==================== block_valid_tracker
### I/O nets highlighted, block_valid_tracker

The bar under the picture is 50 um long.
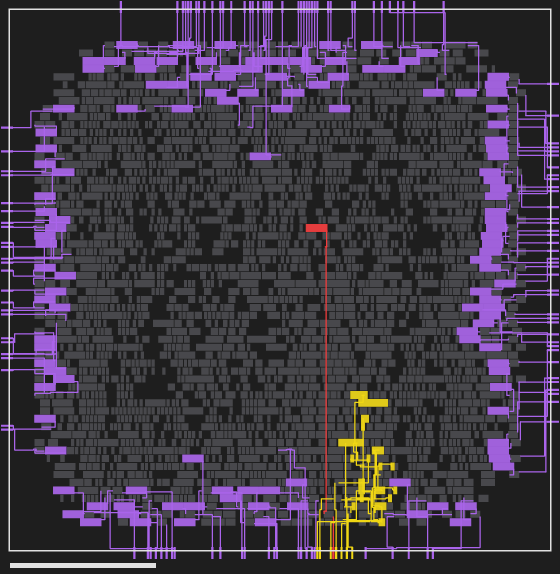
===== src/rtl/block_valid_tracker.sv =====
`default_nettype none
// ============================================================================
// Module      : block_valid_tracker
// Description : Per-entry valid-bit array with set/clear, one-hot decode and
//               a chunked invalidate-all (flush) sequence.
// Revision    : 1.0 - initial release
// ============================================================================
module block_valid_tracker #(
    parameter int IDX_W     = 7,
    parameter int STRIDE    = 16,
    parameter int ZERO_NULL = 1
) (
    input  logic                clk,
    input  logic                rst,
    input  logic                set_en,
    input  logic [IDX_W-1:0]    set_idx,
    input  logic                clr_en,
    input  logic [IDX_W-1:0]    clr_idx,
    input  logic                flush_req,
    input  logic [IDX_W-1:0]    lookup_idx,
    output logic                lookup_valid,
    output logic [2**IDX_W-1:0] valid_vec,
    output logic [2**IDX_W-1:0] dec_onehot,
    output logic                busy,
    output logic                flush_done
);

    localparam int c_sets   = 2**IDX_W;
    localparam int c_chunks = c_sets / STRIDE;
    localparam int c_ptr_w  = (c_chunks > 1) ? $clog2(c_chunks) : 1;
    localparam logic [c_ptr_w-1:0] c_last_ptr = c_ptr_w'(c_chunks - 1);

    localparam logic [0:0] c_idle  = 1'b0;
    localparam logic [0:0] c_flush = 1'b1;

    // With ZERO_NULL set, index 0 is a "no entry" encoding.
    function automatic logic [c_sets-1:0] f_decode(input logic [IDX_W-1:0] idx);
        logic [c_sets-1:0] dec;
        dec = '0;
        if (ZERO_NULL != 0) begin
            if (idx != '0) dec[idx - IDX_W'(1)] = 1'b1;
        end else begin
            dec[idx] = 1'b1;
        end
        return dec;
    endfunction

    logic [0:0]         r_state;
    logic [c_ptr_w-1:0] r_ptr;
    logic [c_sets-1:0]  r_valid;
    logic [c_sets-1:0]  r_dec;
    logic               r_lookup_valid;
    logic               r_flush_done;

    logic [0:0]         w_next_state;
    logic [c_ptr_w-1:0] w_next_ptr;
    logic [c_sets-1:0]  w_next_valid;
    logic [c_sets-1:0]  w_set_dec;
    logic [c_sets-1:0]  w_clr_dec;
    logic [c_sets-1:0]  w_lookup_dec;
    logic               w_last;

    assign w_set_dec    = set_en ? f_decode(set_idx) : '0;
    assign w_clr_dec    = clr_en ? f_decode(clr_idx) : '0;
    assign w_lookup_dec = f_decode(lookup_idx);
    assign w_last       = (r_state == c_flush) && (r_ptr == c_last_ptr);

    always_comb begin
        w_next_state = r_state;
        w_next_ptr   = r_ptr;
        w_next_valid = r_valid;
        if (r_state == c_idle) begin
            if (flush_req) begin
                w_next_state = c_flush;
                w_next_ptr   = '0;
            end else begin
                // Set is OR-ed in after the clear so it wins on a collision.
                w_next_valid = (r_valid & ~w_clr_dec) | w_set_dec;
            end
        end else begin
            for (int i = 0; i < c_sets; i++) begin
                if ((i / STRIDE) == int'(r_ptr)) w_next_valid[i] = 1'b0;
            end
            if (w_last) begin
                w_next_state = c_idle;
                w_next_ptr   = '0;
            end else begin
                w_next_ptr = r_ptr + c_ptr_w'(1);
            end
        end
    end

    always_ff @(posedge clk) begin
        if (rst) begin
            r_state        <= c_idle;
            r_ptr          <= '0;
            r_valid        <= '0;
            r_dec          <= '0;
            r_lookup_valid <= 1'b0;
            r_flush_done   <= 1'b0;
        end else begin
            r_state        <= w_next_state;
            r_ptr          <= w_next_ptr;
            r_valid        <= w_next_valid;
            r_flush_done   <= w_last;
            r_dec          <= ((r_state == c_idle) && !flush_req) ? w_set_dec : '0;
            // Lookup sees this edge's updates and reads 0 for any busy cycle.
            r_lookup_valid <= (w_next_state == c_idle) && |(w_lookup_dec & w_next_valid);
        end
    end

    assign valid_vec    = r_valid;
    assign dec_onehot   = r_dec;
    assign lookup_valid = r_lookup_valid;
    assign flush_done   = r_flush_done;
    assign busy         = (r_state == c_flush);

endmodule
`default_nettype wire


===== config.mk =====
export PLATFORM = sky130hd
export DESIGN_NAME = block_valid_tracker
export DESIGN_NICKNAME = d
export VERILOG_FILES = /design/src/rtl/block_valid_tracker.sv
export SDC_FILE = /design/constraint.sdc
export NUM_CORES = 1
export LEC_CHECK = 0
export ABC_AREA = 1
export CAP_MARGIN = 15
export CORE_MARGIN = 8
export CORE_UTILIZATION = 43
export CTS_BUF_LIST = sky130_fd_sc_hd__clkbuf_4 sky130_fd_sc_hd__clkbuf_8
export DETAILED_ROUTE_END_ITERATION = 8
export PLACE_DENSITY = 0.71
export SYNTH_ARGS = -nofsm -noshare
export SYNTH_HDL_FRONTEND = slang
export SYNTH_SLANG_ARGS = --single-unit

===== constraint.sdc =====
create_clock -name clk -period 2.6 [get_ports clk]
set_input_delay 0.65 -clock clk [delete_from_list [all_inputs] [get_ports clk]]
set_output_delay 0.65 -clock clk [all_outputs]
set_load 0.05 [all_outputs]

==> impl_metrics.env <==
# yosys + openroad results
export IMPL_hold_end="dec_onehot[68]"
export IMPL_intPower_mw=6.64
export IMPL_layout_setup_ws_ps=105
export IMPL_top_layer="met4"
export IMPL_r2r_cells=17
export IMPL_leakage_nw=10.1
export IMPL_clock_area_share_pct=4.66
export IMPL_final_nets=2745
export IMPL_tool_warnings=32
export IMPL_max_stage_delay_ps=260
export IMPL_grt_usage_pct=31.7
export IMPL_status="finished clean"
export IMPL_antenna_found_initial=1
export IMPL_synthFlopType="dfxtp_1"
export IMPL_cts_setup_buffers=21
export IMPL_die_h_um=185
export IMPL_slew_headroom_pct=58.5
export IMPL_dp_slack_ps=-1120
export IMPL_clkPwrFrac_pct=44.4
export IMPL_skew_ps=33.1
export IMPL_largest_cell_class="non-clock buffers"
export IMPL_fin_cells=3121
Notes on 'I/O nets highlighted' of block_valid_tracker above:
legend:
  `clr_idx`:
    color: yellow
    direction: input
    edge: south
    end_cells: 21
    buffers: 13
    wire: 415 um
  `lookup_valid`:
    color: red
    direction: output
    edge: south
    end_cells: 1
    buffers: 1
    wire: 109 um
  `dec_onehot`:
    color: purple
    direction: output
    edge: 41 north, 38 east, 25 south, 24 west
    end_cells: 128
    buffers: 128
    wire: 3,560 um
# IOs: 285
Port Buf Inserts: 284


==================== imem_access_arbiter_flat
### Cells by drive strength, imem_access_arbiter_flat

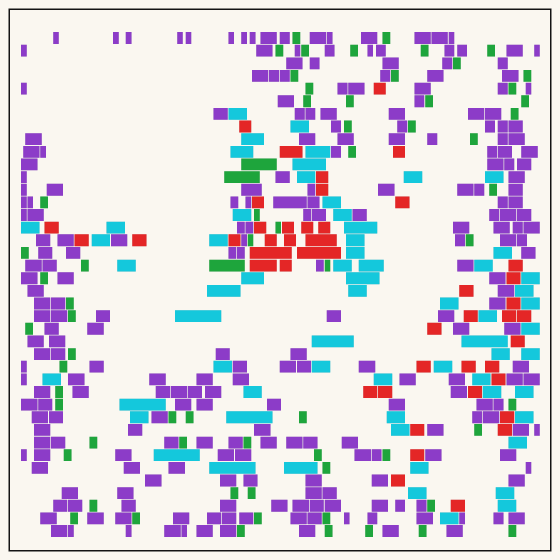
**src/rtl/imem_access_arbiter_if.sv**
```systemverilog
// Bundle between the instruction-memory arbiter and its neighbours.
// Macro: IMEM_ARB_STATS_EN (see imem_access_arbiter.sv) affects only stat_* values.
// Signals:
//   f_*    fetch read channel   (req/addr in, gnt/rvalid/rdata out)
//   l_*    loader write channel (req/addr/wdata in, gnt out)
//   mem_*  single-port instruction memory (en/wen/addr/wdata out, rdata in)
//   stat_* saturating statistics counters
// Modports: slave = arbiter side, master = requesters/memory side.
interface imem_access_arbiter_if #(
    parameter int unsigned ADDR_W = 32,
    parameter int unsigned DATA_W = 32,
    parameter int unsigned CNT_W  = 16
);
    logic              f_req;
    logic [ADDR_W-1:0] f_addr;
    logic              f_gnt;
    logic              f_rvalid;
    logic [DATA_W-1:0] f_rdata;

    logic              l_req;
    logic [ADDR_W-1:0] l_addr;
    logic [DATA_W-1:0] l_wdata;
    logic              l_gnt;

    logic              mem_en;
    logic              mem_wen;
    logic [ADDR_W-1:0] mem_addr;
    logic [DATA_W-1:0] mem_wdata;
    logic [DATA_W-1:0] mem_rdata;

    logic [CNT_W-1:0]  stat_conflict;
    logic [CNT_W-1:0]  stat_starve;

    modport slave (
        input  f_req, f_addr, l_req, l_addr, l_wdata, mem_rdata,
        output f_gnt, f_rvalid, f_rdata, l_gnt,
        output mem_en, mem_wen, mem_addr, mem_wdata,
        output stat_conflict, stat_starve
    );

    modport master (
        output f_req, f_addr, l_req, l_addr, l_wdata, mem_rdata,
        input  f_gnt, f_rvalid, f_rdata, l_gnt,
        input  mem_en, mem_wen, mem_addr, mem_wdata,
        input  stat_conflict, stat_starve
    );
endinterface

```
**src/rtl/imem_access_arbiter.sv**
```systemverilog
// Shares a single-port instruction memory between the fetch stage (reads) and
// the program loader (writes). One winner per cycle; the loader normally wins a
// conflict, but once fetch has been denied STARVE_LIMIT consecutive cycles it
// wins the next conflict. Read data returns one cycle after f_gnt.
// Ports:
//   clk  clock, all state on posedge
//   rst  synchronous active-high reset
//   bus  imem_access_arbiter_if.slave (fetch, loader, memory and stats signals)
// Optional feature: define IMEM_ARB_STATS_EN to build the saturating
// conflict/starvation counters; otherwise stat_* are tied to zero.
module imem_access_arbiter #(
    parameter int unsigned ADDR_W       = 32,
    parameter int unsigned DATA_W       = 32,
    parameter int unsigned STARVE_LIMIT = 4,
    parameter int unsigned CNT_W        = 16
) (
    input  logic                  clk,
    input  logic                  rst,
    imem_access_arbiter_if.slave  bus
);
    localparam int unsigned SW = $clog2(STARVE_LIMIT + 1);
    localparam logic [SW-1:0] StarveMax = SW'(STARVE_LIMIT);

    typedef enum logic {StIdle, StRdPend} state_e;

    state_e        state_q, state_d;
    logic [SW-1:0] starve_q, starve_d;
    logic          fetch_win, load_win, both_req, starve_win;

    // Grant select; requests seen during reset are dropped, not queued.
    always_comb begin
        both_req   = !rst && bus.f_req && bus.l_req;
        fetch_win  = !rst && bus.f_req && (!bus.l_req || starve_q == StarveMax);
        load_win   = !rst && bus.l_req && !fetch_win;
        starve_win = both_req && fetch_win;
    end

    always_comb begin
        bus.f_gnt     = fetch_win;
        bus.l_gnt     = load_win;
        bus.mem_en    = fetch_win || load_win;
        bus.mem_wen   = load_win;
        bus.mem_addr  = '0;
        bus.mem_wdata = '0;
        if (fetch_win) begin
            bus.mem_addr = bus.f_addr;
        end else if (load_win) begin
            bus.mem_addr  = bus.l_addr;
            bus.mem_wdata = bus.l_wdata;
        end
    end

    // Consecutive-denial counter, saturating at STARVE_LIMIT.
    always_comb begin
        starve_d = starve_q;
        if (fetch_win) begin
            starve_d = '0;
        end else if (bus.f_req && starve_q != StarveMax) begin
            starve_d = starve_q + SW'(1);
        end
    end

    always_comb begin
        state_d = fetch_win ? StRdPend : StIdle;
    end

    always_ff @(posedge clk) begin
        if (rst) begin
            state_q  <= StIdle;
            starve_q <= '0;
        end else begin
            state_q  <= state_d;
            starve_q <= starve_d;
        end
    end

    // Gated by rst so a read in flight when reset arrives never reports valid.
    always_comb begin
        bus.f_rvalid = (state_q == StRdPend) && !rst;
        bus.f_rdata  = bus.f_rvalid ? bus.mem_rdata : '0;
    end

`ifdef IMEM_ARB_STATS_EN
    logic [CNT_W-1:0] conflict_q, conflict_d;
    logic [CNT_W-1:0] starve_stat_q, starve_stat_d;

    always_comb begin
        conflict_d    = conflict_q;
        starve_stat_d = starve_stat_q;
        if (both_req && conflict_q != '1) begin
            conflict_d = conflict_q + CNT_W'(1);
        end
        if (starve_win && starve_stat_q != '1) begin
            starve_stat_d = starve_stat_q + CNT_W'(1);
        end
    end

    always_ff @(posedge clk) begin
        if (rst) begin
            conflict_q    <= '0;
            starve_stat_q <= '0;
        end else begin
            conflict_q    <= conflict_d;
            starve_stat_q <= starve_stat_d;
        end
    end

    assign bus.stat_conflict = conflict_q;
    assign bus.stat_starve   = starve_stat_q;
`else
    logic unused_stats;
    assign unused_stats      = both_req ^ starve_win;
    assign bus.stat_conflict = '0;
    assign bus.stat_starve   = '0;
`endif
endmodule

```
**src/flat_wrapper.sv**
```systemverilog
// flat-port wrapper written by rule: the top's interface ports become plain ports
module imem_access_arbiter_flat 
#(
    parameter int unsigned ADDR_W       = 32,
    parameter int unsigned DATA_W       = 32,
    parameter int unsigned STARVE_LIMIT = 4,
    parameter int unsigned CNT_W        = 16
)
  (clk, rst, bus_f_req, bus_f_addr, bus_l_req, bus_l_addr, bus_l_wdata, bus_mem_rdata, bus_f_gnt, bus_f_rvalid, bus_f_rdata, bus_l_gnt, bus_mem_en, bus_mem_wen, bus_mem_addr, bus_mem_wdata, bus_stat_conflict, bus_stat_starve);
  imem_access_arbiter_if #(.ADDR_W(ADDR_W), .DATA_W(DATA_W), .CNT_W(CNT_W)) bus_i ();
  input  logic clk;
  input  logic rst;
  input wire logic [$bits(bus_i.f_req)-1:0] bus_f_req;
  input wire logic [$bits(bus_i.f_addr)-1:0] bus_f_addr;
  input wire logic [$bits(bus_i.l_req)-1:0] bus_l_req;
  input wire logic [$bits(bus_i.l_addr)-1:0] bus_l_addr;
  input wire logic [$bits(bus_i.l_wdata)-1:0] bus_l_wdata;
  input wire logic [$bits(bus_i.mem_rdata)-1:0] bus_mem_rdata;
  output wire logic [$bits(bus_i.f_gnt)-1:0] bus_f_gnt;
  output wire logic [$bits(bus_i.f_rvalid)-1:0] bus_f_rvalid;
  output wire logic [$bits(bus_i.f_rdata)-1:0] bus_f_rdata;
  output wire logic [$bits(bus_i.l_gnt)-1:0] bus_l_gnt;
  output wire logic [$bits(bus_i.mem_en)-1:0] bus_mem_en;
  output wire logic [$bits(bus_i.mem_wen)-1:0] bus_mem_wen;
  output wire logic [$bits(bus_i.mem_addr)-1:0] bus_mem_addr;
  output wire logic [$bits(bus_i.mem_wdata)-1:0] bus_mem_wdata;
  output wire logic [$bits(bus_i.stat_conflict)-1:0] bus_stat_conflict;
  output wire logic [$bits(bus_i.stat_starve)-1:0] bus_stat_starve;
  assign bus_i.f_req = bus_f_req;
  assign bus_i.f_addr = bus_f_addr;
  assign bus_i.l_req = bus_l_req;
  assign bus_i.l_addr = bus_l_addr;
  assign bus_i.l_wdata = bus_l_wdata;
  assign bus_i.mem_rdata = bus_mem_rdata;
  assign bus_f_gnt = bus_i.f_gnt;
  assign bus_f_rvalid = bus_i.f_rvalid;
  assign bus_f_rdata = bus_i.f_rdata;
  assign bus_l_gnt = bus_i.l_gnt;
  assign bus_mem_en = bus_i.mem_en;
  assign bus_mem_wen = bus_i.mem_wen;
  assign bus_mem_addr = bus_i.mem_addr;
  assign bus_mem_wdata = bus_i.mem_wdata;
  assign bus_stat_conflict = bus_i.stat_conflict;
  assign bus_stat_starve = bus_i.stat_starve;
  imem_access_arbiter #(.ADDR_W(ADDR_W), .DATA_W(DATA_W), .STARVE_LIMIT(STARVE_LIMIT), .CNT_W(CNT_W)) u_core (.clk(clk), .rst(rst), .bus(bus_i));
endmodule
```
**config.mk**
```make
export PLATFORM = sky130hd
export DESIGN_NAME = imem_access_arbiter_flat
export DESIGN_NICKNAME = d
export VERILOG_FILES = /design/src/rtl/imem_access_arbiter_if.sv /design/src/rtl/imem_access_arbiter.sv /design/src/flat_wrapper.sv
export SDC_FILE = /design/constraint.sdc
export NUM_CORES = 1
export LEC_CHECK = 0
export ABC_CLOCK_PERIOD_IN_PS = 1500
export CAP_MARGIN = 0
export CELL_PAD_IN_SITES_DETAIL_PLACEMENT = 0
export CELL_PAD_IN_SITES_GLOBAL_PLACEMENT = 1
export CORE_MARGIN = 2
export CORE_UTILIZATION = 10
export CTS_BUF_LIST = sky130_fd_sc_hd__clkbuf_8
export DETAILED_ROUTE_END_ITERATION = 7
export PLACE_DENSITY_LB_ADDON = 0.1
export SLEW_MARGIN = 20
export SYNTH_ARGS = -nofsm -noshare
export SYNTH_HDL_FRONTEND = slang
export SYNTH_SLANG_ARGS = --single-unit
```
**constraint.sdc**
```tcl
create_clock -name clk -period 1.5 [get_ports clk]
set_input_delay 0.15 -clock clk [delete_from_list [all_inputs] [get_ports clk]]
set_output_delay 0.15 -clock clk [all_outputs]
set_load 0.01 [all_outputs]
```
==> impl_metrics.env <==
# yosys + openroad results
export IMPL_status="complete, but fails checks"
export IMPL_violations="setup timing"
export IMPL_mux_share_pct=0
export IMPL_fmax_mhz=531
export IMPL_hold_end="u_core.starve_q[2]"
export IMPL_largest_reg_flops=3
export IMPL_route_detailed_wl_per_inst_um=13.7
export IMPL_path_cells="inv_2 > ha_4 > buf_6 > a21boi_4 > nor3_4 > buf_6 > buf_12 > a22o_1 > buf_2"
export IMPL_core_area_mm2=0.0122
export IMPL_finalSetupViolations=67
export IMPL_clkTransAtPathRegs_ps=40
export IMPL_num_rows=40
export IMPL_largest_cell_class="non-clock buffers"
export IMPL_layout_setup_ws_ps=-383
export IMPL_period_needed_ps=1880
export IMPL_ir_worst_vdd_mv=0.186
## Picture notes: 'Cells by drive strength' of imem_access_arbiter_flat
legend:
  drive 1 or less:
    color: purple
    cells: 256
  drive 2:
    color: green
    cells: 67
  drive 3 to 4:
    color: red
    cells: 45
  drive 6 and up:
    color: cyan
    cells: 63


==================== uart_rx_param
**src/rtl/uart_rx_param.sv**
```systemverilog
// Parametrised UART receiver: 2-flop input synchroniser, oversampled start/data/parity/stop
// recovery, and a valid/ready output register with parity, framing and overrun reporting.
module uart_rx_param #(
    parameter int unsigned DATA_BITS  = 8,
    parameter int unsigned OVERSAMPLE = 16,
    parameter int unsigned PARITY_EN  = 0,
    parameter int unsigned PARITY_ODD = 0,
    parameter int unsigned STOP_BITS  = 1
) (
    input  logic                 clk,
    input  logic                 reset,
    input  logic                 tick,
    input  logic                 rx,
    input  logic                 data_ready,
    output logic [DATA_BITS-1:0] data_out,
    output logic                 data_valid,
    output logic                 parity_err,
    output logic                 frame_err,
    output logic                 overrun
);

    localparam int unsigned TW = $clog2(OVERSAMPLE);
    localparam int unsigned BW = $clog2(DATA_BITS + 1);

    localparam logic [TW-1:0] HALF_LAST = TW'(OVERSAMPLE / 2 - 1);
    localparam logic [TW-1:0] FULL_LAST = TW'(OVERSAMPLE - 1);
    localparam logic [BW-1:0] DATA_LAST = BW'(DATA_BITS - 1);
    localparam logic [BW-1:0] STOP_LAST = BW'(STOP_BITS - 1);

    typedef enum logic [2:0] {
        S_IDLE,
        S_START,
        S_DATA,
        S_PARITY,
        S_STOP
    } state_e;

    state_e                 state_q, state_d;
    logic                   rx_meta_q, rxs_q;
    logic [TW-1:0]          tick_cnt_q, tick_cnt_d;
    logic [BW-1:0]          bit_cnt_q, bit_cnt_d;
    logic [DATA_BITS-1:0]   shift_q, shift_d;
    logic                   prev_q, prev_d;
    logic                   perr_q, perr_d;
    logic                   ferr_q, ferr_d;
    logic [DATA_BITS-1:0]   data_q, data_d;
    logic                   valid_q, valid_d;
    logic                   perr_out_q, perr_out_d;
    logic                   ferr_out_q, ferr_out_d;
    logic                   overrun_q, overrun_d;
    logic                   deliver_c;

    // State, counters, synchroniser and output registers
    always_ff @(posedge clk) begin
        if (reset) begin
            state_q    <= S_IDLE;
            rx_meta_q  <= 1'b1;
            rxs_q      <= 1'b1;
            tick_cnt_q <= '0;
            bit_cnt_q  <= '0;
            shift_q    <= '0;
            prev_q     <= 1'b1;
            perr_q     <= 1'b0;
            ferr_q     <= 1'b0;
            data_q     <= '0;
            valid_q    <= 1'b0;
            perr_out_q <= 1'b0;
            ferr_out_q <= 1'b0;
            overrun_q  <= 1'b0;
        end else begin
            state_q    <= state_d;
            rx_meta_q  <= rx;
            rxs_q      <= rx_meta_q;
            tick_cnt_q <= tick_cnt_d;
            bit_cnt_q  <= bit_cnt_d;
            shift_q    <= shift_d;
            prev_q     <= prev_d;
            perr_q     <= perr_d;
            ferr_q     <= ferr_d;
            data_q     <= data_d;
            valid_q    <= valid_d;
            perr_out_q <= perr_out_d;
            ferr_out_q <= ferr_out_d;
            overrun_q  <= overrun_d;
        end
    end

    // Frame recovery FSM, advancing only on tick; delivery handshake runs every cycle
    always_comb begin
        state_d    = state_q;
        tick_cnt_d = tick_cnt_q;
        bit_cnt_d  = bit_cnt_q;
        shift_d    = shift_q;
        prev_d     = prev_q;
        perr_d     = perr_q;
        ferr_d     = ferr_q;
        deliver_c  = 1'b0;
        data_d     = data_q;
        valid_d    = valid_q & ~data_ready;
        perr_out_d = perr_out_q;
        ferr_out_d = ferr_out_q;
        overrun_d  = 1'b0;

        if (tick) begin
            unique case (state_q)
                S_IDLE: begin
                    prev_d = rxs_q;
                    if (prev_q && !rxs_q) begin
                        state_d    = S_START;
                        tick_cnt_d = '0;
                    end
                end
                S_START: begin
                    if (tick_cnt_q == HALF_LAST) begin
                        if (rxs_q) begin
                            state_d = S_IDLE;
                            prev_d  = 1'b1;
                        end else begin
                            state_d    = S_DATA;
                            tick_cnt_d = '0;
                            bit_cnt_d  = '0;
                            perr_d     = 1'b0;
                            ferr_d     = 1'b0;
                        end
                    end else begin
                        tick_cnt_d = tick_cnt_q + TW'(1);
                    end
                end
                S_DATA: begin
                    if (tick_cnt_q == FULL_LAST) begin
                        tick_cnt_d = '0;
                        shift_d    = {rxs_q, shift_q[DATA_BITS-1:1]};
                        if (bit_cnt_q == DATA_LAST) begin
                            bit_cnt_d = '0;
                            state_d   = (PARITY_EN != 0) ? S_PARITY : S_STOP;
                        end else begin
                            bit_cnt_d = bit_cnt_q + BW'(1);
                        end
                    end else begin
                        tick_cnt_d = tick_cnt_q + TW'(1);
                    end
                end
                S_PARITY: begin
                    if (tick_cnt_q == FULL_LAST) begin
                        tick_cnt_d = '0;
                        perr_d     = ((^shift_q) ^ rxs_q) != 1'(PARITY_ODD);
                        state_d    = S_STOP;
                    end else begin
                        tick_cnt_d = tick_cnt_q + TW'(1);
                    end
                end
                S_STOP: begin
                    if (tick_cnt_q == FULL_LAST) begin
                        tick_cnt_d = '0;
                        ferr_d     = ferr_q | ~rxs_q;
                        if (bit_cnt_q == STOP_LAST) begin
                            // Seeding prev with the stop sample lets an immediate start bit be seen
                            deliver_c = 1'b1;
                            bit_cnt_d = '0;
                            state_d   = S_IDLE;
                            prev_d    = rxs_q;
                        end else begin
                            bit_cnt_d = bit_cnt_q + BW'(1);
                        end
                    end else begin
                        tick_cnt_d = tick_cnt_q + TW'(1);
                    end
                end
                default: state_d = S_IDLE;
            endcase
        end

        if (deliver_c) begin
            if (!valid_q || data_ready) begin
                data_d     = shift_q;
                perr_out_d = perr_q;
                ferr_out_d = ferr_d;
                valid_d    = 1'b1;
            end else begin
                overrun_d = 1'b1;
            end
        end
    end

    assign data_out   = data_q;
    assign data_valid = valid_q;
    assign parity_err = perr_out_q;
    assign frame_err  = ferr_out_q;
    assign overrun    = overrun_q;

endmodule

```
**config.mk**
```make
export PLATFORM = sky130hd
export DESIGN_NAME = uart_rx_param
export DESIGN_NICKNAME = d
export VERILOG_FILES = /design/src/rtl/uart_rx_param.sv
export SDC_FILE = /design/constraint.sdc
export NUM_CORES = 1
export LEC_CHECK = 0
export CORE_UTILIZATION = 60
export DETAILED_ROUTE_END_ITERATION = 8
export PLACE_DENSITY = 0.83
export RECOVER_POWER = 50
export REMOVE_ABC_BUFFERS = 1
export SKIP_CTS_REPAIR_TIMING = 1
export SYNTH_ARGS = -nofsm -noshare
export SYNTH_HDL_FRONTEND = slang
export SYNTH_SLANG_ARGS = --single-unit
```
**constraint.sdc**
```tcl
create_clock -name clk -period 5.49 [get_ports clk]
set_clock_uncertainty 0.15 [all_clocks]
set_input_delay 0.549 -clock clk [delete_from_list [all_inputs] [get_ports clk]]
set_output_delay 0.549 -clock clk [all_outputs]
set_load 0.02 [all_outputs]
```
### Cells by drive strength, uart_rx_param

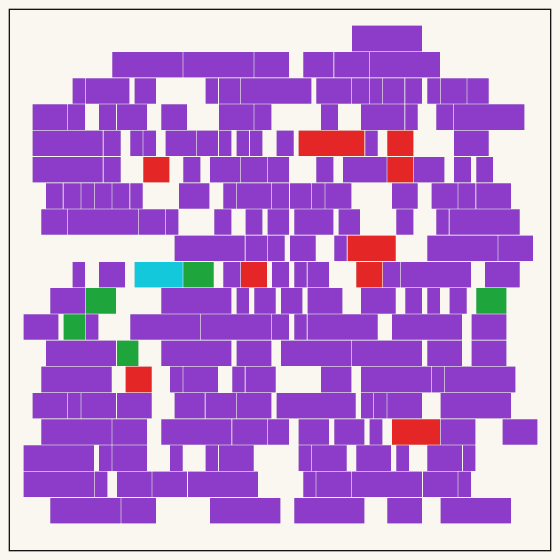
legend:
  drive 6 and up:
    color: cyan
    cells: 1
  drive 2:
    color: green
    cells: 5
  drive 3 to 4:
    color: red
    cells: 9
  drive 1 or less:
    color: purple
    cells: 186
final worst slack: 3020 ps
final instance area: 0.00193 mm^2

==> impl_metrics.env <==
# yosys + openroad results
export IMPL_drt_first_pass_iters=4
export IMPL_clkTransAtPathRegs_ps=100
export IMPL_max_stage_delay_ps=990
export IMPL_place_area_mm2=0.00188
export IMPL_cts_root_buf="clkbuf_4"
export IMPL_seqPwrFrac_pct=61.2
export IMPL_grt_ovfl_total=0
export IMPL_hold_end="rxs_q"
export IMPL_area_growth_pct=10.5
export IMPL_comb_cells=133
export IMPL_ys_seq_share_pct=41.2
export IMPL_ys_chip_area_mm2=0.00175
export IMPL_r2r_cells=5
export IMPL_met2_length_um=1580
export IMPL_arrival_ps=2560
export IMPL_synthDominantCellAreaShare_pct=41.2
export IMPL_dp_slack_ps=2800
export IMPL_clkPwrFrac_pct=33.9
export IMPL_htreeDepth=2
export IMPL_aoi_share_pct=10.4
export IMPL_use_met3_pct=4.88
export IMPL_route_detailed_wl_per_inst_um=13.5
export IMPL_antenna_found_initial=0
export IMPL_numCtsBuffers=5
export IMPL_leakage_nw=0.736
export IMPL_fin_cells=232
export IMPL_grt_use_met2_pct=39.6
export IMPL_edf_count=0
export IMPL_status="finished clean"
export IMPL_mux_share_pct=10.9
export IMPL_synth_area_per_cell_um2=9.40
export IMPL_total_power_mw=0.434
export IMPL_comb_power_share_pct=4.9
export IMPL_seq_power_mw=0.266
export IMPL_n_sequential_cell=36
export IMPL_n_antenna_cell=0
export IMPL_reg2reg_slack_ps=3040
export IMPL_wl_met1_um=1430
export IMPL_fin_setup_tns_ps=0
export IMPL_drc=0
export IMPL_synth_distinct_cells=47
export IMPL_top_power_group="registers"
### I/O nets highlighted, uart_rx_param

The bar under the picture is 20 um long.
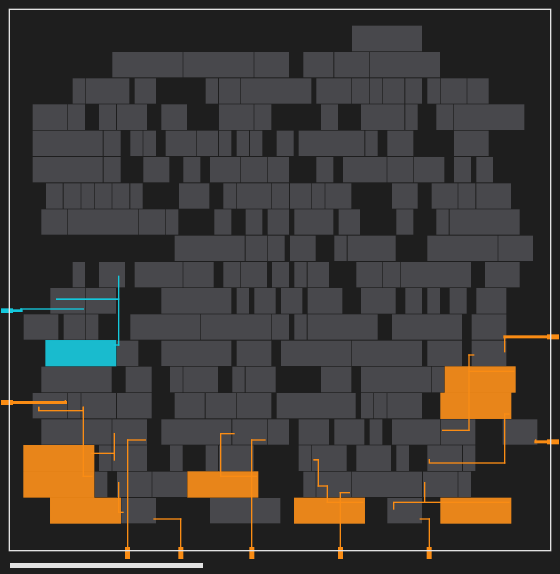
legend:
  `frame_err`:
    color: cyan
    direction: output
    edge: west
    end_cells: 1
    buffers: 1
    wire: 21.3 um
  `data_out`:
    color: orange
    direction: output
    edge: 5 south, 2 east, 1 west
    end_cells: 8
    buffers: 8
    wire: 139 um
Port Buf Inserts: 16
# IOs: 17


==================== uart_tx
--- src/rtl/pio_uart_pkg.sv ---
// Shared definitions for the PIO-compatible UART transmitter: FSM states,
// divider width and the idle line level.
package pio_uart_pkg;

    localparam int   DIV_W      = 16;
    localparam logic IDLE_LEVEL = 1'b1;

    typedef enum logic [2:0] {
        ST_IDLE,
        ST_START,
        ST_DATA,
        ST_PARITY,
        ST_STOP
    } tx_state_e;

endpackage

--- src/rtl/uart_tx_fifo.sv ---
// Small synchronous byte FIFO with asynchronous reset; full/empty flags are
// registered from the next-state occupancy so they settle right after each edge.
module uart_tx_fifo #(
    parameter int WIDTH = 8,
    parameter int DEPTH = 4
) (
    input  logic             clk,
    input  logic             reset,
    input  logic             push_i,
    input  logic [WIDTH-1:0] data_i,
    input  logic             pop_i,
    output logic [WIDTH-1:0] head_o,
    output logic             full_o,
    output logic             empty_o
);

    localparam int                 PTR_W      = $clog2(DEPTH);
    localparam logic [PTR_W:0]     FULL_COUNT = (PTR_W + 1)'(DEPTH);

    logic [WIDTH-1:0] mem_q [DEPTH];
    logic [PTR_W-1:0] wrPtr_q, wrPtr_d;
    logic [PTR_W-1:0] rdPtr_q, rdPtr_d;
    logic [PTR_W:0]   count_q, count_d;
    logic             full_q, empty_q;
    logic             doPush, doPop;

    // A push on a full FIFO is only accepted when a pop frees a slot on the same edge.
    assign doPop  = pop_i && !empty_q;
    assign doPush = push_i && (!full_q || doPop);

    always_comb begin
        wrPtr_d = wrPtr_q;
        rdPtr_d = rdPtr_q;
        count_d = count_q;
        if (doPush) begin
            wrPtr_d = wrPtr_q + 1'b1;
        end
        if (doPop) begin
            rdPtr_d = rdPtr_q + 1'b1;
        end
        if (doPush && !doPop) begin
            count_d = count_q + 1'b1;
        end else if (doPop && !doPush) begin
            count_d = count_q - 1'b1;
        end
    end

    always_ff @(posedge clk or posedge reset) begin
        if (reset) begin
            wrPtr_q <= '0;
            rdPtr_q <= '0;
            count_q <= '0;
            full_q  <= 1'b0;
            empty_q <= 1'b1;
        end else begin
            wrPtr_q <= wrPtr_d;
            rdPtr_q <= rdPtr_d;
            count_q <= count_d;
            full_q  <= (count_d == FULL_COUNT);
            empty_q <= (count_d == '0);
        end
    end

    always_ff @(posedge clk) begin
        if (doPush) begin
            mem_q[wrPtr_q] <= data_i;
        end
    end

    assign head_o  = mem_q[rdPtr_q];
    assign full_o  = full_q;
    assign empty_o = empty_q;

endmodule

--- src/rtl/uart_tx.sv ---
// UART transmitter: FIFO-buffered, idle-high, start + LSB-first data + stop.
// Defining UART_TX_PARITY_EN inserts an even-parity bit before the stop bit.
module uart_tx
    import pio_uart_pkg::*;
#(
    parameter int DATA_BITS  = 8,
    parameter int FIFO_DEPTH = 4
) (
    input  logic                 clk,
    input  logic                 reset,
    input  logic [DIV_W-1:0]     div,
    input  logic [DATA_BITS-1:0] din,
    input  logic                 push,
    output logic                 tx_full,
    output logic                 tx_empty,
    output logic                 busy,
    output logic                 tx
);

    localparam logic [3:0] LAST_BIT = 4'(DATA_BITS - 1);

    tx_state_e            state_q, state_d;
    logic [DIV_W-1:0]     baudCnt_q, baudCnt_d;
    logic [DIV_W-1:0]     reload_q, reload_d;
    logic [3:0]           bitCnt_q, bitCnt_d;
    logic [DATA_BITS-1:0] shift_q, shift_d;
    logic                 tx_q, tx_d;
`ifdef UART_TX_PARITY_EN
    logic                 parity_q, parity_d;
`endif

    logic                 fifoEmpty;
    logic [DATA_BITS-1:0] fifoHead;
    logic                 pop;
    logic                 bitEnd;
    logic                 loadFrame;

    uart_tx_fifo #(
        .WIDTH (DATA_BITS),
        .DEPTH (FIFO_DEPTH)
    ) u_fifo (
        .clk     (clk),
        .reset   (reset),
        .push_i  (push),
        .data_i  (din),
        .pop_i   (pop),
        .head_o  (fifoHead),
        .full_o  (tx_full),
        .empty_o (fifoEmpty)
    );

    always_comb begin
        state_d   = state_q;
        baudCnt_d = baudCnt_q;
        reload_d  = reload_q;
        bitCnt_d  = bitCnt_q;
        shift_d   = shift_q;
        tx_d      = tx_q;
`ifdef UART_TX_PARITY_EN
        parity_d  = parity_q;
`endif
        bitEnd    = (baudCnt_q == '0);

        if (state_q != ST_IDLE) begin
            baudCnt_d = bitEnd ? reload_q : baudCnt_q - DIV_W'(1);
        end

        case (state_q)
            ST_IDLE: begin
                tx_d = IDLE_LEVEL;
            end
            ST_START: begin
                if (bitEnd) begin
                    state_d  = ST_DATA;
                    tx_d     = shift_q[0];
                    bitCnt_d = '0;
                end
            end
            ST_DATA: begin
                if (bitEnd) begin
                    if (bitCnt_q == LAST_BIT) begin
`ifdef UART_TX_PARITY_EN
                        state_d = ST_PARITY;
                        tx_d    = parity_q;
`else
                        state_d = ST_STOP;
                        tx_d    = IDLE_LEVEL;
`endif
                    end else begin
                        shift_d  = shift_q >> 1;
                        tx_d     = shift_q[1];
                        bitCnt_d = bitCnt_q + 4'd1;
                    end
                end
            end
`ifdef UART_TX_PARITY_EN
            ST_PARITY: begin
                if (bitEnd) begin
                    state_d = ST_STOP;
                    tx_d    = IDLE_LEVEL;
                end
            end
`endif
            ST_STOP: begin
                if (bitEnd) begin
                    state_d = ST_IDLE;
                    tx_d    = IDLE_LEVEL;
                end
            end
            default: begin
                state_d = ST_IDLE;
                tx_d    = IDLE_LEVEL;
            end
        endcase

        // Starting a frame from IDLE or straight out of a finished stop bit
        // overrides the above, so back-to-back frames have no idle gap.
        loadFrame = !fifoEmpty &&
                    ((state_q == ST_IDLE) || ((state_q == ST_STOP) && bitEnd));
        pop       = loadFrame;
        if (loadFrame) begin
            shift_d   = fifoHead;
            reload_d  = div;
            baudCnt_d = div;
            tx_d      = 1'b0;
            state_d   = ST_START;
`ifdef UART_TX_PARITY_EN
            parity_d  = ^fifoHead;
`endif
        end
    end

    always_ff @(posedge clk or posedge reset) begin
        if (reset) begin
            state_q   <= ST_IDLE;
            baudCnt_q <= '0;
            reload_q  <= '0;
            bitCnt_q  <= '0;
            shift_q   <= '0;
            tx_q      <= IDLE_LEVEL;
`ifdef UART_TX_PARITY_EN
            parity_q  <= 1'b0;
`endif
        end else begin
            state_q   <= state_d;
            baudCnt_q <= baudCnt_d;
            reload_q  <= reload_d;
            bitCnt_q  <= bitCnt_d;
            shift_q   <= shift_d;
            tx_q      <= tx_d;
`ifdef UART_TX_PARITY_EN
            parity_q  <= parity_d;
`endif
        end
    end

    assign tx       = tx_q;
    assign busy     = (state_q != ST_IDLE);
    assign tx_empty = fifoEmpty;

endmodule

--- config.mk ---
export PLATFORM = sky130hd
export DESIGN_NAME = uart_tx
export DESIGN_NICKNAME = d
export VERILOG_FILES = /design/src/rtl/pio_uart_pkg.sv /design/src/rtl/uart_tx_fifo.sv /design/src/rtl/uart_tx.sv
export SDC_FILE = /design/constraint.sdc
export NUM_CORES = 1
export LEC_CHECK = 0
export CORE_MARGIN = 3
export CORE_UTILIZATION = 53
export DETAILED_ROUTE_END_ITERATION = 7
export PLACE_DENSITY = 0.85
export SLEW_MARGIN = 20
export SYNTH_ARGS = -nofsm -noshare
export SYNTH_HDL_FRONTEND = slang
export SYNTH_SLANG_ARGS = --single-unit
--- constraint.sdc ---
create_clock -name clk -period 2.4 [get_ports clk]
set_clock_uncertainty 0.05 [all_clocks]
set_input_delay 0.48 -clock clk [delete_from_list [all_inputs] [get_ports clk]]
set_output_delay 0.48 -clock clk [all_outputs]
set_load 0.05 [all_outputs]
==> impl_metrics.env <==
# yosys + openroad results
export IMPL_fin_cells=532
export IMPL_period_used_pct=97.0
export IMPL_cts_resized=1
export IMPL_die_h_um=95.5
export IMPL_max_stage_delay_ps=820
export IMPL_status="finished clean"
export IMPL_area_growth_pct=16.6
export IMPL_fmax_mhz=430
export IMPL_r2r_cells=7
export IMPL_max_flop_register="u_fifo.mem_q"
export IMPL_slew_headroom_pct=63.5
export IMPL_port_buffers=30
export IMPL_seqPwrFrac_pct=48.6
export IMPL_n_tap_cell=102
export IMPL_syn_num_nets=421
export IMPL_inverters=10
export IMPL_comb_power_share_pct=32.2
export IMPL_final_nets=460
export IMPL_hold_ws_ps=397
### Cells colored by class, uart_tx

Fill, decap, tap and diode cells in gray.
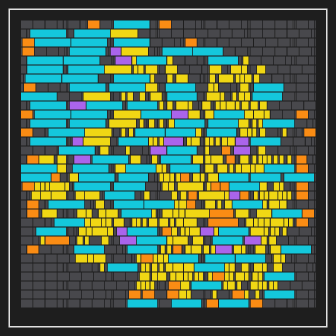
legend:
  all other logic:
    color: yellow
    cells: 281
    share_of_their_area: 37%
  clock drivers and dummy loads:
    color: purple
    cells: 16
    share_of_their_area: 4.1%
  other buffers and delay cells:
    color: orange
    cells: 44
    share_of_their_area: 9.3%
  flip-flops:
    color: cyan
    cells: 89
    share_of_their_area: 50%
Rows: 32
Seq area share: 48.2%
final instance area: 0.00495 mm^2
fin util: 63.8%
core box area: 0.00777 mm^2


==================== uart_tx_feeder
**src/rtl/uart_tx_pkg.sv**
```systemverilog
// rtl/uart_tx_pkg.sv - shared FSM encoding and defaults for the UART TX feeder
// FSM state constants, default byte width and a pointer-width helper.
package uart_tx_pkg;

  localparam int unsigned DEFAULT_DATA_WIDTH = 8;

  localparam logic [1:0] ST_IDLE      = 2'd0;
  localparam logic [1:0] ST_ISSUE     = 2'd1;
  localparam logic [1:0] ST_WAIT_BUSY = 2'd2;
  localparam logic [1:0] ST_WAIT_DONE = 2'd3;

  // Pointer width carries one extra wrap bit above the address bits.
  function automatic int unsigned ptr_width(input int unsigned depth);
    return $clog2(depth) + 1;
  endfunction

endpackage

```
**src/rtl/uart_sync_fifo.sv**
```systemverilog
// rtl/uart_sync_fifo.sv - synchronous byte FIFO with wrap-bit pointers
// Full/empty/count are decoded combinationally from the registered pointers.
module uart_sync_fifo
  import uart_tx_pkg::*;
#(
  parameter int DATA_WIDTH = DEFAULT_DATA_WIDTH,
  parameter int DEPTH      = 8
) (
  input  logic                    CLK,
  input  logic                    RST,
  input  logic                    WR_EN,
  input  logic [DATA_WIDTH-1:0]   WR_DATA,
  input  logic                    RD_EN,
  output logic [DATA_WIDTH-1:0]   RD_DATA,
  output logic                    FULL,
  output logic                    EMPTY,
  output logic [$clog2(DEPTH):0]  FIFO_COUNT,
  output logic                    OVERFLOW
);

  localparam int AW = ptr_width(DEPTH) - 1;
  localparam logic [AW:0] PTR_ONE = {{AW{1'b0}}, 1'b1};

  if (DEPTH < 2 || (DEPTH & (DEPTH - 1)) != 0) begin : g_depth_check
    $error("uart_sync_fifo: DEPTH must be a power of 2 and at least 2");
  end

  logic [DATA_WIDTH-1:0] mem [DEPTH];
  logic [AW:0]           wr_ptr;
  logic [AW:0]           rd_ptr;
  logic                  do_write;
  logic                  do_read;

  // Same address with differing wrap bits means the writer lapped the reader.
  assign FULL       = (wr_ptr[AW-1:0] == rd_ptr[AW-1:0]) && (wr_ptr[AW] != rd_ptr[AW]);
  assign EMPTY      = (wr_ptr == rd_ptr);
  assign FIFO_COUNT = wr_ptr - rd_ptr;

  // FULL is judged before any same-cycle pop, so a push while full is lost.
  assign do_write = WR_EN && !FULL;
  assign do_read  = RD_EN && !EMPTY;

  assign RD_DATA = mem[rd_ptr[AW-1:0]];

  // Storage array; intentionally not cleared by reset.
  always_ff @(posedge CLK) begin
    if (do_write) begin
      mem[wr_ptr[AW-1:0]] <= WR_DATA;
    end
  end

  // Write pointer advances on each accepted push.
  always_ff @(posedge CLK or posedge RST) begin
    if (RST) begin
      wr_ptr <= '0;
    end else if (do_write) begin
      wr_ptr <= wr_ptr + PTR_ONE;
    end
  end

  // Read pointer advances on each pop.
  always_ff @(posedge CLK or posedge RST) begin
    if (RST) begin
      rd_ptr <= '0;
    end else if (do_read) begin
      rd_ptr <= rd_ptr + PTR_ONE;
    end
  end

  // One-cycle flag for a push attempted against a full FIFO.
  always_ff @(posedge CLK or posedge RST) begin
    if (RST) begin
      OVERFLOW <= 1'b0;
    end else begin
      OVERFLOW <= WR_EN && FULL;
    end
  end

endmodule

```
**src/rtl/uart_tx_feeder.sv**
```systemverilog
// rtl/uart_tx_feeder.sv - FIFO-buffered byte feeder for the UART TX path
// Optional Busy-rise timeout with TX_TIMEOUT output under UART_TX_FEEDER_TIMEOUT_EN.
module uart_tx_feeder
  import uart_tx_pkg::*;
#(
  parameter int DATA_WIDTH     = DEFAULT_DATA_WIDTH,
  parameter int DEPTH          = 8,
  parameter int TIMEOUT_CYCLES = 4
) (
  input  logic                    CLK,
  input  logic                    RST,
  input  logic [DATA_WIDTH-1:0]   WR_DATA,
  input  logic                    WR_EN,
  output logic                    FULL,
  output logic                    EMPTY,
  output logic                    OVERFLOW,
  output logic [$clog2(DEPTH):0]  FIFO_COUNT,
  input  logic                    Busy,
  output logic                    Data_Valid,
  output logic [DATA_WIDTH-1:0]   P_DATA
`ifdef UART_TX_FEEDER_TIMEOUT_EN
  ,
  output logic                    TX_TIMEOUT
`endif
);

  // Busy rises two cycles after Data_Valid, so a shorter window always fires.
  if (TIMEOUT_CYCLES < 2) begin : g_timeout_check
    $error("uart_tx_feeder: TIMEOUT_CYCLES must be at least 2");
  end

  logic [1:0]            state;
  logic [1:0]            state_next;
  logic                  rd_en;
  logic [DATA_WIDTH-1:0] rd_data;

  uart_sync_fifo #(
    .DATA_WIDTH (DATA_WIDTH),
    .DEPTH      (DEPTH)
  ) u_fifo (
    .CLK        (CLK),
    .RST        (RST),
    .WR_EN      (WR_EN),
    .WR_DATA    (WR_DATA),
    .RD_EN      (rd_en),
    .RD_DATA    (rd_data),
    .FULL       (FULL),
    .EMPTY      (EMPTY),
    .FIFO_COUNT (FIFO_COUNT),
    .OVERFLOW   (OVERFLOW)
  );

`ifdef UART_TX_FEEDER_TIMEOUT_EN
  localparam int TW = $clog2(TIMEOUT_CYCLES) + 1;
  localparam logic [TW-1:0] TMO_LAST = TW'(TIMEOUT_CYCLES - 1);
  localparam logic [TW-1:0] TMO_ONE  = TW'(1);

  logic [TW-1:0] tmo_cnt;
  logic          tmo_hit;
`endif

  // Issue only from IDLE with Busy low, so a frame is never overlapped;
  // after reset this also holds off until a running frame's Busy drops.
  always_comb begin
    state_next = state;
    rd_en      = 1'b0;
`ifdef UART_TX_FEEDER_TIMEOUT_EN
    tmo_hit    = 1'b0;
`endif
    case (state)
      ST_IDLE: begin
        if (!EMPTY && !Busy) begin
          rd_en      = 1'b1;
          state_next = ST_ISSUE;
        end
      end
      ST_ISSUE: begin
        state_next = ST_WAIT_BUSY;
      end
      ST_WAIT_BUSY: begin
        if (Busy) begin
          state_next = ST_WAIT_DONE;
        end
`ifdef UART_TX_FEEDER_TIMEOUT_EN
        else if (tmo_cnt == TMO_LAST) begin
          tmo_hit    = 1'b1;
          state_next = ST_IDLE;
        end
`endif
      end
      ST_WAIT_DONE: begin
        if (!Busy) begin
          state_next = ST_IDLE;
        end
      end
      default: begin
        state_next = ST_IDLE;
      end
    endcase
  end

  // State register.
  always_ff @(posedge CLK or posedge RST) begin
    if (RST) begin
      state <= ST_IDLE;
    end else begin
      state <= state_next;
    end
  end

  // Byte is captured at the pop and held until the next issue.
  always_ff @(posedge CLK or posedge RST) begin
    if (RST) begin
      P_DATA <= '0;
    end else if (rd_en) begin
      P_DATA <= rd_data;
    end
  end

  assign Data_Valid = (state == ST_ISSUE);

`ifdef UART_TX_FEEDER_TIMEOUT_EN
  // Counts cycles spent in WAIT_BUSY; cleared whenever the FSM leaves it.
  always_ff @(posedge CLK or posedge RST) begin
    if (RST) begin
      tmo_cnt <= '0;
    end else if (state == ST_WAIT_BUSY && state_next == ST_WAIT_BUSY) begin
      tmo_cnt <= tmo_cnt + TMO_ONE;
    end else begin
      tmo_cnt <= '0;
    end
  end

  // One-cycle pulse when Busy never rose; the issued byte is abandoned.
  always_ff @(posedge CLK or posedge RST) begin
    if (RST) begin
      TX_TIMEOUT <= 1'b0;
    end else begin
      TX_TIMEOUT <= tmo_hit;
    end
  end
`endif

endmodule

```
**config.mk**
```make
export PLATFORM = sky130hd
export DESIGN_NAME = uart_tx_feeder
export DESIGN_NICKNAME = d
export VERILOG_FILES = /design/src/rtl/uart_tx_pkg.sv /design/src/rtl/uart_sync_fifo.sv /design/src/rtl/uart_tx_feeder.sv
export SDC_FILE = /design/constraint.sdc
export NUM_CORES = 1
export LEC_CHECK = 0
export CAP_MARGIN = 5
export CORE_UTILIZATION = 50
export DETAILED_ROUTE_END_ITERATION = 7
export PLACE_DENSITY = 0.77
export SYNTH_ARGS = -nofsm -noshare
export SYNTH_HDL_FRONTEND = slang
export SYNTH_HIERARCHICAL = 1
export SYNTH_SLANG_ARGS = --single-unit
```
**constraint.sdc**
```tcl
create_clock -name CLK -period 7.3 [get_ports CLK]
set_input_delay 2.19 -clock CLK [delete_from_list [all_inputs] [get_ports CLK]]
set_output_delay 2.19 -clock CLK [all_outputs]
set_load 0.1 [all_outputs]
```
### Cells colored by class, uart_tx_feeder

Fill, decap, tap and diode cells in gray.
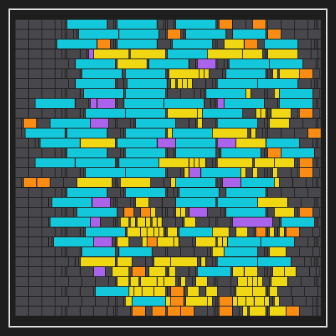
legend:
  flip-flops:
    color: cyan
    cells: 83
    share_of_their_area: 59%
  all other logic:
    color: yellow
    cells: 123
    share_of_their_area: 29%
  clock drivers and dummy loads:
    color: purple
    cells: 16
    share_of_their_area: 4.8%
  other buffers and delay cells:
    color: orange
    cells: 31
    share_of_their_area: 7.4%

==> impl_metrics.env <==
# yosys + openroad results
export IMPL_status="finished clean"
export IMPL_maxSlewViolCount=0
export IMPL_htreeDepth=3
export IMPL_min_delay_path_class="reg2reg"
export IMPL_path_depth=6
export IMPL_dp_hpwl_um=3940
export IMPL_synthFlopType="edfxtp_1"
export IMPL_synth_area_per_cell_um2=17.0
export IMPL_tool_warnings=30
export IMPL_nFillCells=504
export IMPL_cp_top_family="buffers and inverters"
export IMPL_skew_ps=7.80
export IMPL_clkTransAtPathRegs_ps=80
export IMPL_slowest_stage="clkdlybuf4s50_1"
export IMPL_lay_top_cells="edfxtp_1 (64), nand2_1 (28), clkdlybuf4s50_1 (27)"
export IMPL_place_area_mm2=0.00398
export IMPL_clockBufferDepth=2
export IMPL_area_growth_pct=15.7
export IMPL_design_area_mm2=0.00417
export IMPL_synthDominantCellAreaShare_pct=53.4
export IMPL_critPathRequiredTime_ps=5110
export IMPL_path_cells="inv_1 > ha_1 > a21o_1 > a21oi_1 > xnor2_1 > clkdlybuf4s50_1"
export IMPL_drtIter0Drc=142
export IMPL_ys_seq_share_pct=66.6
export IMPL_inverters=15
export IMPL_clock_area_share_pct=4.62
export IMPL_port_buffers=27
export IMPL_hold_end="P_DATA[0]"
export IMPL_num_rows=30
export IMPL_end_kind="primary output"
export IMPL_comb_area_share_pct=26.4
export IMPL_largest_cell_class="registers"
export IMPL_gp_congestion=0.803
export IMPL_top_layer="met4"
export IMPL_reg2reg_slack_ps=4300
export IMPL_use_met3_pct=4.08
export IMPL_simple_gate_area_share_pct=6.15
export IMPL_finalSetupViolations=0
export IMPL_synth_distinct_cells=38
export IMPL_cts_resized=0
export IMPL_critPathLaunch="u_fifo/rd_ptr[1]"
export IMPL_r2r_end="u_fifo/mem[2][6]"

==================== uart_puf_ctrl
### Cells by drive strength, uart_puf_ctrl

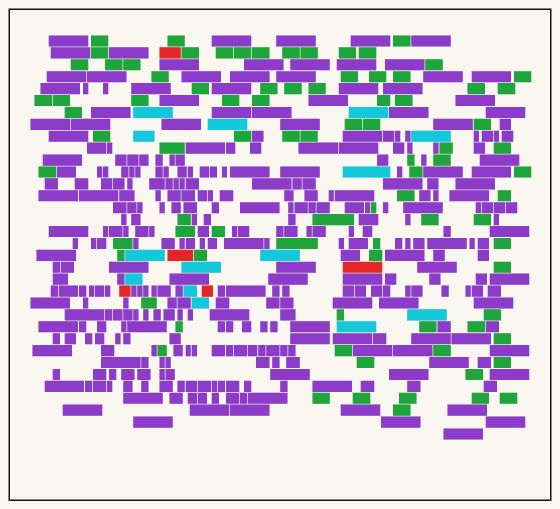
### I/O nets highlighted, uart_puf_ctrl

The bar under the picture is 20 um long.
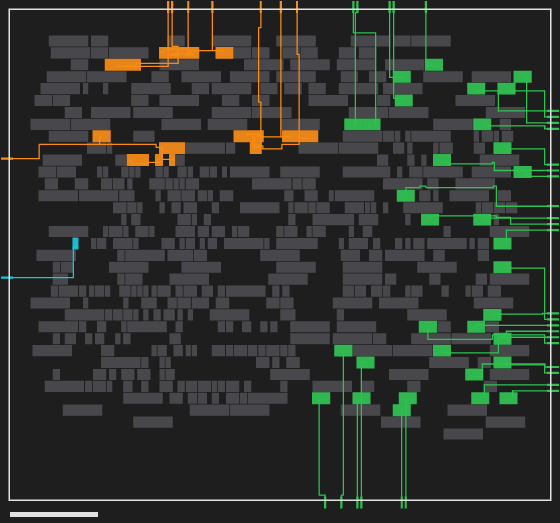
<file path="src/rtl/uart_puf_ctrl.sv">
// Host command sequencer between a byte-wide UART and a PUF evaluation core.
// Parses PING/EVAL commands, launches one evaluation and streams status + response bytes back.
module uart_puf_ctrl #(
  parameter int unsigned          DATA_BITS      = 8,
  parameter int unsigned          CHAL_BYTES     = 4,
  parameter int unsigned          RESP_BYTES     = 4,
  parameter logic [DATA_BITS-1:0] CMD_PING       = 8'h50,
  parameter logic [DATA_BITS-1:0] CMD_EVAL       = 8'hC1,
  parameter logic [DATA_BITS-1:0] ACK            = 8'hAA,
  parameter logic [DATA_BITS-1:0] NACK           = 8'h55,
  parameter int unsigned          TIMEOUT_CYCLES = 5_000_000
) (
  input  logic                             clk,
  input  logic                             resetn,
  input  logic [DATA_BITS-1:0]             rx_data,
  input  logic                             rx_valid,
  output logic                             rx_enable,
  output logic [DATA_BITS-1:0]             tx_data,
  output logic                             tx_enable,
  input  logic                             tx_busy,
  output logic [CHAL_BYTES*DATA_BITS-1:0]  puf_challenge,
  output logic                             puf_start,
  input  logic                             puf_done,
  input  logic [RESP_BYTES*DATA_BITS-1:0]  puf_response,
  output logic                             busy,
  output logic                             error
);

  localparam int unsigned CHW = CHAL_BYTES * DATA_BITS;
  localparam int unsigned RW  = RESP_BYTES * DATA_BITS;
  localparam int unsigned CW  = $clog2(CHAL_BYTES + 1);
  localparam int unsigned IW  = $clog2(RESP_BYTES + 2);
  localparam int unsigned TW  = (TIMEOUT_CYCLES > 1) ? $clog2(TIMEOUT_CYCLES) : 1;

  localparam logic [CW-1:0] CHAL_LAST = CW'(CHAL_BYTES - 1);
  localparam logic [IW-1:0] RESP_LAST = IW'(RESP_BYTES);
  localparam logic [TW-1:0] TMO_LAST  = TW'(TIMEOUT_CYCLES - 1);

  typedef enum logic [2:0] {
    S_IDLE,
    S_RECV_CHAL,
    S_START,
    S_WAIT_PUF,
    S_ISSUE,
    S_WAIT_HI,
    S_WAIT_LO
  } state_e;

  state_e               state_q,    state_d;
  logic [CHW-1:0]       chal_q,     chal_d;
  logic [CW-1:0]        chal_cnt_q, chal_cnt_d;
  logic [TW-1:0]        tmo_q,      tmo_d;
  logic [RW-1:0]        resp_q,     resp_d;
  logic [DATA_BITS-1:0] status_q,   status_d;
  logic [IW-1:0]        idx_q,      idx_d;
  logic [IW-1:0]        last_q,     last_d;
  logic                 error_q,    error_d;
  logic [DATA_BITS-1:0] tx_byte;

  always_ff @(posedge clk or negedge resetn) begin
    if (!resetn) begin
      state_q    <= S_IDLE;
      chal_q     <= '0;
      chal_cnt_q <= '0;
      tmo_q      <= '0;
      resp_q     <= '0;
      status_q   <= '0;
      idx_q      <= '0;
      last_q     <= '0;
      error_q    <= 1'b0;
    end else begin
      state_q    <= state_d;
      chal_q     <= chal_d;
      chal_cnt_q <= chal_cnt_d;
      tmo_q      <= tmo_d;
      resp_q     <= resp_d;
      status_q   <= status_d;
      idx_q      <= idx_d;
      last_q     <= last_d;
      error_q    <= error_d;
    end
  end

  always_comb begin
    state_d    = state_q;
    chal_d     = chal_q;
    chal_cnt_d = chal_cnt_q;
    resp_d     = resp_q;
    status_d   = status_q;
    idx_d      = idx_q;
    last_d     = last_q;
    error_d    = 1'b0;
    tmo_d      = tmo_q;

    case (state_q)
      S_IDLE: begin
        if (rx_valid) begin
          if (rx_data == CMD_PING) begin
            status_d = ACK;
            idx_d    = '0;
            last_d   = '0;
            state_d  = S_ISSUE;
          end else if (rx_data == CMD_EVAL) begin
            chal_cnt_d = '0;
            state_d    = S_RECV_CHAL;
          end else begin
            status_d = NACK;
            idx_d    = '0;
            last_d   = '0;
            error_d  = 1'b1;
            state_d  = S_ISSUE;
          end
        end
      end
      S_RECV_CHAL: begin
        // An arriving byte takes priority over a timeout in the same cycle.
        if (rx_valid) begin
          chal_d = (chal_q << DATA_BITS) | CHW'(rx_data);
          if (chal_cnt_q == CHAL_LAST) state_d = S_START;
          else                         chal_cnt_d = chal_cnt_q + 1'b1;
        end else if (tmo_q == TMO_LAST) begin
          status_d = NACK;
          idx_d    = '0;
          last_d   = '0;
          error_d  = 1'b1;
          state_d  = S_ISSUE;
        end
      end
      S_START: state_d = S_WAIT_PUF;
      S_WAIT_PUF: begin
        if (puf_done) begin
          resp_d   = puf_response;
          status_d = ACK;
          idx_d    = '0;
          last_d   = RESP_LAST;
          state_d  = S_ISSUE;
        end else if (tmo_q == TMO_LAST) begin
          status_d = NACK;
          idx_d    = '0;
          last_d   = '0;
          error_d  = 1'b1;
          state_d  = S_ISSUE;
        end
      end
      S_ISSUE:   if (!tx_busy) state_d = S_WAIT_HI;
      S_WAIT_HI: if (tx_busy)  state_d = S_WAIT_LO;
      S_WAIT_LO: begin
        if (!tx_busy) begin
          if (idx_q == last_q) begin
            state_d = S_IDLE;
          end else begin
            idx_d   = idx_q + 1'b1;
            state_d = S_ISSUE;
          end
        end
      end
      default: state_d = S_IDLE;
    endcase

    // Timeout restarts on every state change and on each challenge byte; otherwise saturates.
    if (state_d != state_q || (state_q == S_RECV_CHAL && rx_valid)) tmo_d = '0;
    else if (tmo_q != TMO_LAST)                                    tmo_d = tmo_q + 1'b1;
  end

  always_comb begin
    tx_byte = status_q;
    for (int unsigned i = 0; i < RESP_BYTES; i++) begin
      if (idx_q == IW'(i + 1)) tx_byte = resp_q[(RESP_BYTES-1-i)*DATA_BITS +: DATA_BITS];
    end
  end

  always_comb begin
    rx_enable     = (state_q == S_IDLE) || (state_q == S_RECV_CHAL);
    tx_enable     = (state_q == S_ISSUE) && !tx_busy;
    tx_data       = tx_byte;
    puf_start     = (state_q == S_START);
    puf_challenge = chal_q;
    busy          = (state_q != S_IDLE);
    error         = error_q;
  end

endmodule

</file>
<file path="config.mk">
export PLATFORM = sky130hd
export DESIGN_NAME = uart_puf_ctrl
export DESIGN_NICKNAME = d
export VERILOG_FILES = /design/src/rtl/uart_puf_ctrl.sv
export SDC_FILE = /design/constraint.sdc
export NUM_CORES = 1
export LEC_CHECK = 0
export CORE_ASPECT_RATIO = 0.9
export CORE_MARGIN = 4
export CORE_UTILIZATION = 43
export CTS_CLUSTER_SIZE = 24
export DETAILED_ROUTE_END_ITERATION = 8
export DONT_BUFFER_PORTS = 1
export GPL_TIMING_DRIVEN = 0
export MAX_ROUTING_LAYER = met4
export PLACE_DENSITY = 0.57
export SYNTH_ARGS = -nofsm -noshare
export SYNTH_HDL_FRONTEND = slang
export SYNTH_SLANG_ARGS = --single-unit
export TNS_END_PERCENT = 50
</file>
<file path="constraint.sdc">
create_clock -name clk -period 3 [get_ports clk]
set_clock_uncertainty 0.2 [all_clocks]
set_input_delay 0.45 -clock clk [delete_from_list [all_inputs] [get_ports clk]]
set_output_delay 0.45 -clock clk [all_outputs]
set_load 0.02 [all_outputs]
</file>
==> impl_metrics.env <==
# yosys + openroad results
export IMPL_status="complete, but fails checks"
export IMPL_violations="hold timing"
export IMPL_fin_setup_tns_ps=0
export IMPL_end_kind="primary output"
export IMPL_total_power_mw=5.38
export IMPL_seq_power_mw=2.54
export IMPL_wl_met3_um=627
export IMPL_synth_area_top_cells="dfrtp_1 (53%), mux2_2 (14%), nor3_1 (2.3%)"
export IMPL_ys_warnings_count=0
export IMPL_area_combinational_mm2=0.00230
export IMPL_sh_seq_area_pct=47.8
export IMPL_chipWidth_um=123
export IMPL_finalWirelength_um=11000
export IMPL_ir_worst_vdd_mv=0.536
export IMPL_drc=0
export IMPL_synthTopLogicFamily="multiplexers"
export IMPL_path_depth=8
export IMPL_synth_area_per_cell_um2=11.7
export IMPL_hold_ws_ps=-401
export IMPL_grt_use_met2_pct=24.4
export IMPL_path_class="reg2out"
export IMPL_port_buffers=0
export IMPL_dp_slack_ps=78.6
export IMPL_core_area_mm2=0.0116
export IMPL_clkPwrFrac_pct=21.8
export IMPL_die_h_um=112
export IMPL_rsz0062_at_grt="false"
export IMPL_seqPwrFrac_pct=47.1
export IMPL_comb_area_share_pct=40.7
export IMPL_ys_chip_area_mm2=0.00515
export IMPL_nFillCells=1043
export IMPL_buf_share_pct=1.79
export IMPL_critPathRequiredTime_ps=2350
export IMPL_clock_area_share_pct=5.15
export IMPL_tool_warnings=33
export IMPL_edf_count=0
export IMPL_final_hold_violation_count=108
export IMPL_rr_startpoint="tmo_q[0]"
export IMPL_r2r_cells=7
export IMPL_final_nets=504
Notes on 'Cells by drive strength' of uart_puf_ctrl above:
legend:
  drive 1 or less:
    color: purple
    cells: 350
  drive 3 to 4:
    color: red
    cells: 5
  drive 6 and up:
    color: cyan
    cells: 14
  drive 2:
    color: green
    cells: 86
Layout area overhead: 9.89%
final instance area: 0.00566 mm^2
final worst slack: 218 ps
Non-clk bufs: 20

Notes on 'I/O nets highlighted' of uart_puf_ctrl above:
legend:
  `puf_response`:
    color: green
    direction: input
    edge: 21 east, 6 south, 5 north
    end_cells: 32
    buffers: 0
    wire: 658 um
  `rx_data`:
    color: orange
    direction: input
    edge: 7 north, 1 west
    end_cells: 16
    buffers: 0
    wire: 271 um
  `puf_start`:
    color: cyan
    direction: output
    edge: west
    end_cells: 1
    buffers: 0
    wire: 21.7 um


==================== pipe_stage_skid
**src/rtl/pipe_pkg.sv**
```systemverilog
// pipe_pkg: shared skid-stage state encoding and default payload widths
package pipe_pkg;
    localparam int PIPE_DATA_W = 101;
    localparam int PIPE_CTRL_W = 7;
    typedef enum logic [1:0] {EMPTY = 2'd0, ONE = 2'd1, TWO = 2'd2} skid_state_t;
endpackage

```
**src/rtl/pipe_skid_ctrl.sv**
```systemverilog
// pipe_skid_ctrl: occupancy state machine, registered in_ready and payload load enables
module pipe_skid_ctrl
    import pipe_pkg::*;
(
    input  logic       clk,
    input  logic       reset,
    input  logic       in_valid,
    input  logic       out_ready,
    input  logic       flush,
    output logic       in_ready,
    output logic       out_valid,
    output logic       main_en,
    output logic       main_from_skid,
    output logic       skid_en,
    output logic [1:0] occupancy
);
    skid_state_t state, state_nxt;
    logic in_xfer, out_xfer;

    assign out_valid = state != EMPTY;
    assign in_xfer   = in_valid & in_ready;
    assign out_xfer  = out_valid & out_ready;
    assign occupancy = state;

    always_comb begin
        state_nxt      = state;
        main_en        = 1'b0;
        main_from_skid = 1'b0;
        skid_en        = 1'b0;
        if (!flush) begin
            case (state)
                EMPTY: begin
                    state_nxt = in_xfer ? ONE : EMPTY;
                    main_en   = in_xfer;
                end
                ONE: begin
                    state_nxt = in_xfer ? (out_xfer ? ONE : TWO) : (out_xfer ? EMPTY : ONE);
                    main_en   = in_xfer & out_xfer;
                    skid_en   = in_xfer & !out_xfer;
                end
                TWO: begin
                    state_nxt      = out_xfer ? ONE : TWO;
                    main_en        = out_xfer;
                    main_from_skid = out_xfer;
                end
                default: state_nxt = EMPTY;
            endcase
        end else begin
            state_nxt = EMPTY;
        end
    end

    // in_ready comes from the next state so out_ready never reaches it combinationally
    always_ff @(posedge clk) begin
        if (reset) begin
            state    <= EMPTY;
            in_ready <= 1'b1;
        end else begin
            state    <= state_nxt;
            in_ready <= state_nxt != TWO;
        end
    end
endmodule

```
**src/rtl/pipe_stage_skid.sv**
```systemverilog
// pipe_stage_skid: pipeline register stage with one-entry skid buffer and flush
module pipe_stage_skid
    import pipe_pkg::*;
#(
    parameter int DATA_W = PIPE_DATA_W,
    parameter int CTRL_W = PIPE_CTRL_W
) (
    input  logic              clk,
    input  logic              reset,
    input  logic              in_valid,
    output logic              in_ready,
    input  logic [DATA_W-1:0] in_data,
    input  logic [CTRL_W-1:0] in_ctrl,
    input  logic              flush,
    output logic              out_valid,
    input  logic              out_ready,
    output logic [DATA_W-1:0] out_data,
    output logic [CTRL_W-1:0] out_ctrl,
    output logic [1:0]        occupancy
);
    logic [DATA_W-1:0] main_data, skid_data;
    logic [CTRL_W-1:0] main_ctrl, skid_ctrl;
    logic main_en, main_from_skid, skid_en;

    pipe_skid_ctrl u_ctrl (
        .clk           (clk),
        .reset         (reset),
        .in_valid      (in_valid),
        .out_ready     (out_ready),
        .flush         (flush),
        .in_ready      (in_ready),
        .out_valid     (out_valid),
        .main_en       (main_en),
        .main_from_skid(main_from_skid),
        .skid_en       (skid_en),
        .occupancy     (occupancy)
    );

    always_ff @(posedge clk) begin
        if (reset) begin
            main_data <= '0;
            main_ctrl <= '0;
            skid_data <= '0;
            skid_ctrl <= '0;
        end else begin
            if (main_en) begin
                main_data <= main_from_skid ? skid_data : in_data;
                main_ctrl <= main_from_skid ? skid_ctrl : in_ctrl;
            end
            if (skid_en) begin
                skid_data <= in_data;
                skid_ctrl <= in_ctrl;
            end
        end
    end

    // invalid slots present an all-zero control word so downstream sees a bubble
    assign out_data = main_data;
    assign out_ctrl = out_valid ? main_ctrl : '0;
endmodule
```
**config.mk**
```make
export PLATFORM = sky130hd
export DESIGN_NAME = pipe_stage_skid
export DESIGN_NICKNAME = d
export VERILOG_FILES = /design/src/rtl/pipe_pkg.sv /design/src/rtl/pipe_skid_ctrl.sv /design/src/rtl/pipe_stage_skid.sv
export SDC_FILE = /design/constraint.sdc
export NUM_CORES = 1
export LEC_CHECK = 0
export ABC_AREA = 1
export CAP_MARGIN = 5
export CELL_PAD_IN_SITES_DETAIL_PLACEMENT = 1
export CELL_PAD_IN_SITES_GLOBAL_PLACEMENT = 1
export CORE_MARGIN = 4
export CORE_UTILIZATION = 35
export DETAILED_ROUTE_END_ITERATION = 8
export PLACE_DENSITY_LB_ADDON = 0.15
export SYNTH_ARGS = -nofsm -noshare
export SYNTH_HDL_FRONTEND = slang
export SYNTH_HIERARCHICAL = 1
export SYNTH_SLANG_ARGS = --single-unit
```
**constraint.sdc**
```tcl
create_clock -name clk -period 2 [get_ports clk]
set_input_delay 0.4 -clock clk [delete_from_list [all_inputs] [get_ports clk]]
set_output_delay 0.4 -clock clk [all_outputs]
set_load 0.05 [all_outputs]
```
### Routed metal, one color a layer, pipe_stage_skid

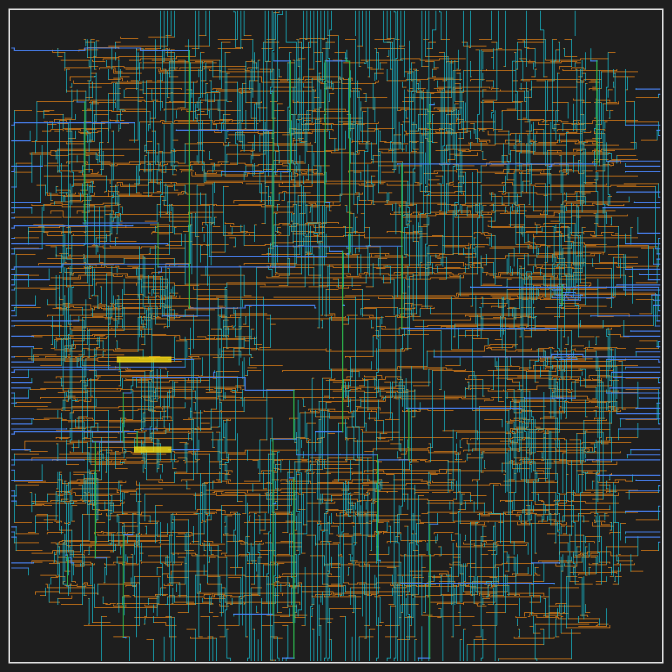
legend:
  met5:
    color: yellow
    wire_length: 21.2 um
  met4:
    color: green
    wire_length: 681 um
  met1:
    color: orange
    wire_length: 14,400 um
  met2:
    color: cyan
    wire_length: 15,100 um
  met3:
    color: blue
    wire_length: 1,630 um

### Cells by drive strength, pipe_stage_skid

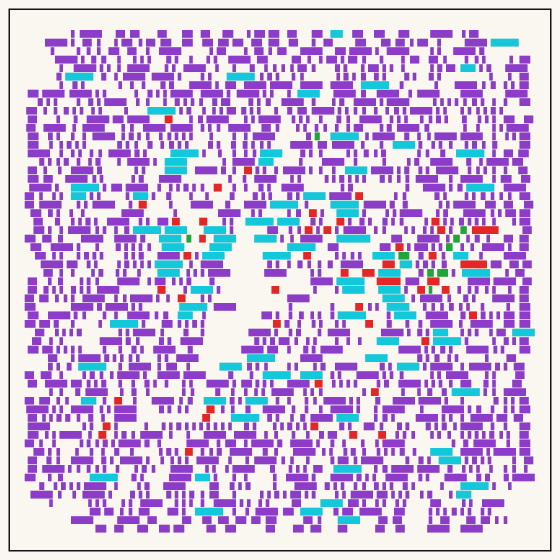
legend:
  drive 2:
    color: green
    cells: 9
  drive 3 to 4:
    color: red
    cells: 46
  drive 6 and up:
    color: cyan
    cells: 85
  drive 1 or less:
    color: purple
    cells: 1,546
Non-clk bufs: 297
final worst slack: 84.1 ps
final instance area: 0.0135 mm^2
Layout area overhead: 43.0%

==> impl_metrics.env <==
# yosys + openroad results
export IMPL_wl_met1_um=14400
export IMPL_comb_cells=1000
export IMPL_comb_area_share_pct=30.4
export IMPL_critPathRequiredTime_ps=1600
export IMPL_mux_share_pct=0
export IMPL_num_rows=59
export IMPL_clkPwrFrac_pct=42.4
export IMPL_synth_distinct_cells=18
export IMPL_port_buffers=224
export IMPL_drive_gt1_share_pct=8.30
export IMPL_met2_length_um=15100
export IMPL_via_count=9688
export IMPL_ys_ff=219
export IMPL_grt_usage_pct=20.4
export IMPL_finalSetupViolations=0
export IMPL_synthArstFlopShare_pct=0
export IMPL_dp_hpwl_um=21000
export IMPL_tool_warnings=27
export IMPL_clkTransAtPathRegs_ps=60
export IMPL_ir_worst_vdd_mv=0.470
export IMPL_ys_warnings_count=6
export IMPL_status="finished clean"
export IMPL_end_kind="primary output"
export IMPL_grt_pass1_wl_um=50100
export IMPL_final_nets=1783
export IMPL_worstHoldStart="reset"
export IMPL_netlist_instances=1437

==================== mem_arbiter_flat
## src/rtl/mem_arbiter_if.sv

```systemverilog
// Bus bundle for mem_arbiter: two requester ports (CPU, DMA) plus the
// memory-side access port. The arbiter uses the slave view; whatever drives
// the requests and models the memory uses the master view.
interface mem_arbiter_if #(
  parameter int DATA_W = 32,
  parameter int ADDR_W = 32
);
  // CPU requester
  logic              cpu_req;
  logic              cpu_we;
  logic [ADDR_W-1:0] cpu_addr;
  logic [DATA_W-1:0] cpu_wdata;
  logic              cpu_done;
  logic [DATA_W-1:0] cpu_rdata;
  logic              cpu_stall;
  // DMA / debug requester
  logic              dma_req;
  logic              dma_we;
  logic [ADDR_W-1:0] dma_addr;
  logic [DATA_W-1:0] dma_wdata;
  logic              dma_done;
  logic [DATA_W-1:0] dma_rdata;
  // Memory port
  logic              mem_en;
  logic              mem_we;
  logic [ADDR_W-1:0] mem_addr;
  logic [DATA_W-1:0] mem_wdata;
  logic [DATA_W-1:0] mem_rdata;
  logic              mem_ready;
  logic              err;

  modport slave (
    input  cpu_req, cpu_we, cpu_addr, cpu_wdata,
    output cpu_done, cpu_rdata, cpu_stall,
    input  dma_req, dma_we, dma_addr, dma_wdata,
    output dma_done, dma_rdata,
    output mem_en, mem_we, mem_addr, mem_wdata,
    input  mem_rdata, mem_ready,
    output err
  );

  modport master (
    output cpu_req, cpu_we, cpu_addr, cpu_wdata,
    input  cpu_done, cpu_rdata, cpu_stall,
    output dma_req, dma_we, dma_addr, dma_wdata,
    input  dma_done, dma_rdata,
    input  mem_en, mem_we, mem_addr, mem_wdata,
    output mem_rdata, mem_ready,
    input  err
  );
endinterface

```

## src/rtl/mem_arbiter.sv

```systemverilog
// Two-port round-robin memory arbiter. One access at a time goes through
// IDLE -> ACCESS -> DONE; the winner's command is latched on grant and held
// on the memory port for the whole access. An access that sees no mem_ready
// for TIMEOUT cycles is aborted with a one-cycle err pulse alongside done.
module mem_arbiter #(
  parameter int DATA_W  = 32,
  parameter int ADDR_W  = 32,
  parameter int TIMEOUT = 16   // must be >= 2
) (
  input  logic         Clk,
  input  logic         Reset,  // asynchronous, active-low
  mem_arbiter_if.slave bus
);

  localparam int CNT_W = $clog2(TIMEOUT);

  typedef enum logic [1:0] {IDLE, ACCESS, DONE} state_t;
  typedef enum logic {OWN_CPU = 1'b0, OWN_DMA = 1'b1} owner_t;

  state_t            state_q, state_d;
  owner_t            owner_q, owner_d;
  owner_t            last_owner_q, last_owner_d;
  logic              we_q, we_d;
  logic [ADDR_W-1:0] addr_q, addr_d;
  logic [DATA_W-1:0] wdata_q, wdata_d;
  logic [CNT_W-1:0]  cnt_q, cnt_d;
  logic              err_q, err_d;
  logic [DATA_W-1:0] cpu_rdata_q, cpu_rdata_d;
  logic [DATA_W-1:0] dma_rdata_q, dma_rdata_d;

  // State and datapath registers; reset aborts any access in flight.
  // NOTE: sequential state uses non-blocking assignments only, so every
  // register samples the pre-edge value of every other register.
  always_ff @(posedge Clk or negedge Reset) begin
    if (!Reset) begin
      state_q      <= IDLE;
      owner_q      <= OWN_CPU;
      last_owner_q <= OWN_DMA;   // CPU wins the first tie
      we_q         <= 1'b0;
      addr_q       <= '0;
      wdata_q      <= '0;
      cnt_q        <= '0;
      err_q        <= 1'b0;
      cpu_rdata_q  <= '0;
      dma_rdata_q  <= '0;
    end else begin
      state_q      <= state_d;
      owner_q      <= owner_d;
      last_owner_q <= last_owner_d;
      we_q         <= we_d;
      addr_q       <= addr_d;
      wdata_q      <= wdata_d;
      cnt_q        <= cnt_d;
      err_q        <= err_d;
      cpu_rdata_q  <= cpu_rdata_d;
      dma_rdata_q  <= dma_rdata_d;
    end
  end

  // Next-state logic: arbitration in IDLE, completion/timeout in ACCESS.
  // NOTE: every variable gets its hold value first so no path through the
  // case statement leaves one unassigned and infers a latch.
  always_comb begin
    state_d      = state_q;
    owner_d      = owner_q;
    last_owner_d = last_owner_q;
    we_d         = we_q;
    addr_d       = addr_q;
    wdata_d      = wdata_q;
    cnt_d        = cnt_q;
    err_d        = err_q;
    cpu_rdata_d  = cpu_rdata_q;
    dma_rdata_d  = dma_rdata_q;

    unique case (state_q)
      IDLE: begin
        cnt_d = '0;
        if (bus.cpu_req || bus.dma_req) begin
          if (bus.cpu_req && bus.dma_req)
            owner_d = (last_owner_q == OWN_CPU) ? OWN_DMA : OWN_CPU;
          else
            owner_d = bus.cpu_req ? OWN_CPU : OWN_DMA;

          if (owner_d == OWN_CPU) begin
            we_d    = bus.cpu_we;
            addr_d  = bus.cpu_addr;
            wdata_d = bus.cpu_wdata;
          end else begin
            we_d    = bus.dma_we;
            addr_d  = bus.dma_addr;
            wdata_d = bus.dma_wdata;
          end
          state_d = ACCESS;
        end
      end

      ACCESS: begin
        // mem_ready takes priority over a timeout landing on the same cycle.
        if (bus.mem_ready) begin
          state_d      = DONE;
          err_d        = 1'b0;
          last_owner_d = owner_q;
          if (owner_q == OWN_CPU) cpu_rdata_d = we_q ? '0 : bus.mem_rdata;
          else                    dma_rdata_d = we_q ? '0 : bus.mem_rdata;
        end else if (cnt_q == CNT_W'(TIMEOUT - 1)) begin
          state_d = DONE;
          err_d   = 1'b1;
          if (owner_q == OWN_CPU) cpu_rdata_d = '0;
          else                    dma_rdata_d = '0;
        end else begin
          cnt_d = cnt_q + CNT_W'(1);
        end
      end

      DONE: state_d = IDLE;

      default: state_d = IDLE;
    endcase
  end

  // Outputs decoded from state; memory command comes from latched values.
  assign bus.mem_en    = (state_q == ACCESS);
  assign bus.mem_we    = (state_q == ACCESS) && we_q;
  assign bus.mem_addr  = addr_q;
  assign bus.mem_wdata = wdata_q;

  assign bus.cpu_done  = (state_q == DONE) && (owner_q == OWN_CPU);
  assign bus.dma_done  = (state_q == DONE) && (owner_q == OWN_DMA);
  assign bus.err       = (state_q == DONE) && err_q;
  assign bus.cpu_rdata = cpu_rdata_q;
  assign bus.dma_rdata = dma_rdata_q;
  assign bus.cpu_stall = bus.cpu_req && !bus.cpu_done;

endmodule

```

## src/flat_wrapper.sv

```systemverilog
// flat-port wrapper written by rule: the top's interface ports become plain ports
module mem_arbiter_flat 
#(
  parameter int DATA_W  = 32,
  parameter int ADDR_W  = 32,
  parameter int TIMEOUT = 16                  
)
  (Clk, Reset, bus_cpu_req, bus_cpu_we, bus_cpu_addr, bus_cpu_wdata, bus_cpu_done, bus_cpu_rdata, bus_cpu_stall, bus_dma_req, bus_dma_we, bus_dma_addr, bus_dma_wdata, bus_dma_done, bus_dma_rdata, bus_mem_en, bus_mem_we, bus_mem_addr, bus_mem_wdata, bus_mem_rdata, bus_mem_ready, bus_err);
  mem_arbiter_if #(.DATA_W(DATA_W), .ADDR_W(ADDR_W)) bus_i ();
  input  logic Clk;
  input  logic Reset;
  input wire logic [$bits(bus_i.cpu_req)-1:0] bus_cpu_req;
  input wire logic [$bits(bus_i.cpu_we)-1:0] bus_cpu_we;
  input wire logic [$bits(bus_i.cpu_addr)-1:0] bus_cpu_addr;
  input wire logic [$bits(bus_i.cpu_wdata)-1:0] bus_cpu_wdata;
  output wire logic [$bits(bus_i.cpu_done)-1:0] bus_cpu_done;
  output wire logic [$bits(bus_i.cpu_rdata)-1:0] bus_cpu_rdata;
  output wire logic [$bits(bus_i.cpu_stall)-1:0] bus_cpu_stall;
  input wire logic [$bits(bus_i.dma_req)-1:0] bus_dma_req;
  input wire logic [$bits(bus_i.dma_we)-1:0] bus_dma_we;
  input wire logic [$bits(bus_i.dma_addr)-1:0] bus_dma_addr;
  input wire logic [$bits(bus_i.dma_wdata)-1:0] bus_dma_wdata;
  output wire logic [$bits(bus_i.dma_done)-1:0] bus_dma_done;
  output wire logic [$bits(bus_i.dma_rdata)-1:0] bus_dma_rdata;
  output wire logic [$bits(bus_i.mem_en)-1:0] bus_mem_en;
  output wire logic [$bits(bus_i.mem_we)-1:0] bus_mem_we;
  output wire logic [$bits(bus_i.mem_addr)-1:0] bus_mem_addr;
  output wire logic [$bits(bus_i.mem_wdata)-1:0] bus_mem_wdata;
  input wire logic [$bits(bus_i.mem_rdata)-1:0] bus_mem_rdata;
  input wire logic [$bits(bus_i.mem_ready)-1:0] bus_mem_ready;
  output wire logic [$bits(bus_i.err)-1:0] bus_err;
  assign bus_i.cpu_req = bus_cpu_req;
  assign bus_i.cpu_we = bus_cpu_we;
  assign bus_i.cpu_addr = bus_cpu_addr;
  assign bus_i.cpu_wdata = bus_cpu_wdata;
  assign bus_cpu_done = bus_i.cpu_done;
  assign bus_cpu_rdata = bus_i.cpu_rdata;
  assign bus_cpu_stall = bus_i.cpu_stall;
  assign bus_i.dma_req = bus_dma_req;
  assign bus_i.dma_we = bus_dma_we;
  assign bus_i.dma_addr = bus_dma_addr;
  assign bus_i.dma_wdata = bus_dma_wdata;
  assign bus_dma_done = bus_i.dma_done;
  assign bus_dma_rdata = bus_i.dma_rdata;
  assign bus_mem_en = bus_i.mem_en;
  assign bus_mem_we = bus_i.mem_we;
  assign bus_mem_addr = bus_i.mem_addr;
  assign bus_mem_wdata = bus_i.mem_wdata;
  assign bus_i.mem_rdata = bus_mem_rdata;
  assign bus_i.mem_ready = bus_mem_ready;
  assign bus_err = bus_i.err;
  mem_arbiter #(.DATA_W(DATA_W), .ADDR_W(ADDR_W), .TIMEOUT(TIMEOUT)) u_core (.Clk(Clk), .Reset(Reset), .bus(bus_i));
endmodule
```

## config.mk

```make
export PLATFORM = sky130hd
export DESIGN_NAME = mem_arbiter_flat
export DESIGN_NICKNAME = d
export VERILOG_FILES = /design/src/rtl/mem_arbiter_if.sv /design/src/rtl/mem_arbiter.sv /design/src/flat_wrapper.sv
export SDC_FILE = /design/constraint.sdc
export NUM_CORES = 1
export LEC_CHECK = 0
export ABC_CLOCK_PERIOD_IN_PS = 2200
export CORE_MARGIN = 2
export CORE_UTILIZATION = 35
export CTS_CLUSTER_DIAMETER = 80
export DETAILED_ROUTE_END_ITERATION = 16
export MAX_ROUTING_LAYER = met4
export PLACE_DENSITY = 0.73
export SYNTH_ARGS = -nofsm -noshare
export SYNTH_HDL_FRONTEND = slang
export SYNTH_SLANG_ARGS = --single-unit
```

## constraint.sdc

```tcl
create_clock -name Clk -period 2.2 [get_ports Clk]
set_clock_uncertainty 0.1 [all_clocks]
set_input_delay 0.33 -clock Clk [delete_from_list [all_inputs] [get_ports Clk]]
set_output_delay 0.33 -clock Clk [all_outputs]
set_load 0.01 [all_outputs]
```

### Routed metal, one color a layer, mem_arbiter_flat

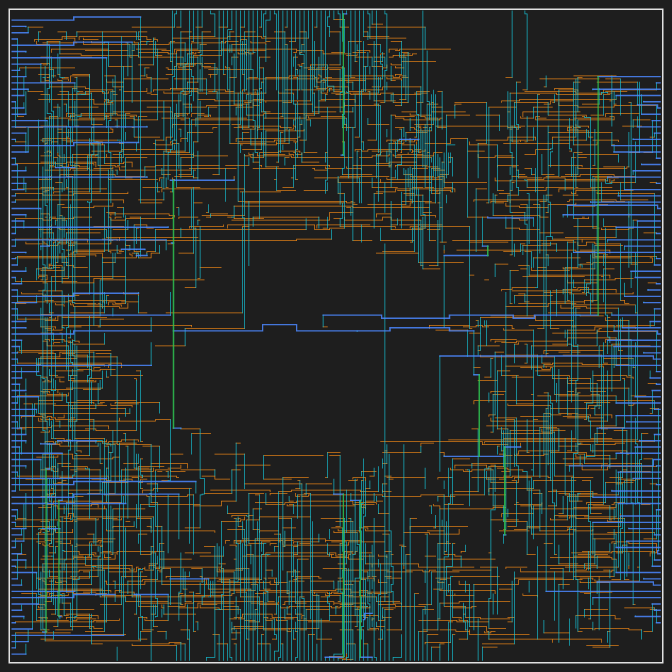
legend:
  met4:
    color: green
    wire_length: 305 um
  met3:
    color: blue
    wire_length: 1,660 um
  met1:
    color: orange
    wire_length: 9,030 um
  met2:
    color: cyan
    wire_length: 9,760 um

### Cell outlines without signal wires, mem_arbiter_flat

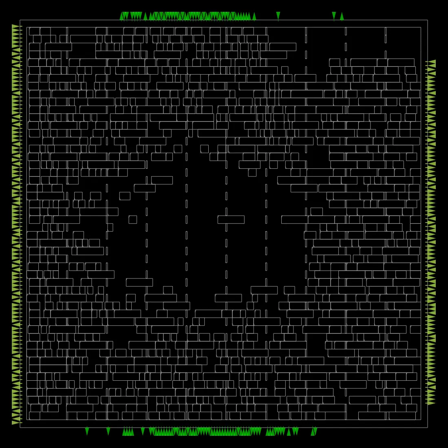
fin util: 56.4%
core box area: 0.0186 mm^2
n_taps: 234
Non-Filler Instances: 1,124

==> impl_metrics.env <==
# yosys + openroad results
export IMPL_status="finished clean"
export IMPL_slew_headroom_pct=28.0
export IMPL_fmax_mhz=474
export IMPL_clkTransAtPathRegs_ps=60
export IMPL_nFillCells=1624
export IMPL_wl_met3_um=1660
export IMPL_clockBufferDepth=2
export IMPL_grt_pass1_vias=5842
export IMPL_cts_tree="yes"
export IMPL_common_cells="dfrtp_1 (137), a21oi_1 (69), a31oi_1 (67)"
export IMPL_layout_setup_ws_ps=90.5
export IMPL_seq_power_mw=4.37
export IMPL_design_area_mm2=0.0105
export IMPL_gp_congestion=0.846
export IMPL_clock_area_share_pct=5.67
export IMPL_comb_area_share_pct=27.3
export IMPL_ys_chip_area_mm2=0.00659
export IMPL_pg_clk_mw=2.89
export IMPL_crit_fanout=5
export IMPL_synthTopLogicFamily="AND-OR/OR-AND gates"
export IMPL_top_cell="dfrtp_1"
export IMPL_worst_slew_pin_slew_ps=1080
export IMPL_rsz0062_at_grt="false"
export IMPL_tool_warnings=26
export IMPL_leakage_nw=4.37
export IMPL_drt_first_pass_iters=4
export IMPL_fin_setup_tns_ps=0
export IMPL_adder_share_pct=0.190
export IMPL_htreeDepth=4
export IMPL_largest_area_cell="dfrtp_1"
export IMPL_via_per_inst=5.21
export IMPL_total_power_mw=13.3
export IMPL_largest_cell_class="registers"
export IMPL_ys_warnings_count=0

==================== regfile_mp
### Cells by drive strength, regfile_mp

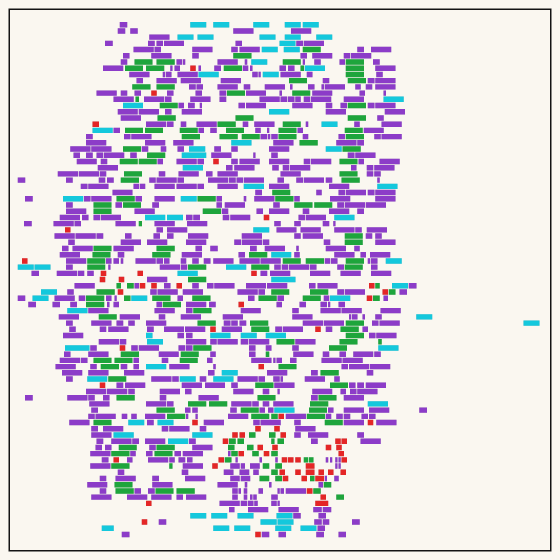
### Routed metal, one color a layer, regfile_mp

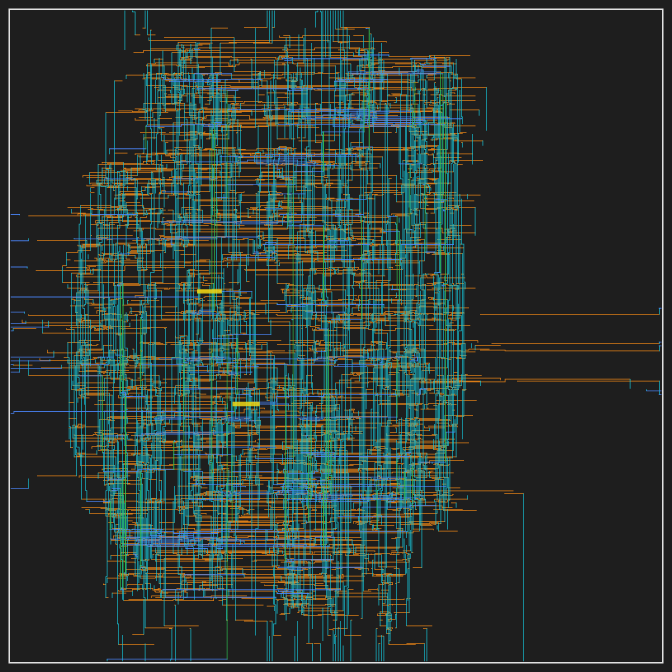
### Cells colored by class, regfile_mp

Fill, decap, tap and diode cells in gray.
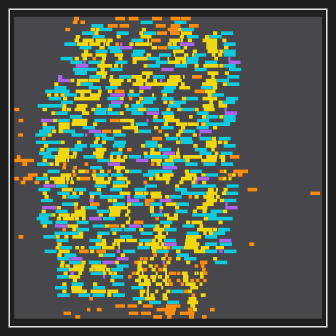
$ cat config.mk
export PLATFORM = sky130hd
export DESIGN_NAME = regfile_mp
export DESIGN_NICKNAME = d
export VERILOG_FILES = /design/src/rtl/regfile_mp_pkg.sv /design/src/rtl/regfile_mp_sweep.sv /design/src/rtl/regfile_mp.sv
export SDC_FILE = /design/constraint.sdc
export NUM_CORES = 1
export LEC_CHECK = 0
export ABC_CLOCK_PERIOD_IN_PS = 5550
export CAP_MARGIN = 15
export CORE_MARGIN = 3
export CORE_UTILIZATION = 25
export CTS_BUF_LIST = sky130_fd_sc_hd__clkbuf_16
export DETAILED_ROUTE_END_ITERATION = 16
export PLACE_DENSITY = 0.48
export SYNTH_ARGS = -nofsm -noshare
export SYNTH_HDL_FRONTEND = slang
export SYNTH_SLANG_ARGS = --single-unit
$ cat constraint.sdc
create_clock -name clk -period 5.55 [get_ports clk]
set_input_delay 1.665 -clock clk [delete_from_list [all_inputs] [get_ports clk]]
set_output_delay 1.665 -clock clk [all_outputs]
set_load 0.03 [all_outputs]
$ cat src/rtl/regfile_mp_pkg.sv
// Shared types and default sizes for the multi-port register file.
package regfile_mp_pkg;

  typedef enum logic {
    IDLE  = 1'b0,
    SWEEP = 1'b1
  } state_t;

  localparam int DEF_WIDTH = 16;
  localparam int DEF_DEPTH = 16;

endpackage

$ cat src/rtl/regfile_mp_sweep.sv
// Flush sequencer: walks a pointer over every register once, issuing a clearing
// write per cycle, and reports Busy for exactly DEPTH cycles.
module regfile_mp_sweep
  import regfile_mp_pkg::*;
#(
  parameter  int DEPTH = DEF_DEPTH,
  localparam int AW    = $clog2(DEPTH)
) (
  input  logic          clk,
  input  logic          clear_n,
  input  logic          flush,
  output logic          busy,
  output logic          sweep_we,
  output logic [AW-1:0] sweep_addr
);

  localparam logic [AW-1:0] LAST_ADDR = AW'(DEPTH - 1);

  state_t        state_reg, state_next;
  logic [AW-1:0] ptr_reg, ptr_next;

  always_ff @(posedge clk or negedge clear_n) begin
    if (!clear_n) begin
      state_reg <= IDLE;
      ptr_reg   <= '0;
    end else begin
      state_reg <= state_next;
      ptr_reg   <= ptr_next;
    end
  end

  // Flush is only looked at in IDLE, so a repeat request cannot stretch a sweep.
  always_comb begin
    state_next = state_reg;
    ptr_next   = ptr_reg;
    case (state_reg)
      IDLE: begin
        if (flush) begin
          state_next = SWEEP;
          ptr_next   = '0;
        end
      end
      SWEEP: begin
        ptr_next = ptr_reg + 1'b1;
        if (ptr_reg == LAST_ADDR) begin
          state_next = IDLE;
          ptr_next   = '0;
        end
      end
      default: begin
        state_next = IDLE;
        ptr_next   = '0;
      end
    endcase
  end

  assign busy       = (state_reg == SWEEP);
  assign sweep_we   = busy;
  assign sweep_addr = ptr_reg;

endmodule

$ cat src/rtl/regfile_mp.sv
// Register file with two combinational read ports, one write port and a flush sweep.
// Optional write-to-read forwarding is enabled by defining REGFILE_MP_BYPASS_EN.
module regfile_mp
  import regfile_mp_pkg::*;
#(
  parameter  int WIDTH   = DEF_WIDTH,
  parameter  int DEPTH   = DEF_DEPTH,
  parameter  int ZERO_R0 = 0,
  localparam int AW      = $clog2(DEPTH)
) (
  input  logic             clk,
  input  logic             Clear_n,
  input  logic [AW-1:0]    Aaddr,
  input  logic [AW-1:0]    Baddr,
  output logic [WIDTH-1:0] A,
  output logic [WIDTH-1:0] B,
  input  logic [AW-1:0]    Caddr,
  input  logic [WIDTH-1:0] C,
  input  logic             Load,
  input  logic             Flush,
  output logic             Busy
);

  logic [WIDTH-1:0] mem_reg [DEPTH];
  logic             busy;
  logic             sweep_we;
  logic [AW-1:0]    sweep_addr;
  logic             write_en;
  logic             r0_blocked;

  regfile_mp_sweep #(
    .DEPTH(DEPTH)
  ) u_sweep (
    .clk       (clk),
    .clear_n   (Clear_n),
    .flush     (Flush),
    .busy      (busy),
    .sweep_we  (sweep_we),
    .sweep_addr(sweep_addr)
  );

  assign Busy       = busy;
  assign write_en   = Load && !busy;
  assign r0_blocked = (ZERO_R0 != 0) && (Caddr == '0);

  always_ff @(posedge clk or negedge Clear_n) begin
    if (!Clear_n) begin
      for (int i = 0; i < DEPTH; i++) begin
        mem_reg[i] <= '0;
      end
    end else if (sweep_we) begin
      mem_reg[sweep_addr] <= '0;
    end else if (write_en && !r0_blocked) begin
      mem_reg[Caddr] <= C;
    end
  end

  // The hard-wired zero for register 0 is applied last so it also overrides forwarding.
  function automatic logic [WIDTH-1:0] read_port(input logic [AW-1:0] addr);
    logic [WIDTH-1:0] d;
    d = mem_reg[addr];
`ifdef REGFILE_MP_BYPASS_EN
    if (write_en && (Caddr == addr)) d = C;
`endif
    if ((ZERO_R0 != 0) && (addr == '0)) d = '0;
    return d;
  endfunction

  assign A = read_port(Aaddr);
  assign B = read_port(Baddr);

endmodule

==> impl_metrics.env <==
# yosys + openroad results
export IMPL_critPathBufInv=4
export IMPL_gp_congestion=0.776
export IMPL_adder_share_pct=0.566
export IMPL_n_sequential_cell=261
export IMPL_path_depth=7
export IMPL_top_cell="dfrtp_1"
export IMPL_path_cells="buf_4 > buf_4 > mux4_2 > a22oi_1 > buf_4 > nand2_1 > buf_12"
export IMPL_worstHoldStart="mem_reg[86]"
export IMPL_lay_top_count="dfrtp_1"
export IMPL_initCoreUtil_pct=25.5
export IMPL_buf_share_pct=10.1
export IMPL_p_sw_share_pct=32.4
export IMPL_rr_startpoint="u_sweep.busy"
export IMPL_cts_sink_count=261
export IMPL_dieArea_mm2=0.0558
export IMPL_simple_gate_area_share_pct=3.00
export IMPL_critPathLaunchType="input port"
export IMPL_lay_top_cells="dfrtp_1 (261), a22o_1 (256), mux4_2 (128)"
export IMPL_comb_cells=552
export IMPL_path_class="in2out"
export IMPL_status="finished clean"
export IMPL_critPathLaunch="Aaddr[0]"
export IMPL_clock_area_share_pct=5.69
export IMPL_r2r_cells=6
export IMPL_antenna_found_initial=2
export IMPL_drtIter0Drc=974
export IMPL_maxCapViolCount=0
export IMPL_ys_ff=261
export IMPL_core_area_mm2=0.0519
export IMPL_maxSlewViolCount=0
export IMPL_power_density_mw_per_mm2=364
export IMPL_seq_area_mm2=0.00653
export IMPL_path_common_cell="buf_4"
export IMPL_fin_setup_tns_ps=0
export IMPL_busiest_layer="met2"
About 'Cells by drive strength' of regfile_mp:
legend:
  drive 3 to 4:
    color: red
    cells: 66
  drive 1 or less:
    color: purple
    cells: 689
  drive 6 and up:
    color: cyan
    cells: 80
  drive 2:
    color: green
    cells: 164

About 'Routed metal, one color a layer' of regfile_mp:
legend:
  met3:
    color: blue
    wire_length: 3,810 um
  met5:
    color: yellow
    wire_length: 15.6 um
  met1:
    color: orange
    wire_length: 19,800 um
  met2:
    color: cyan
    wire_length: 23.5 mm
  met4:
    color: green
    wire_length: 1,770 um
Vias: 9,757
wire length per cell: 29.1 um
total track usage: 17.3%

About 'Cells colored by class' of regfile_mp:
legend:
  other buffers and delay cells:
    color: orange
    cells: 131
    share_of_their_area: 11%
  clock drivers and dummy loads:
    color: purple
    cells: 52
    share_of_their_area: 6.0%
  all other logic:
    color: yellow
    cells: 555
    share_of_their_area: 41%
  flip-flops:
    color: cyan
    cells: 261
    share_of_their_area: 42%


==================== gcd_engine_flat
### I/O nets highlighted, gcd_engine_flat

The bar under the picture is 20 um long.
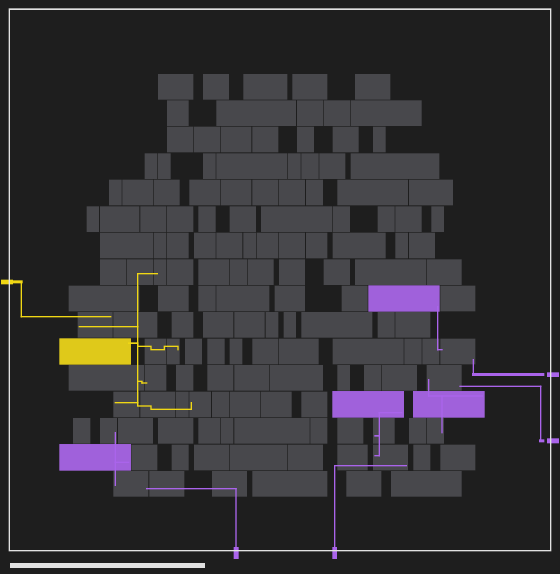
### Routed metal, one color a layer, gcd_engine_flat

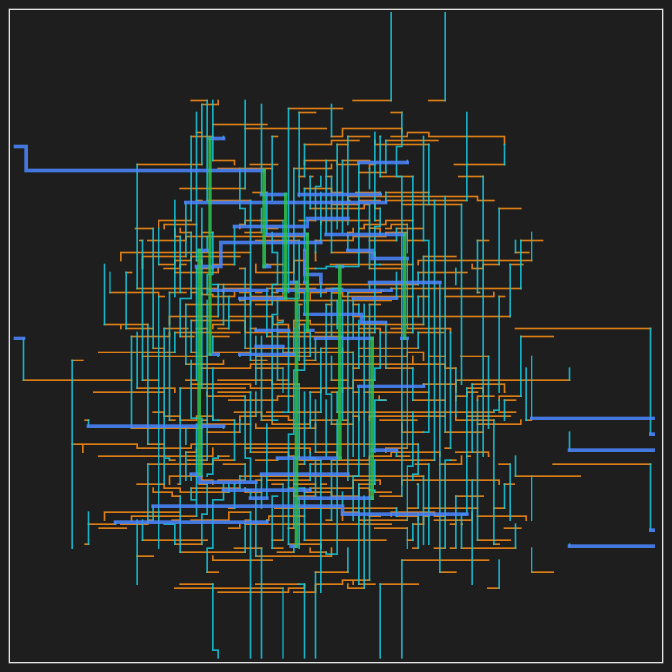
--- src/rtl/gcd_pkg.sv ---
// Shared definitions for the subtractive GCD engine: controller state encoding
// and the default operand width.
package gcd_pkg;

  localparam int unsigned DefaultWidth = 4;

  typedef enum logic [0:0] {
    StIdle = 1'b0,
    StCalc = 1'b1
  } state_e;

endpackage

--- src/rtl/gcd_if.sv ---
// Request/result bundle of the GCD engine. The requester drives go_i/x_i/y_i;
// the engine returns d_o/done_o/busy_o.
interface gcd_if #(
  parameter int unsigned W = gcd_pkg::DefaultWidth
) ();

  logic         go_i;
  logic [W-1:0] x_i;
  logic [W-1:0] y_i;
  logic [W-1:0] d_o;
  logic         done_o;
  logic         busy_o;

  modport master (
    output go_i,
    output x_i,
    output y_i,
    input  d_o,
    input  done_o,
    input  busy_o
  );

  modport slave (
    input  go_i,
    input  x_i,
    input  y_i,
    output d_o,
    output done_o,
    output busy_o
  );

endinterface

--- src/rtl/gcd_datapath.sv ---
// Operand registers xr/yr with comparator and the two subtractors. The
// controller only ever asserts the subtract whose minuend is the larger value.
module gcd_datapath #(
  parameter int unsigned W = gcd_pkg::DefaultWidth
) (
  input  logic         clk,
  input  logic         rst,
  input  logic         load_i,
  input  logic         sub_x_i,
  input  logic         sub_y_i,
  input  logic [W-1:0] x_i,
  input  logic [W-1:0] y_i,
  output logic [W-1:0] xr_o,
  output logic         gt_o,
  output logic         eq_o
);

  logic [W-1:0] xr_q, xr_d;
  logic [W-1:0] yr_q, yr_d;

  always_comb begin
    xr_d = xr_q;
    yr_d = yr_q;
    if (load_i) begin
      xr_d = x_i;
      yr_d = y_i;
    end else if (sub_x_i) begin
      xr_d = xr_q - yr_q;
    end else if (sub_y_i) begin
      yr_d = yr_q - xr_q;
    end
  end

  always_ff @(posedge clk) begin
    if (rst) begin
      xr_q <= '0;
      yr_q <= '0;
    end else begin
      xr_q <= xr_d;
      yr_q <= yr_d;
    end
  end

  assign xr_o = xr_q;
  assign gt_o = (xr_q > yr_q);
  assign eq_o = (xr_q == yr_q);

endmodule

--- src/rtl/gcd_engine.sv ---
// Subtractive GCD engine: IDLE/CALC controller, result register and done
// pulse, driving the gcd_datapath operand registers.
module gcd_engine import gcd_pkg::*; #(
  parameter int unsigned W = DefaultWidth
) (
  input logic  clk,
  input logic  rst,
  gcd_if.slave bus
);

  state_e       state_q, state_d;
  logic [W-1:0] d_q, d_d;
  logic         done_q, done_d;

  logic         load, sub_x, sub_y;
  logic         gt, eq;
  logic [W-1:0] xr;

  gcd_datapath #(
    .W (W)
  ) u_datapath (
    .clk     (clk),
    .rst     (rst),
    .load_i  (load),
    .sub_x_i (sub_x),
    .sub_y_i (sub_y),
    .x_i     (bus.x_i),
    .y_i     (bus.y_i),
    .xr_o    (xr),
    .gt_o    (gt),
    .eq_o    (eq)
  );

  always_comb begin
    state_d = state_q;
    d_d     = d_q;
    done_d  = 1'b0;
    load    = 1'b0;
    sub_x   = 1'b0;
    sub_y   = 1'b0;
    unique case (state_q)
      StIdle: begin
        if (bus.go_i) begin
          if ((bus.x_i != '0) && (bus.y_i != '0)) begin
            load    = 1'b1;
            state_d = StCalc;
          end else begin
            // gcd(a,0) = a and gcd(0,0) = 0, so no iteration is needed.
            d_d    = bus.x_i | bus.y_i;
            done_d = 1'b1;
          end
        end
      end
      StCalc: begin
        if (eq) begin
          d_d     = xr;
          done_d  = 1'b1;
          state_d = StIdle;
        end else if (gt) begin
          sub_x = 1'b1;
        end else begin
          sub_y = 1'b1;
        end
      end
      default: state_d = StIdle;
    endcase
  end

  always_ff @(posedge clk) begin
    if (rst) begin
      state_q <= StIdle;
      d_q     <= '0;
      done_q  <= 1'b0;
    end else begin
      state_q <= state_d;
      d_q     <= d_d;
      done_q  <= done_d;
    end
  end

  assign bus.d_o    = d_q;
  assign bus.done_o = done_q;
  assign bus.busy_o = (state_q == StCalc);

endmodule

--- src/flat_wrapper.sv ---
// flat-port wrapper written by rule: the top's interface ports become plain ports
module gcd_engine_flat import gcd_pkg::*;
#(
  parameter int unsigned W = DefaultWidth
)
  (clk, rst, bus_go_i, bus_x_i, bus_y_i, bus_d_o, bus_done_o, bus_busy_o);
  gcd_if #(.W(W)) bus_i ();
  input logic clk;
  input logic rst;
  input wire logic [$bits(bus_i.go_i)-1:0] bus_go_i;
  input wire logic [$bits(bus_i.x_i)-1:0] bus_x_i;
  input wire logic [$bits(bus_i.y_i)-1:0] bus_y_i;
  output wire logic [$bits(bus_i.d_o)-1:0] bus_d_o;
  output wire logic [$bits(bus_i.done_o)-1:0] bus_done_o;
  output wire logic [$bits(bus_i.busy_o)-1:0] bus_busy_o;
  assign bus_i.go_i = bus_go_i;
  assign bus_i.x_i = bus_x_i;
  assign bus_i.y_i = bus_y_i;
  assign bus_d_o = bus_i.d_o;
  assign bus_done_o = bus_i.done_o;
  assign bus_busy_o = bus_i.busy_o;
  gcd_engine #(.W(W)) u_core (.clk(clk), .rst(rst), .bus(bus_i));
endmodule
--- config.mk ---
export PLATFORM = sky130hd
export DESIGN_NAME = gcd_engine_flat
export DESIGN_NICKNAME = d
export VERILOG_FILES = /design/src/rtl/gcd_pkg.sv /design/src/rtl/gcd_if.sv /design/src/rtl/gcd_datapath.sv /design/src/rtl/gcd_engine.sv /design/src/flat_wrapper.sv
export SDC_FILE = /design/constraint.sdc
export NUM_CORES = 1
export LEC_CHECK = 0
export CAP_MARGIN = 20
export CORE_MARGIN = 5
export CORE_UTILIZATION = 49
export CTS_BUF_LIST = sky130_fd_sc_hd__clkbuf_4 sky130_fd_sc_hd__clkbuf_8
export DETAILED_ROUTE_END_ITERATION = 10
export PLACE_DENSITY = 0.82
export SLEW_MARGIN = 10
export SYNTH_ARGS = -nofsm -noshare
export SYNTH_HDL_FRONTEND = slang
export SYNTH_SLANG_ARGS = --single-unit
--- constraint.sdc ---
create_clock -name clk -period 1.9 [get_ports clk]
set_input_delay 0.19 -clock clk [delete_from_list [all_inputs] [get_ports clk]]
set_output_delay 0.19 -clock clk [all_outputs]
set_load 0.005 [all_outputs]
==> impl_metrics.env <==
# yosys + openroad results
export IMPL_reg2reg_slack_ps=50
export IMPL_dp_hpwl_um=2270
export IMPL_clkPwrFrac_pct=12.6
export IMPL_n_clock_buffer=3
export IMPL_clkTransAtPathRegs_ps=80
export IMPL_comb_area_share_pct=50.7
export IMPL_antenna_found_initial=0
export IMPL_met2_length_um=1430
export IMPL_numCtsBuffers=3
export IMPL_syn_area_mm2=0.00101
export IMPL_synthTopLogicFamily="AND-OR/OR-AND gates"
export IMPL_leakage_nw=0.527
export IMPL_port_buffers=16
export IMPL_wl_met1_um=1200
export IMPL_die_h_um=55.5
export IMPL_edf_count=0
export IMPL_status="finished clean"
## Picture notes: 'I/O nets highlighted' of gcd_engine_flat
legend:
  `bus_d_o`:
    color: purple
    direction: output
    edge: 2 south, 2 east
    end_cells: 4
    buffers: 4
    wire: 83.9 um
  `bus_busy_o`:
    color: yellow
    direction: output
    edge: west
    end_cells: 1
    buffers: 1
    wire: 51.4 um

## Picture notes: 'Routed metal, one color a layer' of gcd_engine_flat
legend:
  met2:
    color: cyan
    wire_length: 1,430 um
  met3:
    color: blue
    wire_length: 270 um
  met4:
    color: green
    wire_length: 124 um
  met1:
    color: orange
    wire_length: 1,200 um
Vias: 1,098
total track usage: 20.0%
wire length per cell: 17.4 um
WL final: 3030 um


==================== bus_master_8086
### Cell outlines without signal wires, bus_master_8086

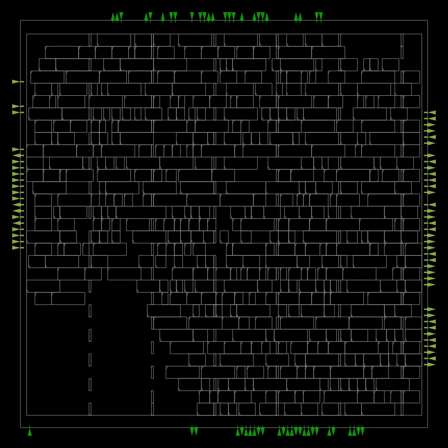
### Cells by drive strength, bus_master_8086

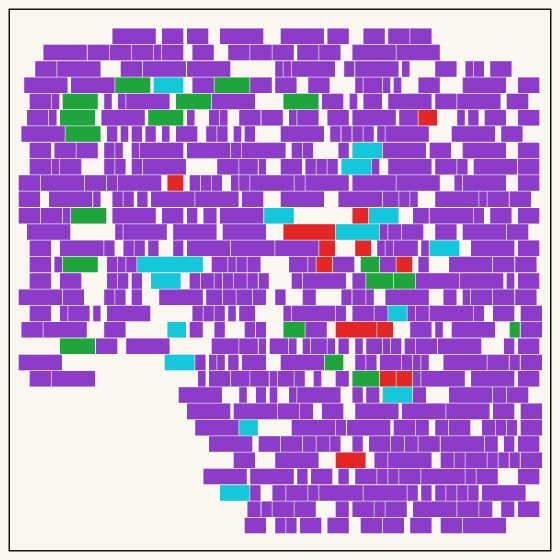
--- config.mk ---
export PLATFORM = sky130hd
export DESIGN_NAME = bus_master_8086
export DESIGN_NICKNAME = d
export VERILOG_FILES = /design/src/rtl/bus_master_8086.sv
export SDC_FILE = /design/constraint.sdc
export NUM_CORES = 1
export LEC_CHECK = 0
export CAP_MARGIN = 0
export CORE_UTILIZATION = 51
export DETAILED_ROUTE_END_ITERATION = 12
export PLACE_DENSITY = 0.95
export SYNTH_ARGS = -nofsm -noshare
export SYNTH_HDL_FRONTEND = slang
export SYNTH_SLANG_ARGS = --single-unit
--- constraint.sdc ---
create_clock -name clk -period 3.45 [get_ports clk]
set_input_delay 0.5175 -clock clk [delete_from_list [all_inputs] [get_ports clk]]
set_output_delay 0.5175 -clock clk [all_outputs]
set_load 0.02 [all_outputs]
--- src/rtl/bus_master_8086.sv ---
// Minimum-mode 8086 bus-cycle initiator: one client request becomes one T1..T4 bus cycle, stretched by READY wait states.
// Interrupt-acknowledge cycles (req_inta port, INTA strobe) are compiled in only when INTA_CYCLE_EN is defined.
module bus_master_8086 #(
  parameter int unsigned T_DIV    = 1,
  parameter int unsigned WAIT_MAX = 255
) (
  input  logic        clk,
  input  logic        RESET,
  input  logic        req,
  input  logic        req_wr,
  input  logic        req_mio,
  input  logic [19:0] req_addr,
  input  logic [1:0]  req_be,
  input  logic [15:0] req_wdata,
`ifdef INTA_CYCLE_EN
  input  logic        req_inta,
`endif
  output logic        busy,
  output logic        done,
  output logic        err,
  output logic [15:0] rdata,
  output logic        ALE,
  output logic        RD,
  output logic        WR,
  output logic        INTA,
  output logic        DEN,
  output logic        DT_R,
  output logic        M_IO,
  output logic        BHE_S7,
  output logic [19:0] lad_out,
  output logic        lad_oe,
  input  logic [15:0] lad_in,
  input  logic        READY
);

  localparam int unsigned PW = (T_DIV > 1) ? $clog2(T_DIV) : 1;

  typedef enum logic [2:0] {S_IDLE, S_T1, S_T2, S_T3, S_TW, S_T4} state_t;

  typedef struct packed {
    logic        wr;
    logic        mio;
    logic        inta;
    logic [19:0] addr;
    logic [1:0]  be;
    logic [15:0] wdata;
  } rq_t;

  typedef struct packed {
    logic        ale, rd, wr, inta, den, dt_r, m_io, bhe;
    logic        oe;
    logic [19:0] lad;
  } bus_t;

  localparam bus_t BUS_IDLE = '{ale: 1'b0, rd: 1'b1, wr: 1'b1, inta: 1'b1, den: 1'b1,
                                dt_r: 1'b0, m_io: 1'b0, bhe: 1'b1, oe: 1'b0, lad: 20'h0};

  state_t        state_q, state_d;
  logic [PW-1:0] pre_q, pre_d;
  logic [7:0]    wcnt_q, wcnt_d;
  rq_t           rq_q, rq_d;
  logic          to_q, to_d;
  bus_t          bus_q, bus_d;
  logic          busy_q, busy_d;
  logic          done_q, done_d;
  logic          err_q, err_d;
  logic [15:0]   rdata_q, rdata_d;
  logic          last;
  logic          req_inta_w;

`ifdef INTA_CYCLE_EN
  assign req_inta_w = req_inta;
`else
  assign req_inta_w = 1'b0;
`endif

  // NOTE: every variable gets a default before the case so no path leaves it unassigned (no latches).
  always_comb begin
    state_d = state_q;
    pre_d   = '0;
    wcnt_d  = wcnt_q;
    rq_d    = rq_q;
    to_d    = to_q;
    rdata_d = rdata_q;
    done_d  = 1'b0;
    err_d   = 1'b0;
    last    = (pre_q == PW'(T_DIV - 1));

    case (state_q)
      S_IDLE: begin
        if (req) begin
          if (req_be == 2'b00 && !req_inta_w) begin
            done_d = 1'b1;
            err_d  = 1'b1;
          end else begin
            state_d = S_T1;
            wcnt_d  = '0;
            to_d    = 1'b0;
            // An interrupt acknowledge is always a read of the I/O space.
            rq_d    = '{wr: req_wr & ~req_inta_w, mio: req_mio & ~req_inta_w, inta: req_inta_w,
                        addr: req_addr, be: req_be, wdata: req_wdata};
          end
        end
      end
      S_T1: if (last) state_d = S_T2;
      S_T2: if (last) state_d = S_T3;
      S_T3, S_TW: begin
        if (last) begin
          if (READY) begin
            state_d = S_T4;
            if (rq_q.inta)     rdata_d = {8'h00, lad_in[7:0]};
            else if (!rq_q.wr) rdata_d = lad_in;
          end else if (wcnt_q == 8'(WAIT_MAX)) begin
            state_d = S_T4;
            to_d    = 1'b1;
            rdata_d = '0;
          end else begin
            state_d = S_TW;
            wcnt_d  = wcnt_q + 8'd1;
          end
        end
      end
      S_T4: if (last) state_d = S_IDLE;
      default: state_d = S_IDLE;
    endcase

    if (state_q != S_IDLE && !last) pre_d = pre_q + PW'(1);

    // Outputs are registered, so they are derived from the state being entered.
    busy_d = (state_d != S_IDLE);
    if (state_d == S_T4 && pre_d == PW'(T_DIV - 1)) begin
      done_d = 1'b1;
      err_d  = to_d;
    end

    bus_d = BUS_IDLE;
    if (state_d != S_IDLE) begin
      bus_d.dt_r = rq_d.wr;
      bus_d.m_io = rq_d.mio;
      bus_d.bhe  = rq_d.inta | ~rq_d.be[1];
      bus_d.lad  = {rq_d.addr[19:1], ~rq_d.be[0]};
    end
    case (state_d)
      S_T1: begin
        bus_d.ale = 1'b1;
        bus_d.oe  = ~rq_d.inta;
      end
      S_T2, S_T3, S_TW: begin
        bus_d.den = 1'b0;
        if (rq_d.wr) begin
          bus_d.wr        = 1'b0;
          bus_d.oe        = 1'b1;
          bus_d.lad[15:0] = rq_d.wdata;
        end else if (rq_d.inta) begin
          bus_d.inta = 1'b0;
        end else begin
          bus_d.rd = 1'b0;
        end
      end
      S_T4: if (rq_d.wr) bus_d.lad[15:0] = rq_d.wdata;
      default: ;
    endcase
  end

  // NOTE: sequential state uses non-blocking assignments so all flops update from pre-edge values.
  always_ff @(posedge clk) begin
    if (RESET) begin
      state_q <= S_IDLE;
      pre_q   <= '0;
      wcnt_q  <= '0;
      rq_q    <= '0;
      to_q    <= 1'b0;
      bus_q   <= BUS_IDLE;
      busy_q  <= 1'b0;
      done_q  <= 1'b0;
      err_q   <= 1'b0;
      rdata_q <= '0;
    end else begin
      state_q <= state_d;
      pre_q   <= pre_d;
      wcnt_q  <= wcnt_d;
      rq_q    <= rq_d;
      to_q    <= to_d;
      bus_q   <= bus_d;
      busy_q  <= busy_d;
      done_q  <= done_d;
      err_q   <= err_d;
      rdata_q <= rdata_d;
    end
  end

  assign busy    = busy_q;
  assign done    = done_q;
  assign err     = err_q;
  assign rdata   = rdata_q;
  assign ALE     = bus_q.ale;
  assign RD      = bus_q.rd;
  assign WR      = bus_q.wr;
  assign INTA    = bus_q.inta;
  assign DEN     = bus_q.den;
  assign DT_R    = bus_q.dt_r;
  assign M_IO    = bus_q.m_io;
  assign BHE_S7  = bus_q.bhe;
  assign lad_out = bus_q.lad;
  assign lad_oe  = bus_q.oe;

endmodule

==> impl_metrics.env <==
# yosys + openroad results
export IMPL_dieArea_mm2=0.00811
export IMPL_path_cells="clkdlybuf4s50_1 > or4b_1 > nor2_8 > mux2i_1 > o32ai_2"
export IMPL_fin_util_pct=71.3
export IMPL_cts_setup_buffers=0
export IMPL_p_sw_mw=0.652
export IMPL_cts_sink_count=101
export IMPL_crit_end="lad_out[2]"
export IMPL_synth_area_per_cell_um2=9.58
export IMPL_met1_usage_pct=26.8
export IMPL_max_flop_register="rq_q"
export IMPL_grt_use_met2_pct=39.4
export IMPL_ys_ff=101
export IMPL_top_layer="met4"
export IMPL_leakage_nw=1.83
export IMPL_place_area_mm2=0.00505
export IMPL_port_buffers=106
export IMPL_pin_count=108
export IMPL_buf_share_pct=21.4
export IMPL_status="finished clean"
export IMPL_seq_power_mw=1.25
About 'Cell outlines without signal wires' of bus_master_8086:
Rows: 31
filler cell count in the final layout: 523

About 'Cells by drive strength' of bus_master_8086:
legend:
  drive 6 and up:
    color: cyan
    cells: 15
  drive 2:
    color: green
    cells: 18
  drive 3 to 4:
    color: red
    cells: 13
  drive 1 or less:
    color: purple
    cells: 465


==================== elevator_call_latch_flat
==> src/rtl/elevator_call_latch_pkg.sv <==
// elevator_pkg: shared constants, debounce state encoding and counter sizing for the call latch
package elevator_pkg;
    localparam int DEF_NFLOORS = 3;
    localparam logic [1:0] IDLE = 2'd0, ARM = 2'd1, HELD = 2'd2, REL = 2'd3;
    function automatic int cnt_w(input int n);
        return $clog2(n + 1);
    endfunction
endpackage

==> src/rtl/elevator_call_latch_if.sv <==
// elevator_call_latch_if: button, call-reset, call and pending-count signals between panel and controller
interface elevator_call_latch_if
    import elevator_pkg::*;
#(
    parameter int NFLOORS = DEF_NFLOORS
) ();
    logic [NFLOORS:1] P;
    logic [NFLOORS:1] R;
    logic [NFLOORS:1] B;
    logic [NFLOORS:1] CXL;
    logic [$clog2(NFLOORS+1)-1:0] PEND;
    modport master (output P, output R, input B, input PEND, input CXL);
    modport slave (input P, input R, output B, output PEND, output CXL);
endinterface

==> src/rtl/elevator_call_latch_button_debounce.sv <==
// elevator_button_debounce: per-floor synchroniser and debounce FSM; CALL_CANCEL_EN adds long-hold cancel
module elevator_button_debounce
    import elevator_pkg::*;
#(
    parameter int DEB_CYCLES    = 4,
    parameter int CANCEL_CYCLES = 16
) (
    input  logic CLK,
    input  logic RST,
    input  logic p,
    output logic set,
    output logic cancel
);
    // One width serves both the debounce counter and the hold counter.
    localparam int CW = cnt_w(DEB_CYCLES > CANCEL_CYCLES ? DEB_CYCLES : CANCEL_CYCLES);
    localparam logic [CW-1:0] DEB_M = CW'(DEB_CYCLES);
    logic [1:0] sync_q, sync_d, state_q, state_d;
    logic [CW-1:0] cnt_q, cnt_d, cnt_inc;
    logic s, pressing, done;
    always_ff @(posedge CLK) begin
        if (RST) begin
            sync_q  <= '1;
            state_q <= IDLE;
            cnt_q   <= '0;
        end else begin
            sync_q  <= sync_d;
            state_q <= state_d;
            cnt_q   <= cnt_d;
        end
    end
    always_comb begin
        sync_d   = {sync_q[0], p};
        s        = sync_q[1];
        cnt_inc  = cnt_q + CW'(1);
        done     = cnt_inc == DEB_M;
        pressing = state_q == IDLE || state_q == ARM;
        state_d  = pressing ? (s ? IDLE : done ? HELD : ARM) : (!s ? HELD : done ? IDLE : REL);
        cnt_d    = (state_d == ARM || state_d == REL) ? cnt_inc : '0;
    end
`ifdef CALL_CANCEL_EN
    localparam logic [CW-1:0] HC_M = CW'(CANCEL_CYCLES);
    logic [CW-1:0] hc_q, hc_d;
    // hc saturates at the cancel length so a single press cancels at most once.
    always_comb hc_d = (state_q == HELD && state_d == HELD) ? (hc_q == HC_M ? hc_q : hc_q + CW'(1)) : '0;
    always_ff @(posedge CLK) begin
        if (RST) hc_q <= '0;
        else hc_q <= hc_d;
    end
`endif
    always_comb begin
        set = pressing && state_d == HELD;
`ifdef CALL_CANCEL_EN
        cancel = hc_d == HC_M && hc_q != HC_M;
`else
        cancel = 1'b0;
`endif
    end
endmodule

==> src/rtl/elevator_call_latch.sv <==
// elevator_call_latch: debounced per-floor call latch with controller clear and pending count; CALL_CANCEL_EN enables hold-to-cancel
module elevator_call_latch
    import elevator_pkg::*;
#(
    parameter int NFLOORS       = DEF_NFLOORS,
    parameter int DEB_CYCLES    = 4,
    parameter int CANCEL_CYCLES = 16
) (
    input logic CLK,
    input logic RST,
    elevator_call_latch_if.slave bus
);
    localparam int PW = $clog2(NFLOORS + 1);
    logic [NFLOORS:1] set, cancel, b_q, b_d, cxl_q, cxl_d;
    logic [PW-1:0] pend_q, pend_d;
    for (genvar i = 1; i <= NFLOORS; i++) begin : g_floor
        elevator_button_debounce #(
            .DEB_CYCLES    (DEB_CYCLES),
            .CANCEL_CYCLES (CANCEL_CYCLES)
        ) u_deb (
            .CLK    (CLK),
            .RST    (RST),
            .p      (bus.P[i]),
            .set    (set[i]),
            .cancel (cancel[i])
        );
    end
    // R beats a coinciding set; a cancel only reports floors that actually had a call.
    always_comb begin
        b_d    = ~bus.R & (b_q | set) & ~cancel;
        cxl_d  = cancel & b_q;
        pend_d = PW'($countones(b_d));
    end
    always_ff @(posedge CLK) begin
        if (RST) begin
            b_q    <= '0;
            cxl_q  <= '0;
            pend_q <= '0;
        end else begin
            b_q    <= b_d;
            cxl_q  <= cxl_d;
            pend_q <= pend_d;
        end
    end
    assign bus.B    = b_q;
    assign bus.CXL  = cxl_q;
    assign bus.PEND = pend_q;
endmodule
==> src/flat_wrapper.sv <==
// flat-port wrapper written by rule: the top's interface ports become plain ports
module elevator_call_latch_flat import elevator_pkg::*;
#(
    parameter int NFLOORS       = DEF_NFLOORS,
    parameter int DEB_CYCLES    = 4,
    parameter int CANCEL_CYCLES = 16
)
  (CLK, RST, bus_P, bus_R, bus_B, bus_PEND, bus_CXL);
  elevator_call_latch_if #(.NFLOORS(NFLOORS)) bus_i ();
  input logic CLK;
  input logic RST;
  input wire logic [$bits(bus_i.P)-1:0] bus_P;
  input wire logic [$bits(bus_i.R)-1:0] bus_R;
  output wire logic [$bits(bus_i.B)-1:0] bus_B;
  output wire logic [$bits(bus_i.PEND)-1:0] bus_PEND;
  output wire logic [$bits(bus_i.CXL)-1:0] bus_CXL;
  assign bus_i.P = bus_P;
  assign bus_i.R = bus_R;
  assign bus_B = bus_i.B;
  assign bus_PEND = bus_i.PEND;
  assign bus_CXL = bus_i.CXL;
  elevator_call_latch #(.NFLOORS(NFLOORS), .DEB_CYCLES(DEB_CYCLES), .CANCEL_CYCLES(CANCEL_CYCLES)) u_core (.CLK(CLK), .RST(RST), .bus(bus_i));
endmodule
==> config.mk <==
export PLATFORM = sky130hd
export DESIGN_NAME = elevator_call_latch_flat
export DESIGN_NICKNAME = d
export VERILOG_FILES = /design/src/rtl/elevator_call_latch_pkg.sv /design/src/rtl/elevator_call_latch_if.sv /design/src/rtl/elevator_call_latch_button_debounce.sv /design/src/rtl/elevator_call_latch.sv /design/src/flat_wrapper.sv
export SDC_FILE = /design/constraint.sdc
export NUM_CORES = 1
export LEC_CHECK = 0
export CORE_MARGIN = 10
export CORE_UTILIZATION = 45
export DETAILED_ROUTE_END_ITERATION = 8
export GPL_TIMING_DRIVEN = 0
export PLACE_DENSITY = 0.8
export SYNTH_ARGS = -nofsm -noshare
export SYNTH_HDL_FRONTEND = slang
export SYNTH_SLANG_ARGS = --single-unit
==> constraint.sdc <==
create_clock -name CLK -period 2.6 [get_ports CLK]
set_clock_uncertainty 0.2 [all_clocks]
set_input_delay 0.26 -clock CLK [delete_from_list [all_inputs] [get_ports CLK]]
set_output_delay 0.26 -clock CLK [all_outputs]
set_load 0.01 [all_outputs]
### Routed metal, one color a layer, elevator_call_latch_flat

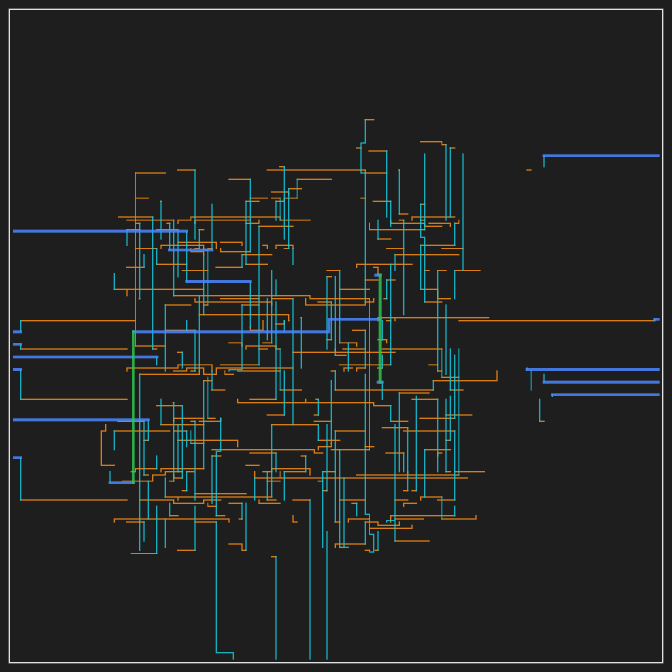
legend:
  met2:
    color: cyan
    wire_length: 857 um
  met4:
    color: green
    wire_length: 27.9 um
  met1:
    color: orange
    wire_length: 782 um
  met3:
    color: blue
    wire_length: 145 um
total track usage: 8.40%
WL final: 1810 um
Vias: 758
wire length per cell: 11.2 um

### Cells colored by class, elevator_call_latch_flat

Fill, decap, tap and diode cells in gray.
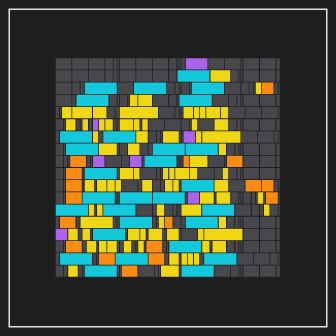
legend:
  other buffers and delay cells:
    color: orange
    cells: 17
    share_of_their_area: 11%
  clock drivers and dummy loads:
    color: purple
    cells: 7
    share_of_their_area: 4.1%
  all other logic:
    color: yellow
    cells: 78
    share_of_their_area: 41%
  flip-flops:
    color: cyan
    cells: 29
    share_of_their_area: 44%
final instance area: 0.00137 mm^2
core box area: 0.00245 mm^2
Rows: 18
Seq area share: 42.5%

==> impl_metrics.env <==
# yosys + openroad results
export IMPL_aoi_share_pct=2.62
export IMPL_critPathLaunchType="flip-flop"
export IMPL_ir_worst_vdd_mv=0.377
export IMPL_busiest_layer="met2"
export IMPL_synthTopLogicFamily="simple AND/OR/NAND/NOR gates"
export IMPL_cts_root_buf="clkbuf_4"
export IMPL_tool_warnings=26
export IMPL_status="finished clean"
export IMPL_wl_met1_um=781
export IMPL_r2r_cells=6
export IMPL_netlist_instances=110
export IMPL_pin_count=16
export IMPL_p_sw_mw=0.154
export IMPL_htreeDepth=2
export IMPL_adder_share_pct=5.02
export IMPL_period_needed_ps=2060
export IMPL_seq_area_um2=581
export IMPL_synthDominantCellAreaShare_pct=50.6
export IMPL_grt_max_degree=11
export IMPL_clock_area_share_pct=4.03
export IMPL_synth_area_per_cell_um2=10.4


==> layout pictures side by side <==
I/O nets highlighted.
(a)
The bar under the picture is 20 um long.
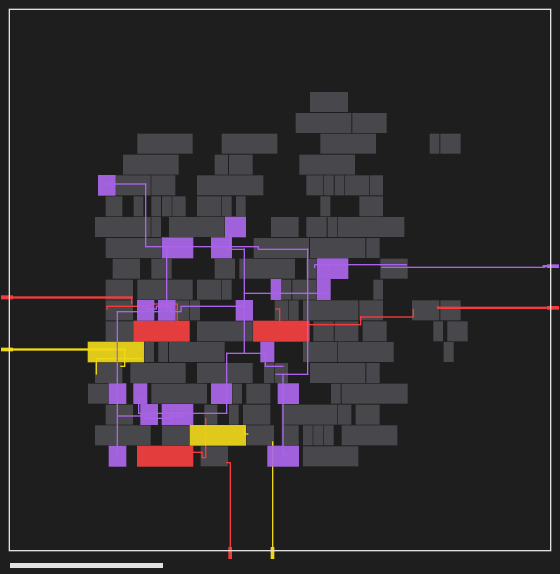
(b)
The bar under the picture is 50 um long.
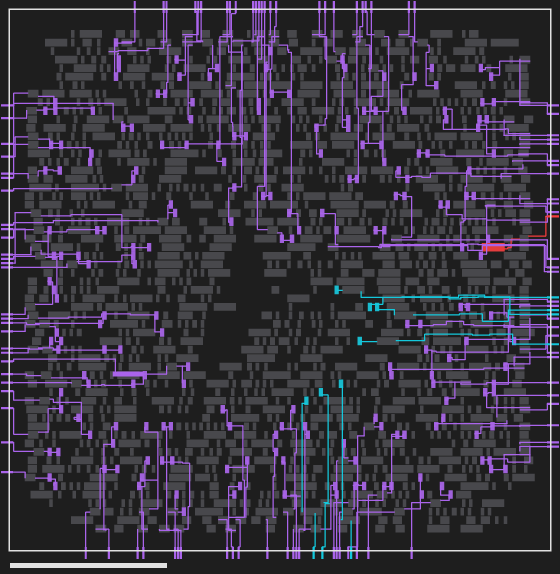
(c)
The bar under the picture is 50 um long.
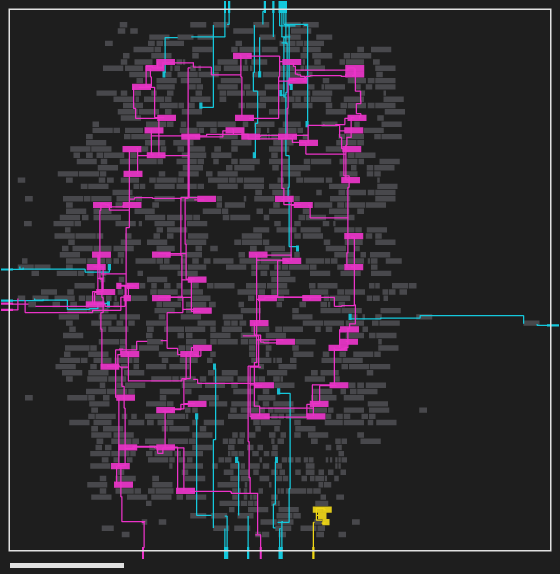
(d)
The bar under the picture is 20 um long.
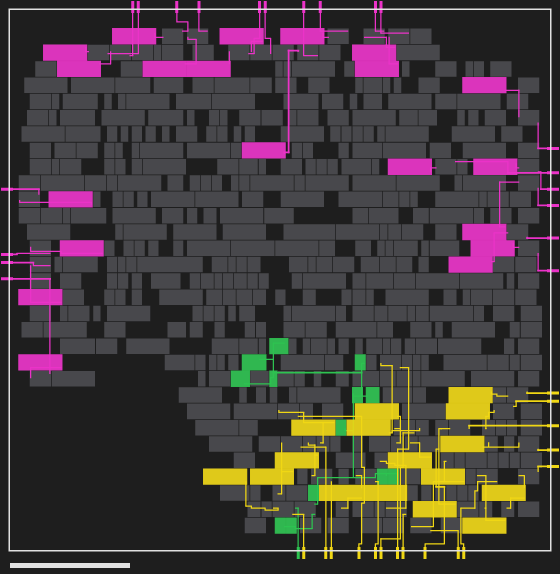
(e)
The bar under the picture is 20 um long.
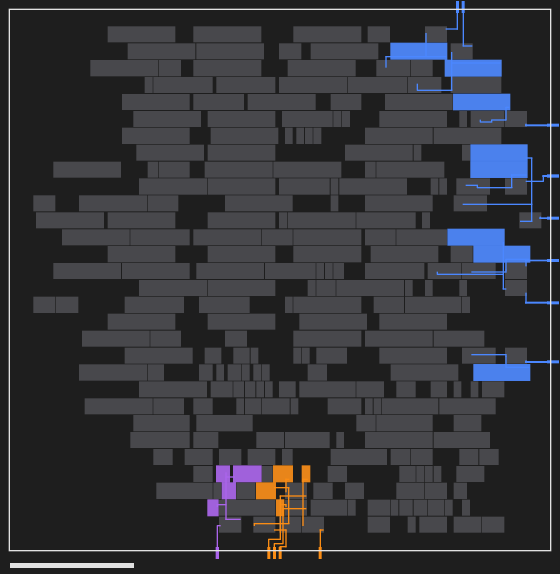
(f)
The bar under the picture is 50 um long.
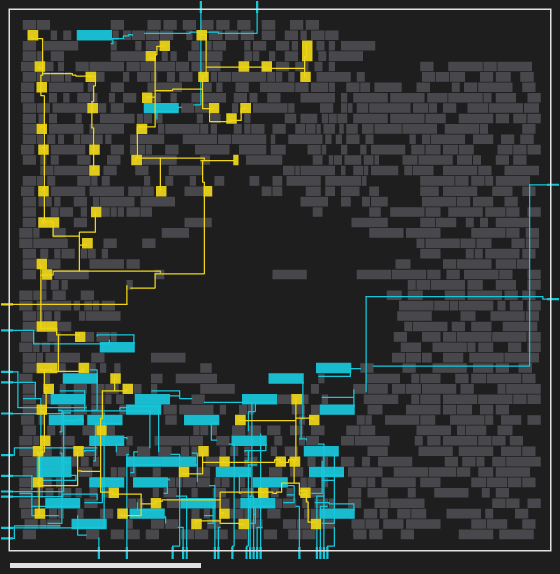
| from | picture |
|---|---|
| mem_arbiter_flat | (f) |
| bus_master_8086 | (d) |
| pipe_stage_skid | (b) |
| uart_tx_feeder | (e) |
| regfile_mp | (c) |
| elevator_call_latch_flat | (a) |
Of these, most cells: (b)


==> layout pictures side by side <==
Cells by drive strength.
panel A
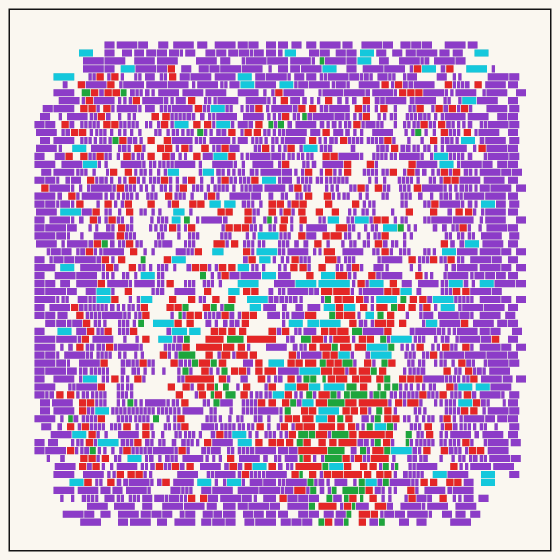
panel B
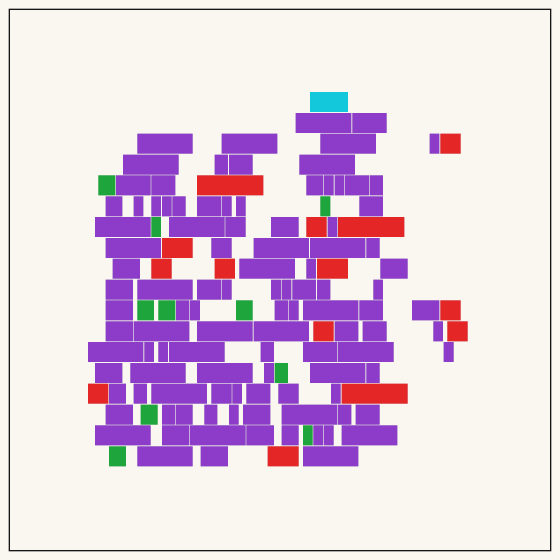
panel C
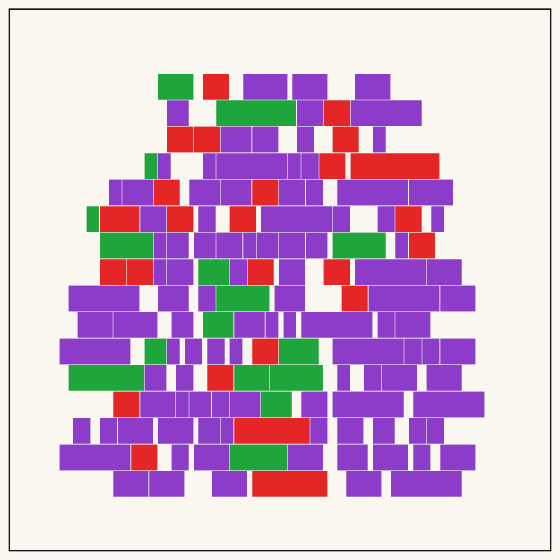
panel D
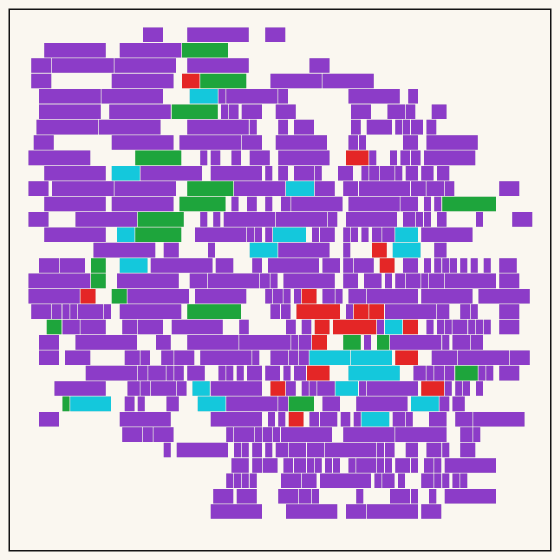
panel E
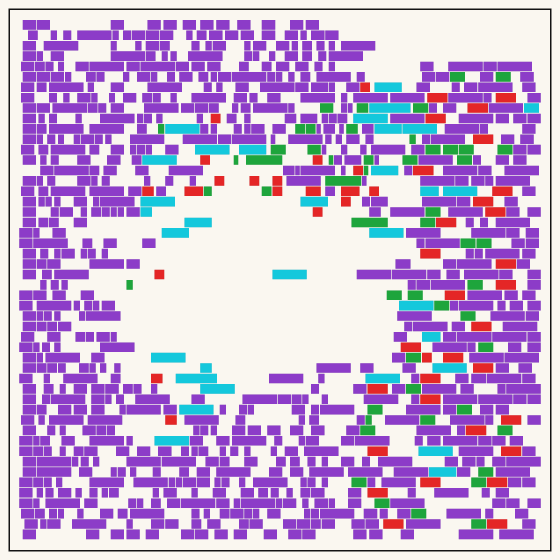
- most cells: panel A
panel B: elevator_call_latch_flat
panel E: mem_arbiter_flat
panel A: block_valid_tracker
panel D: uart_tx
panel C: gcd_engine_flat

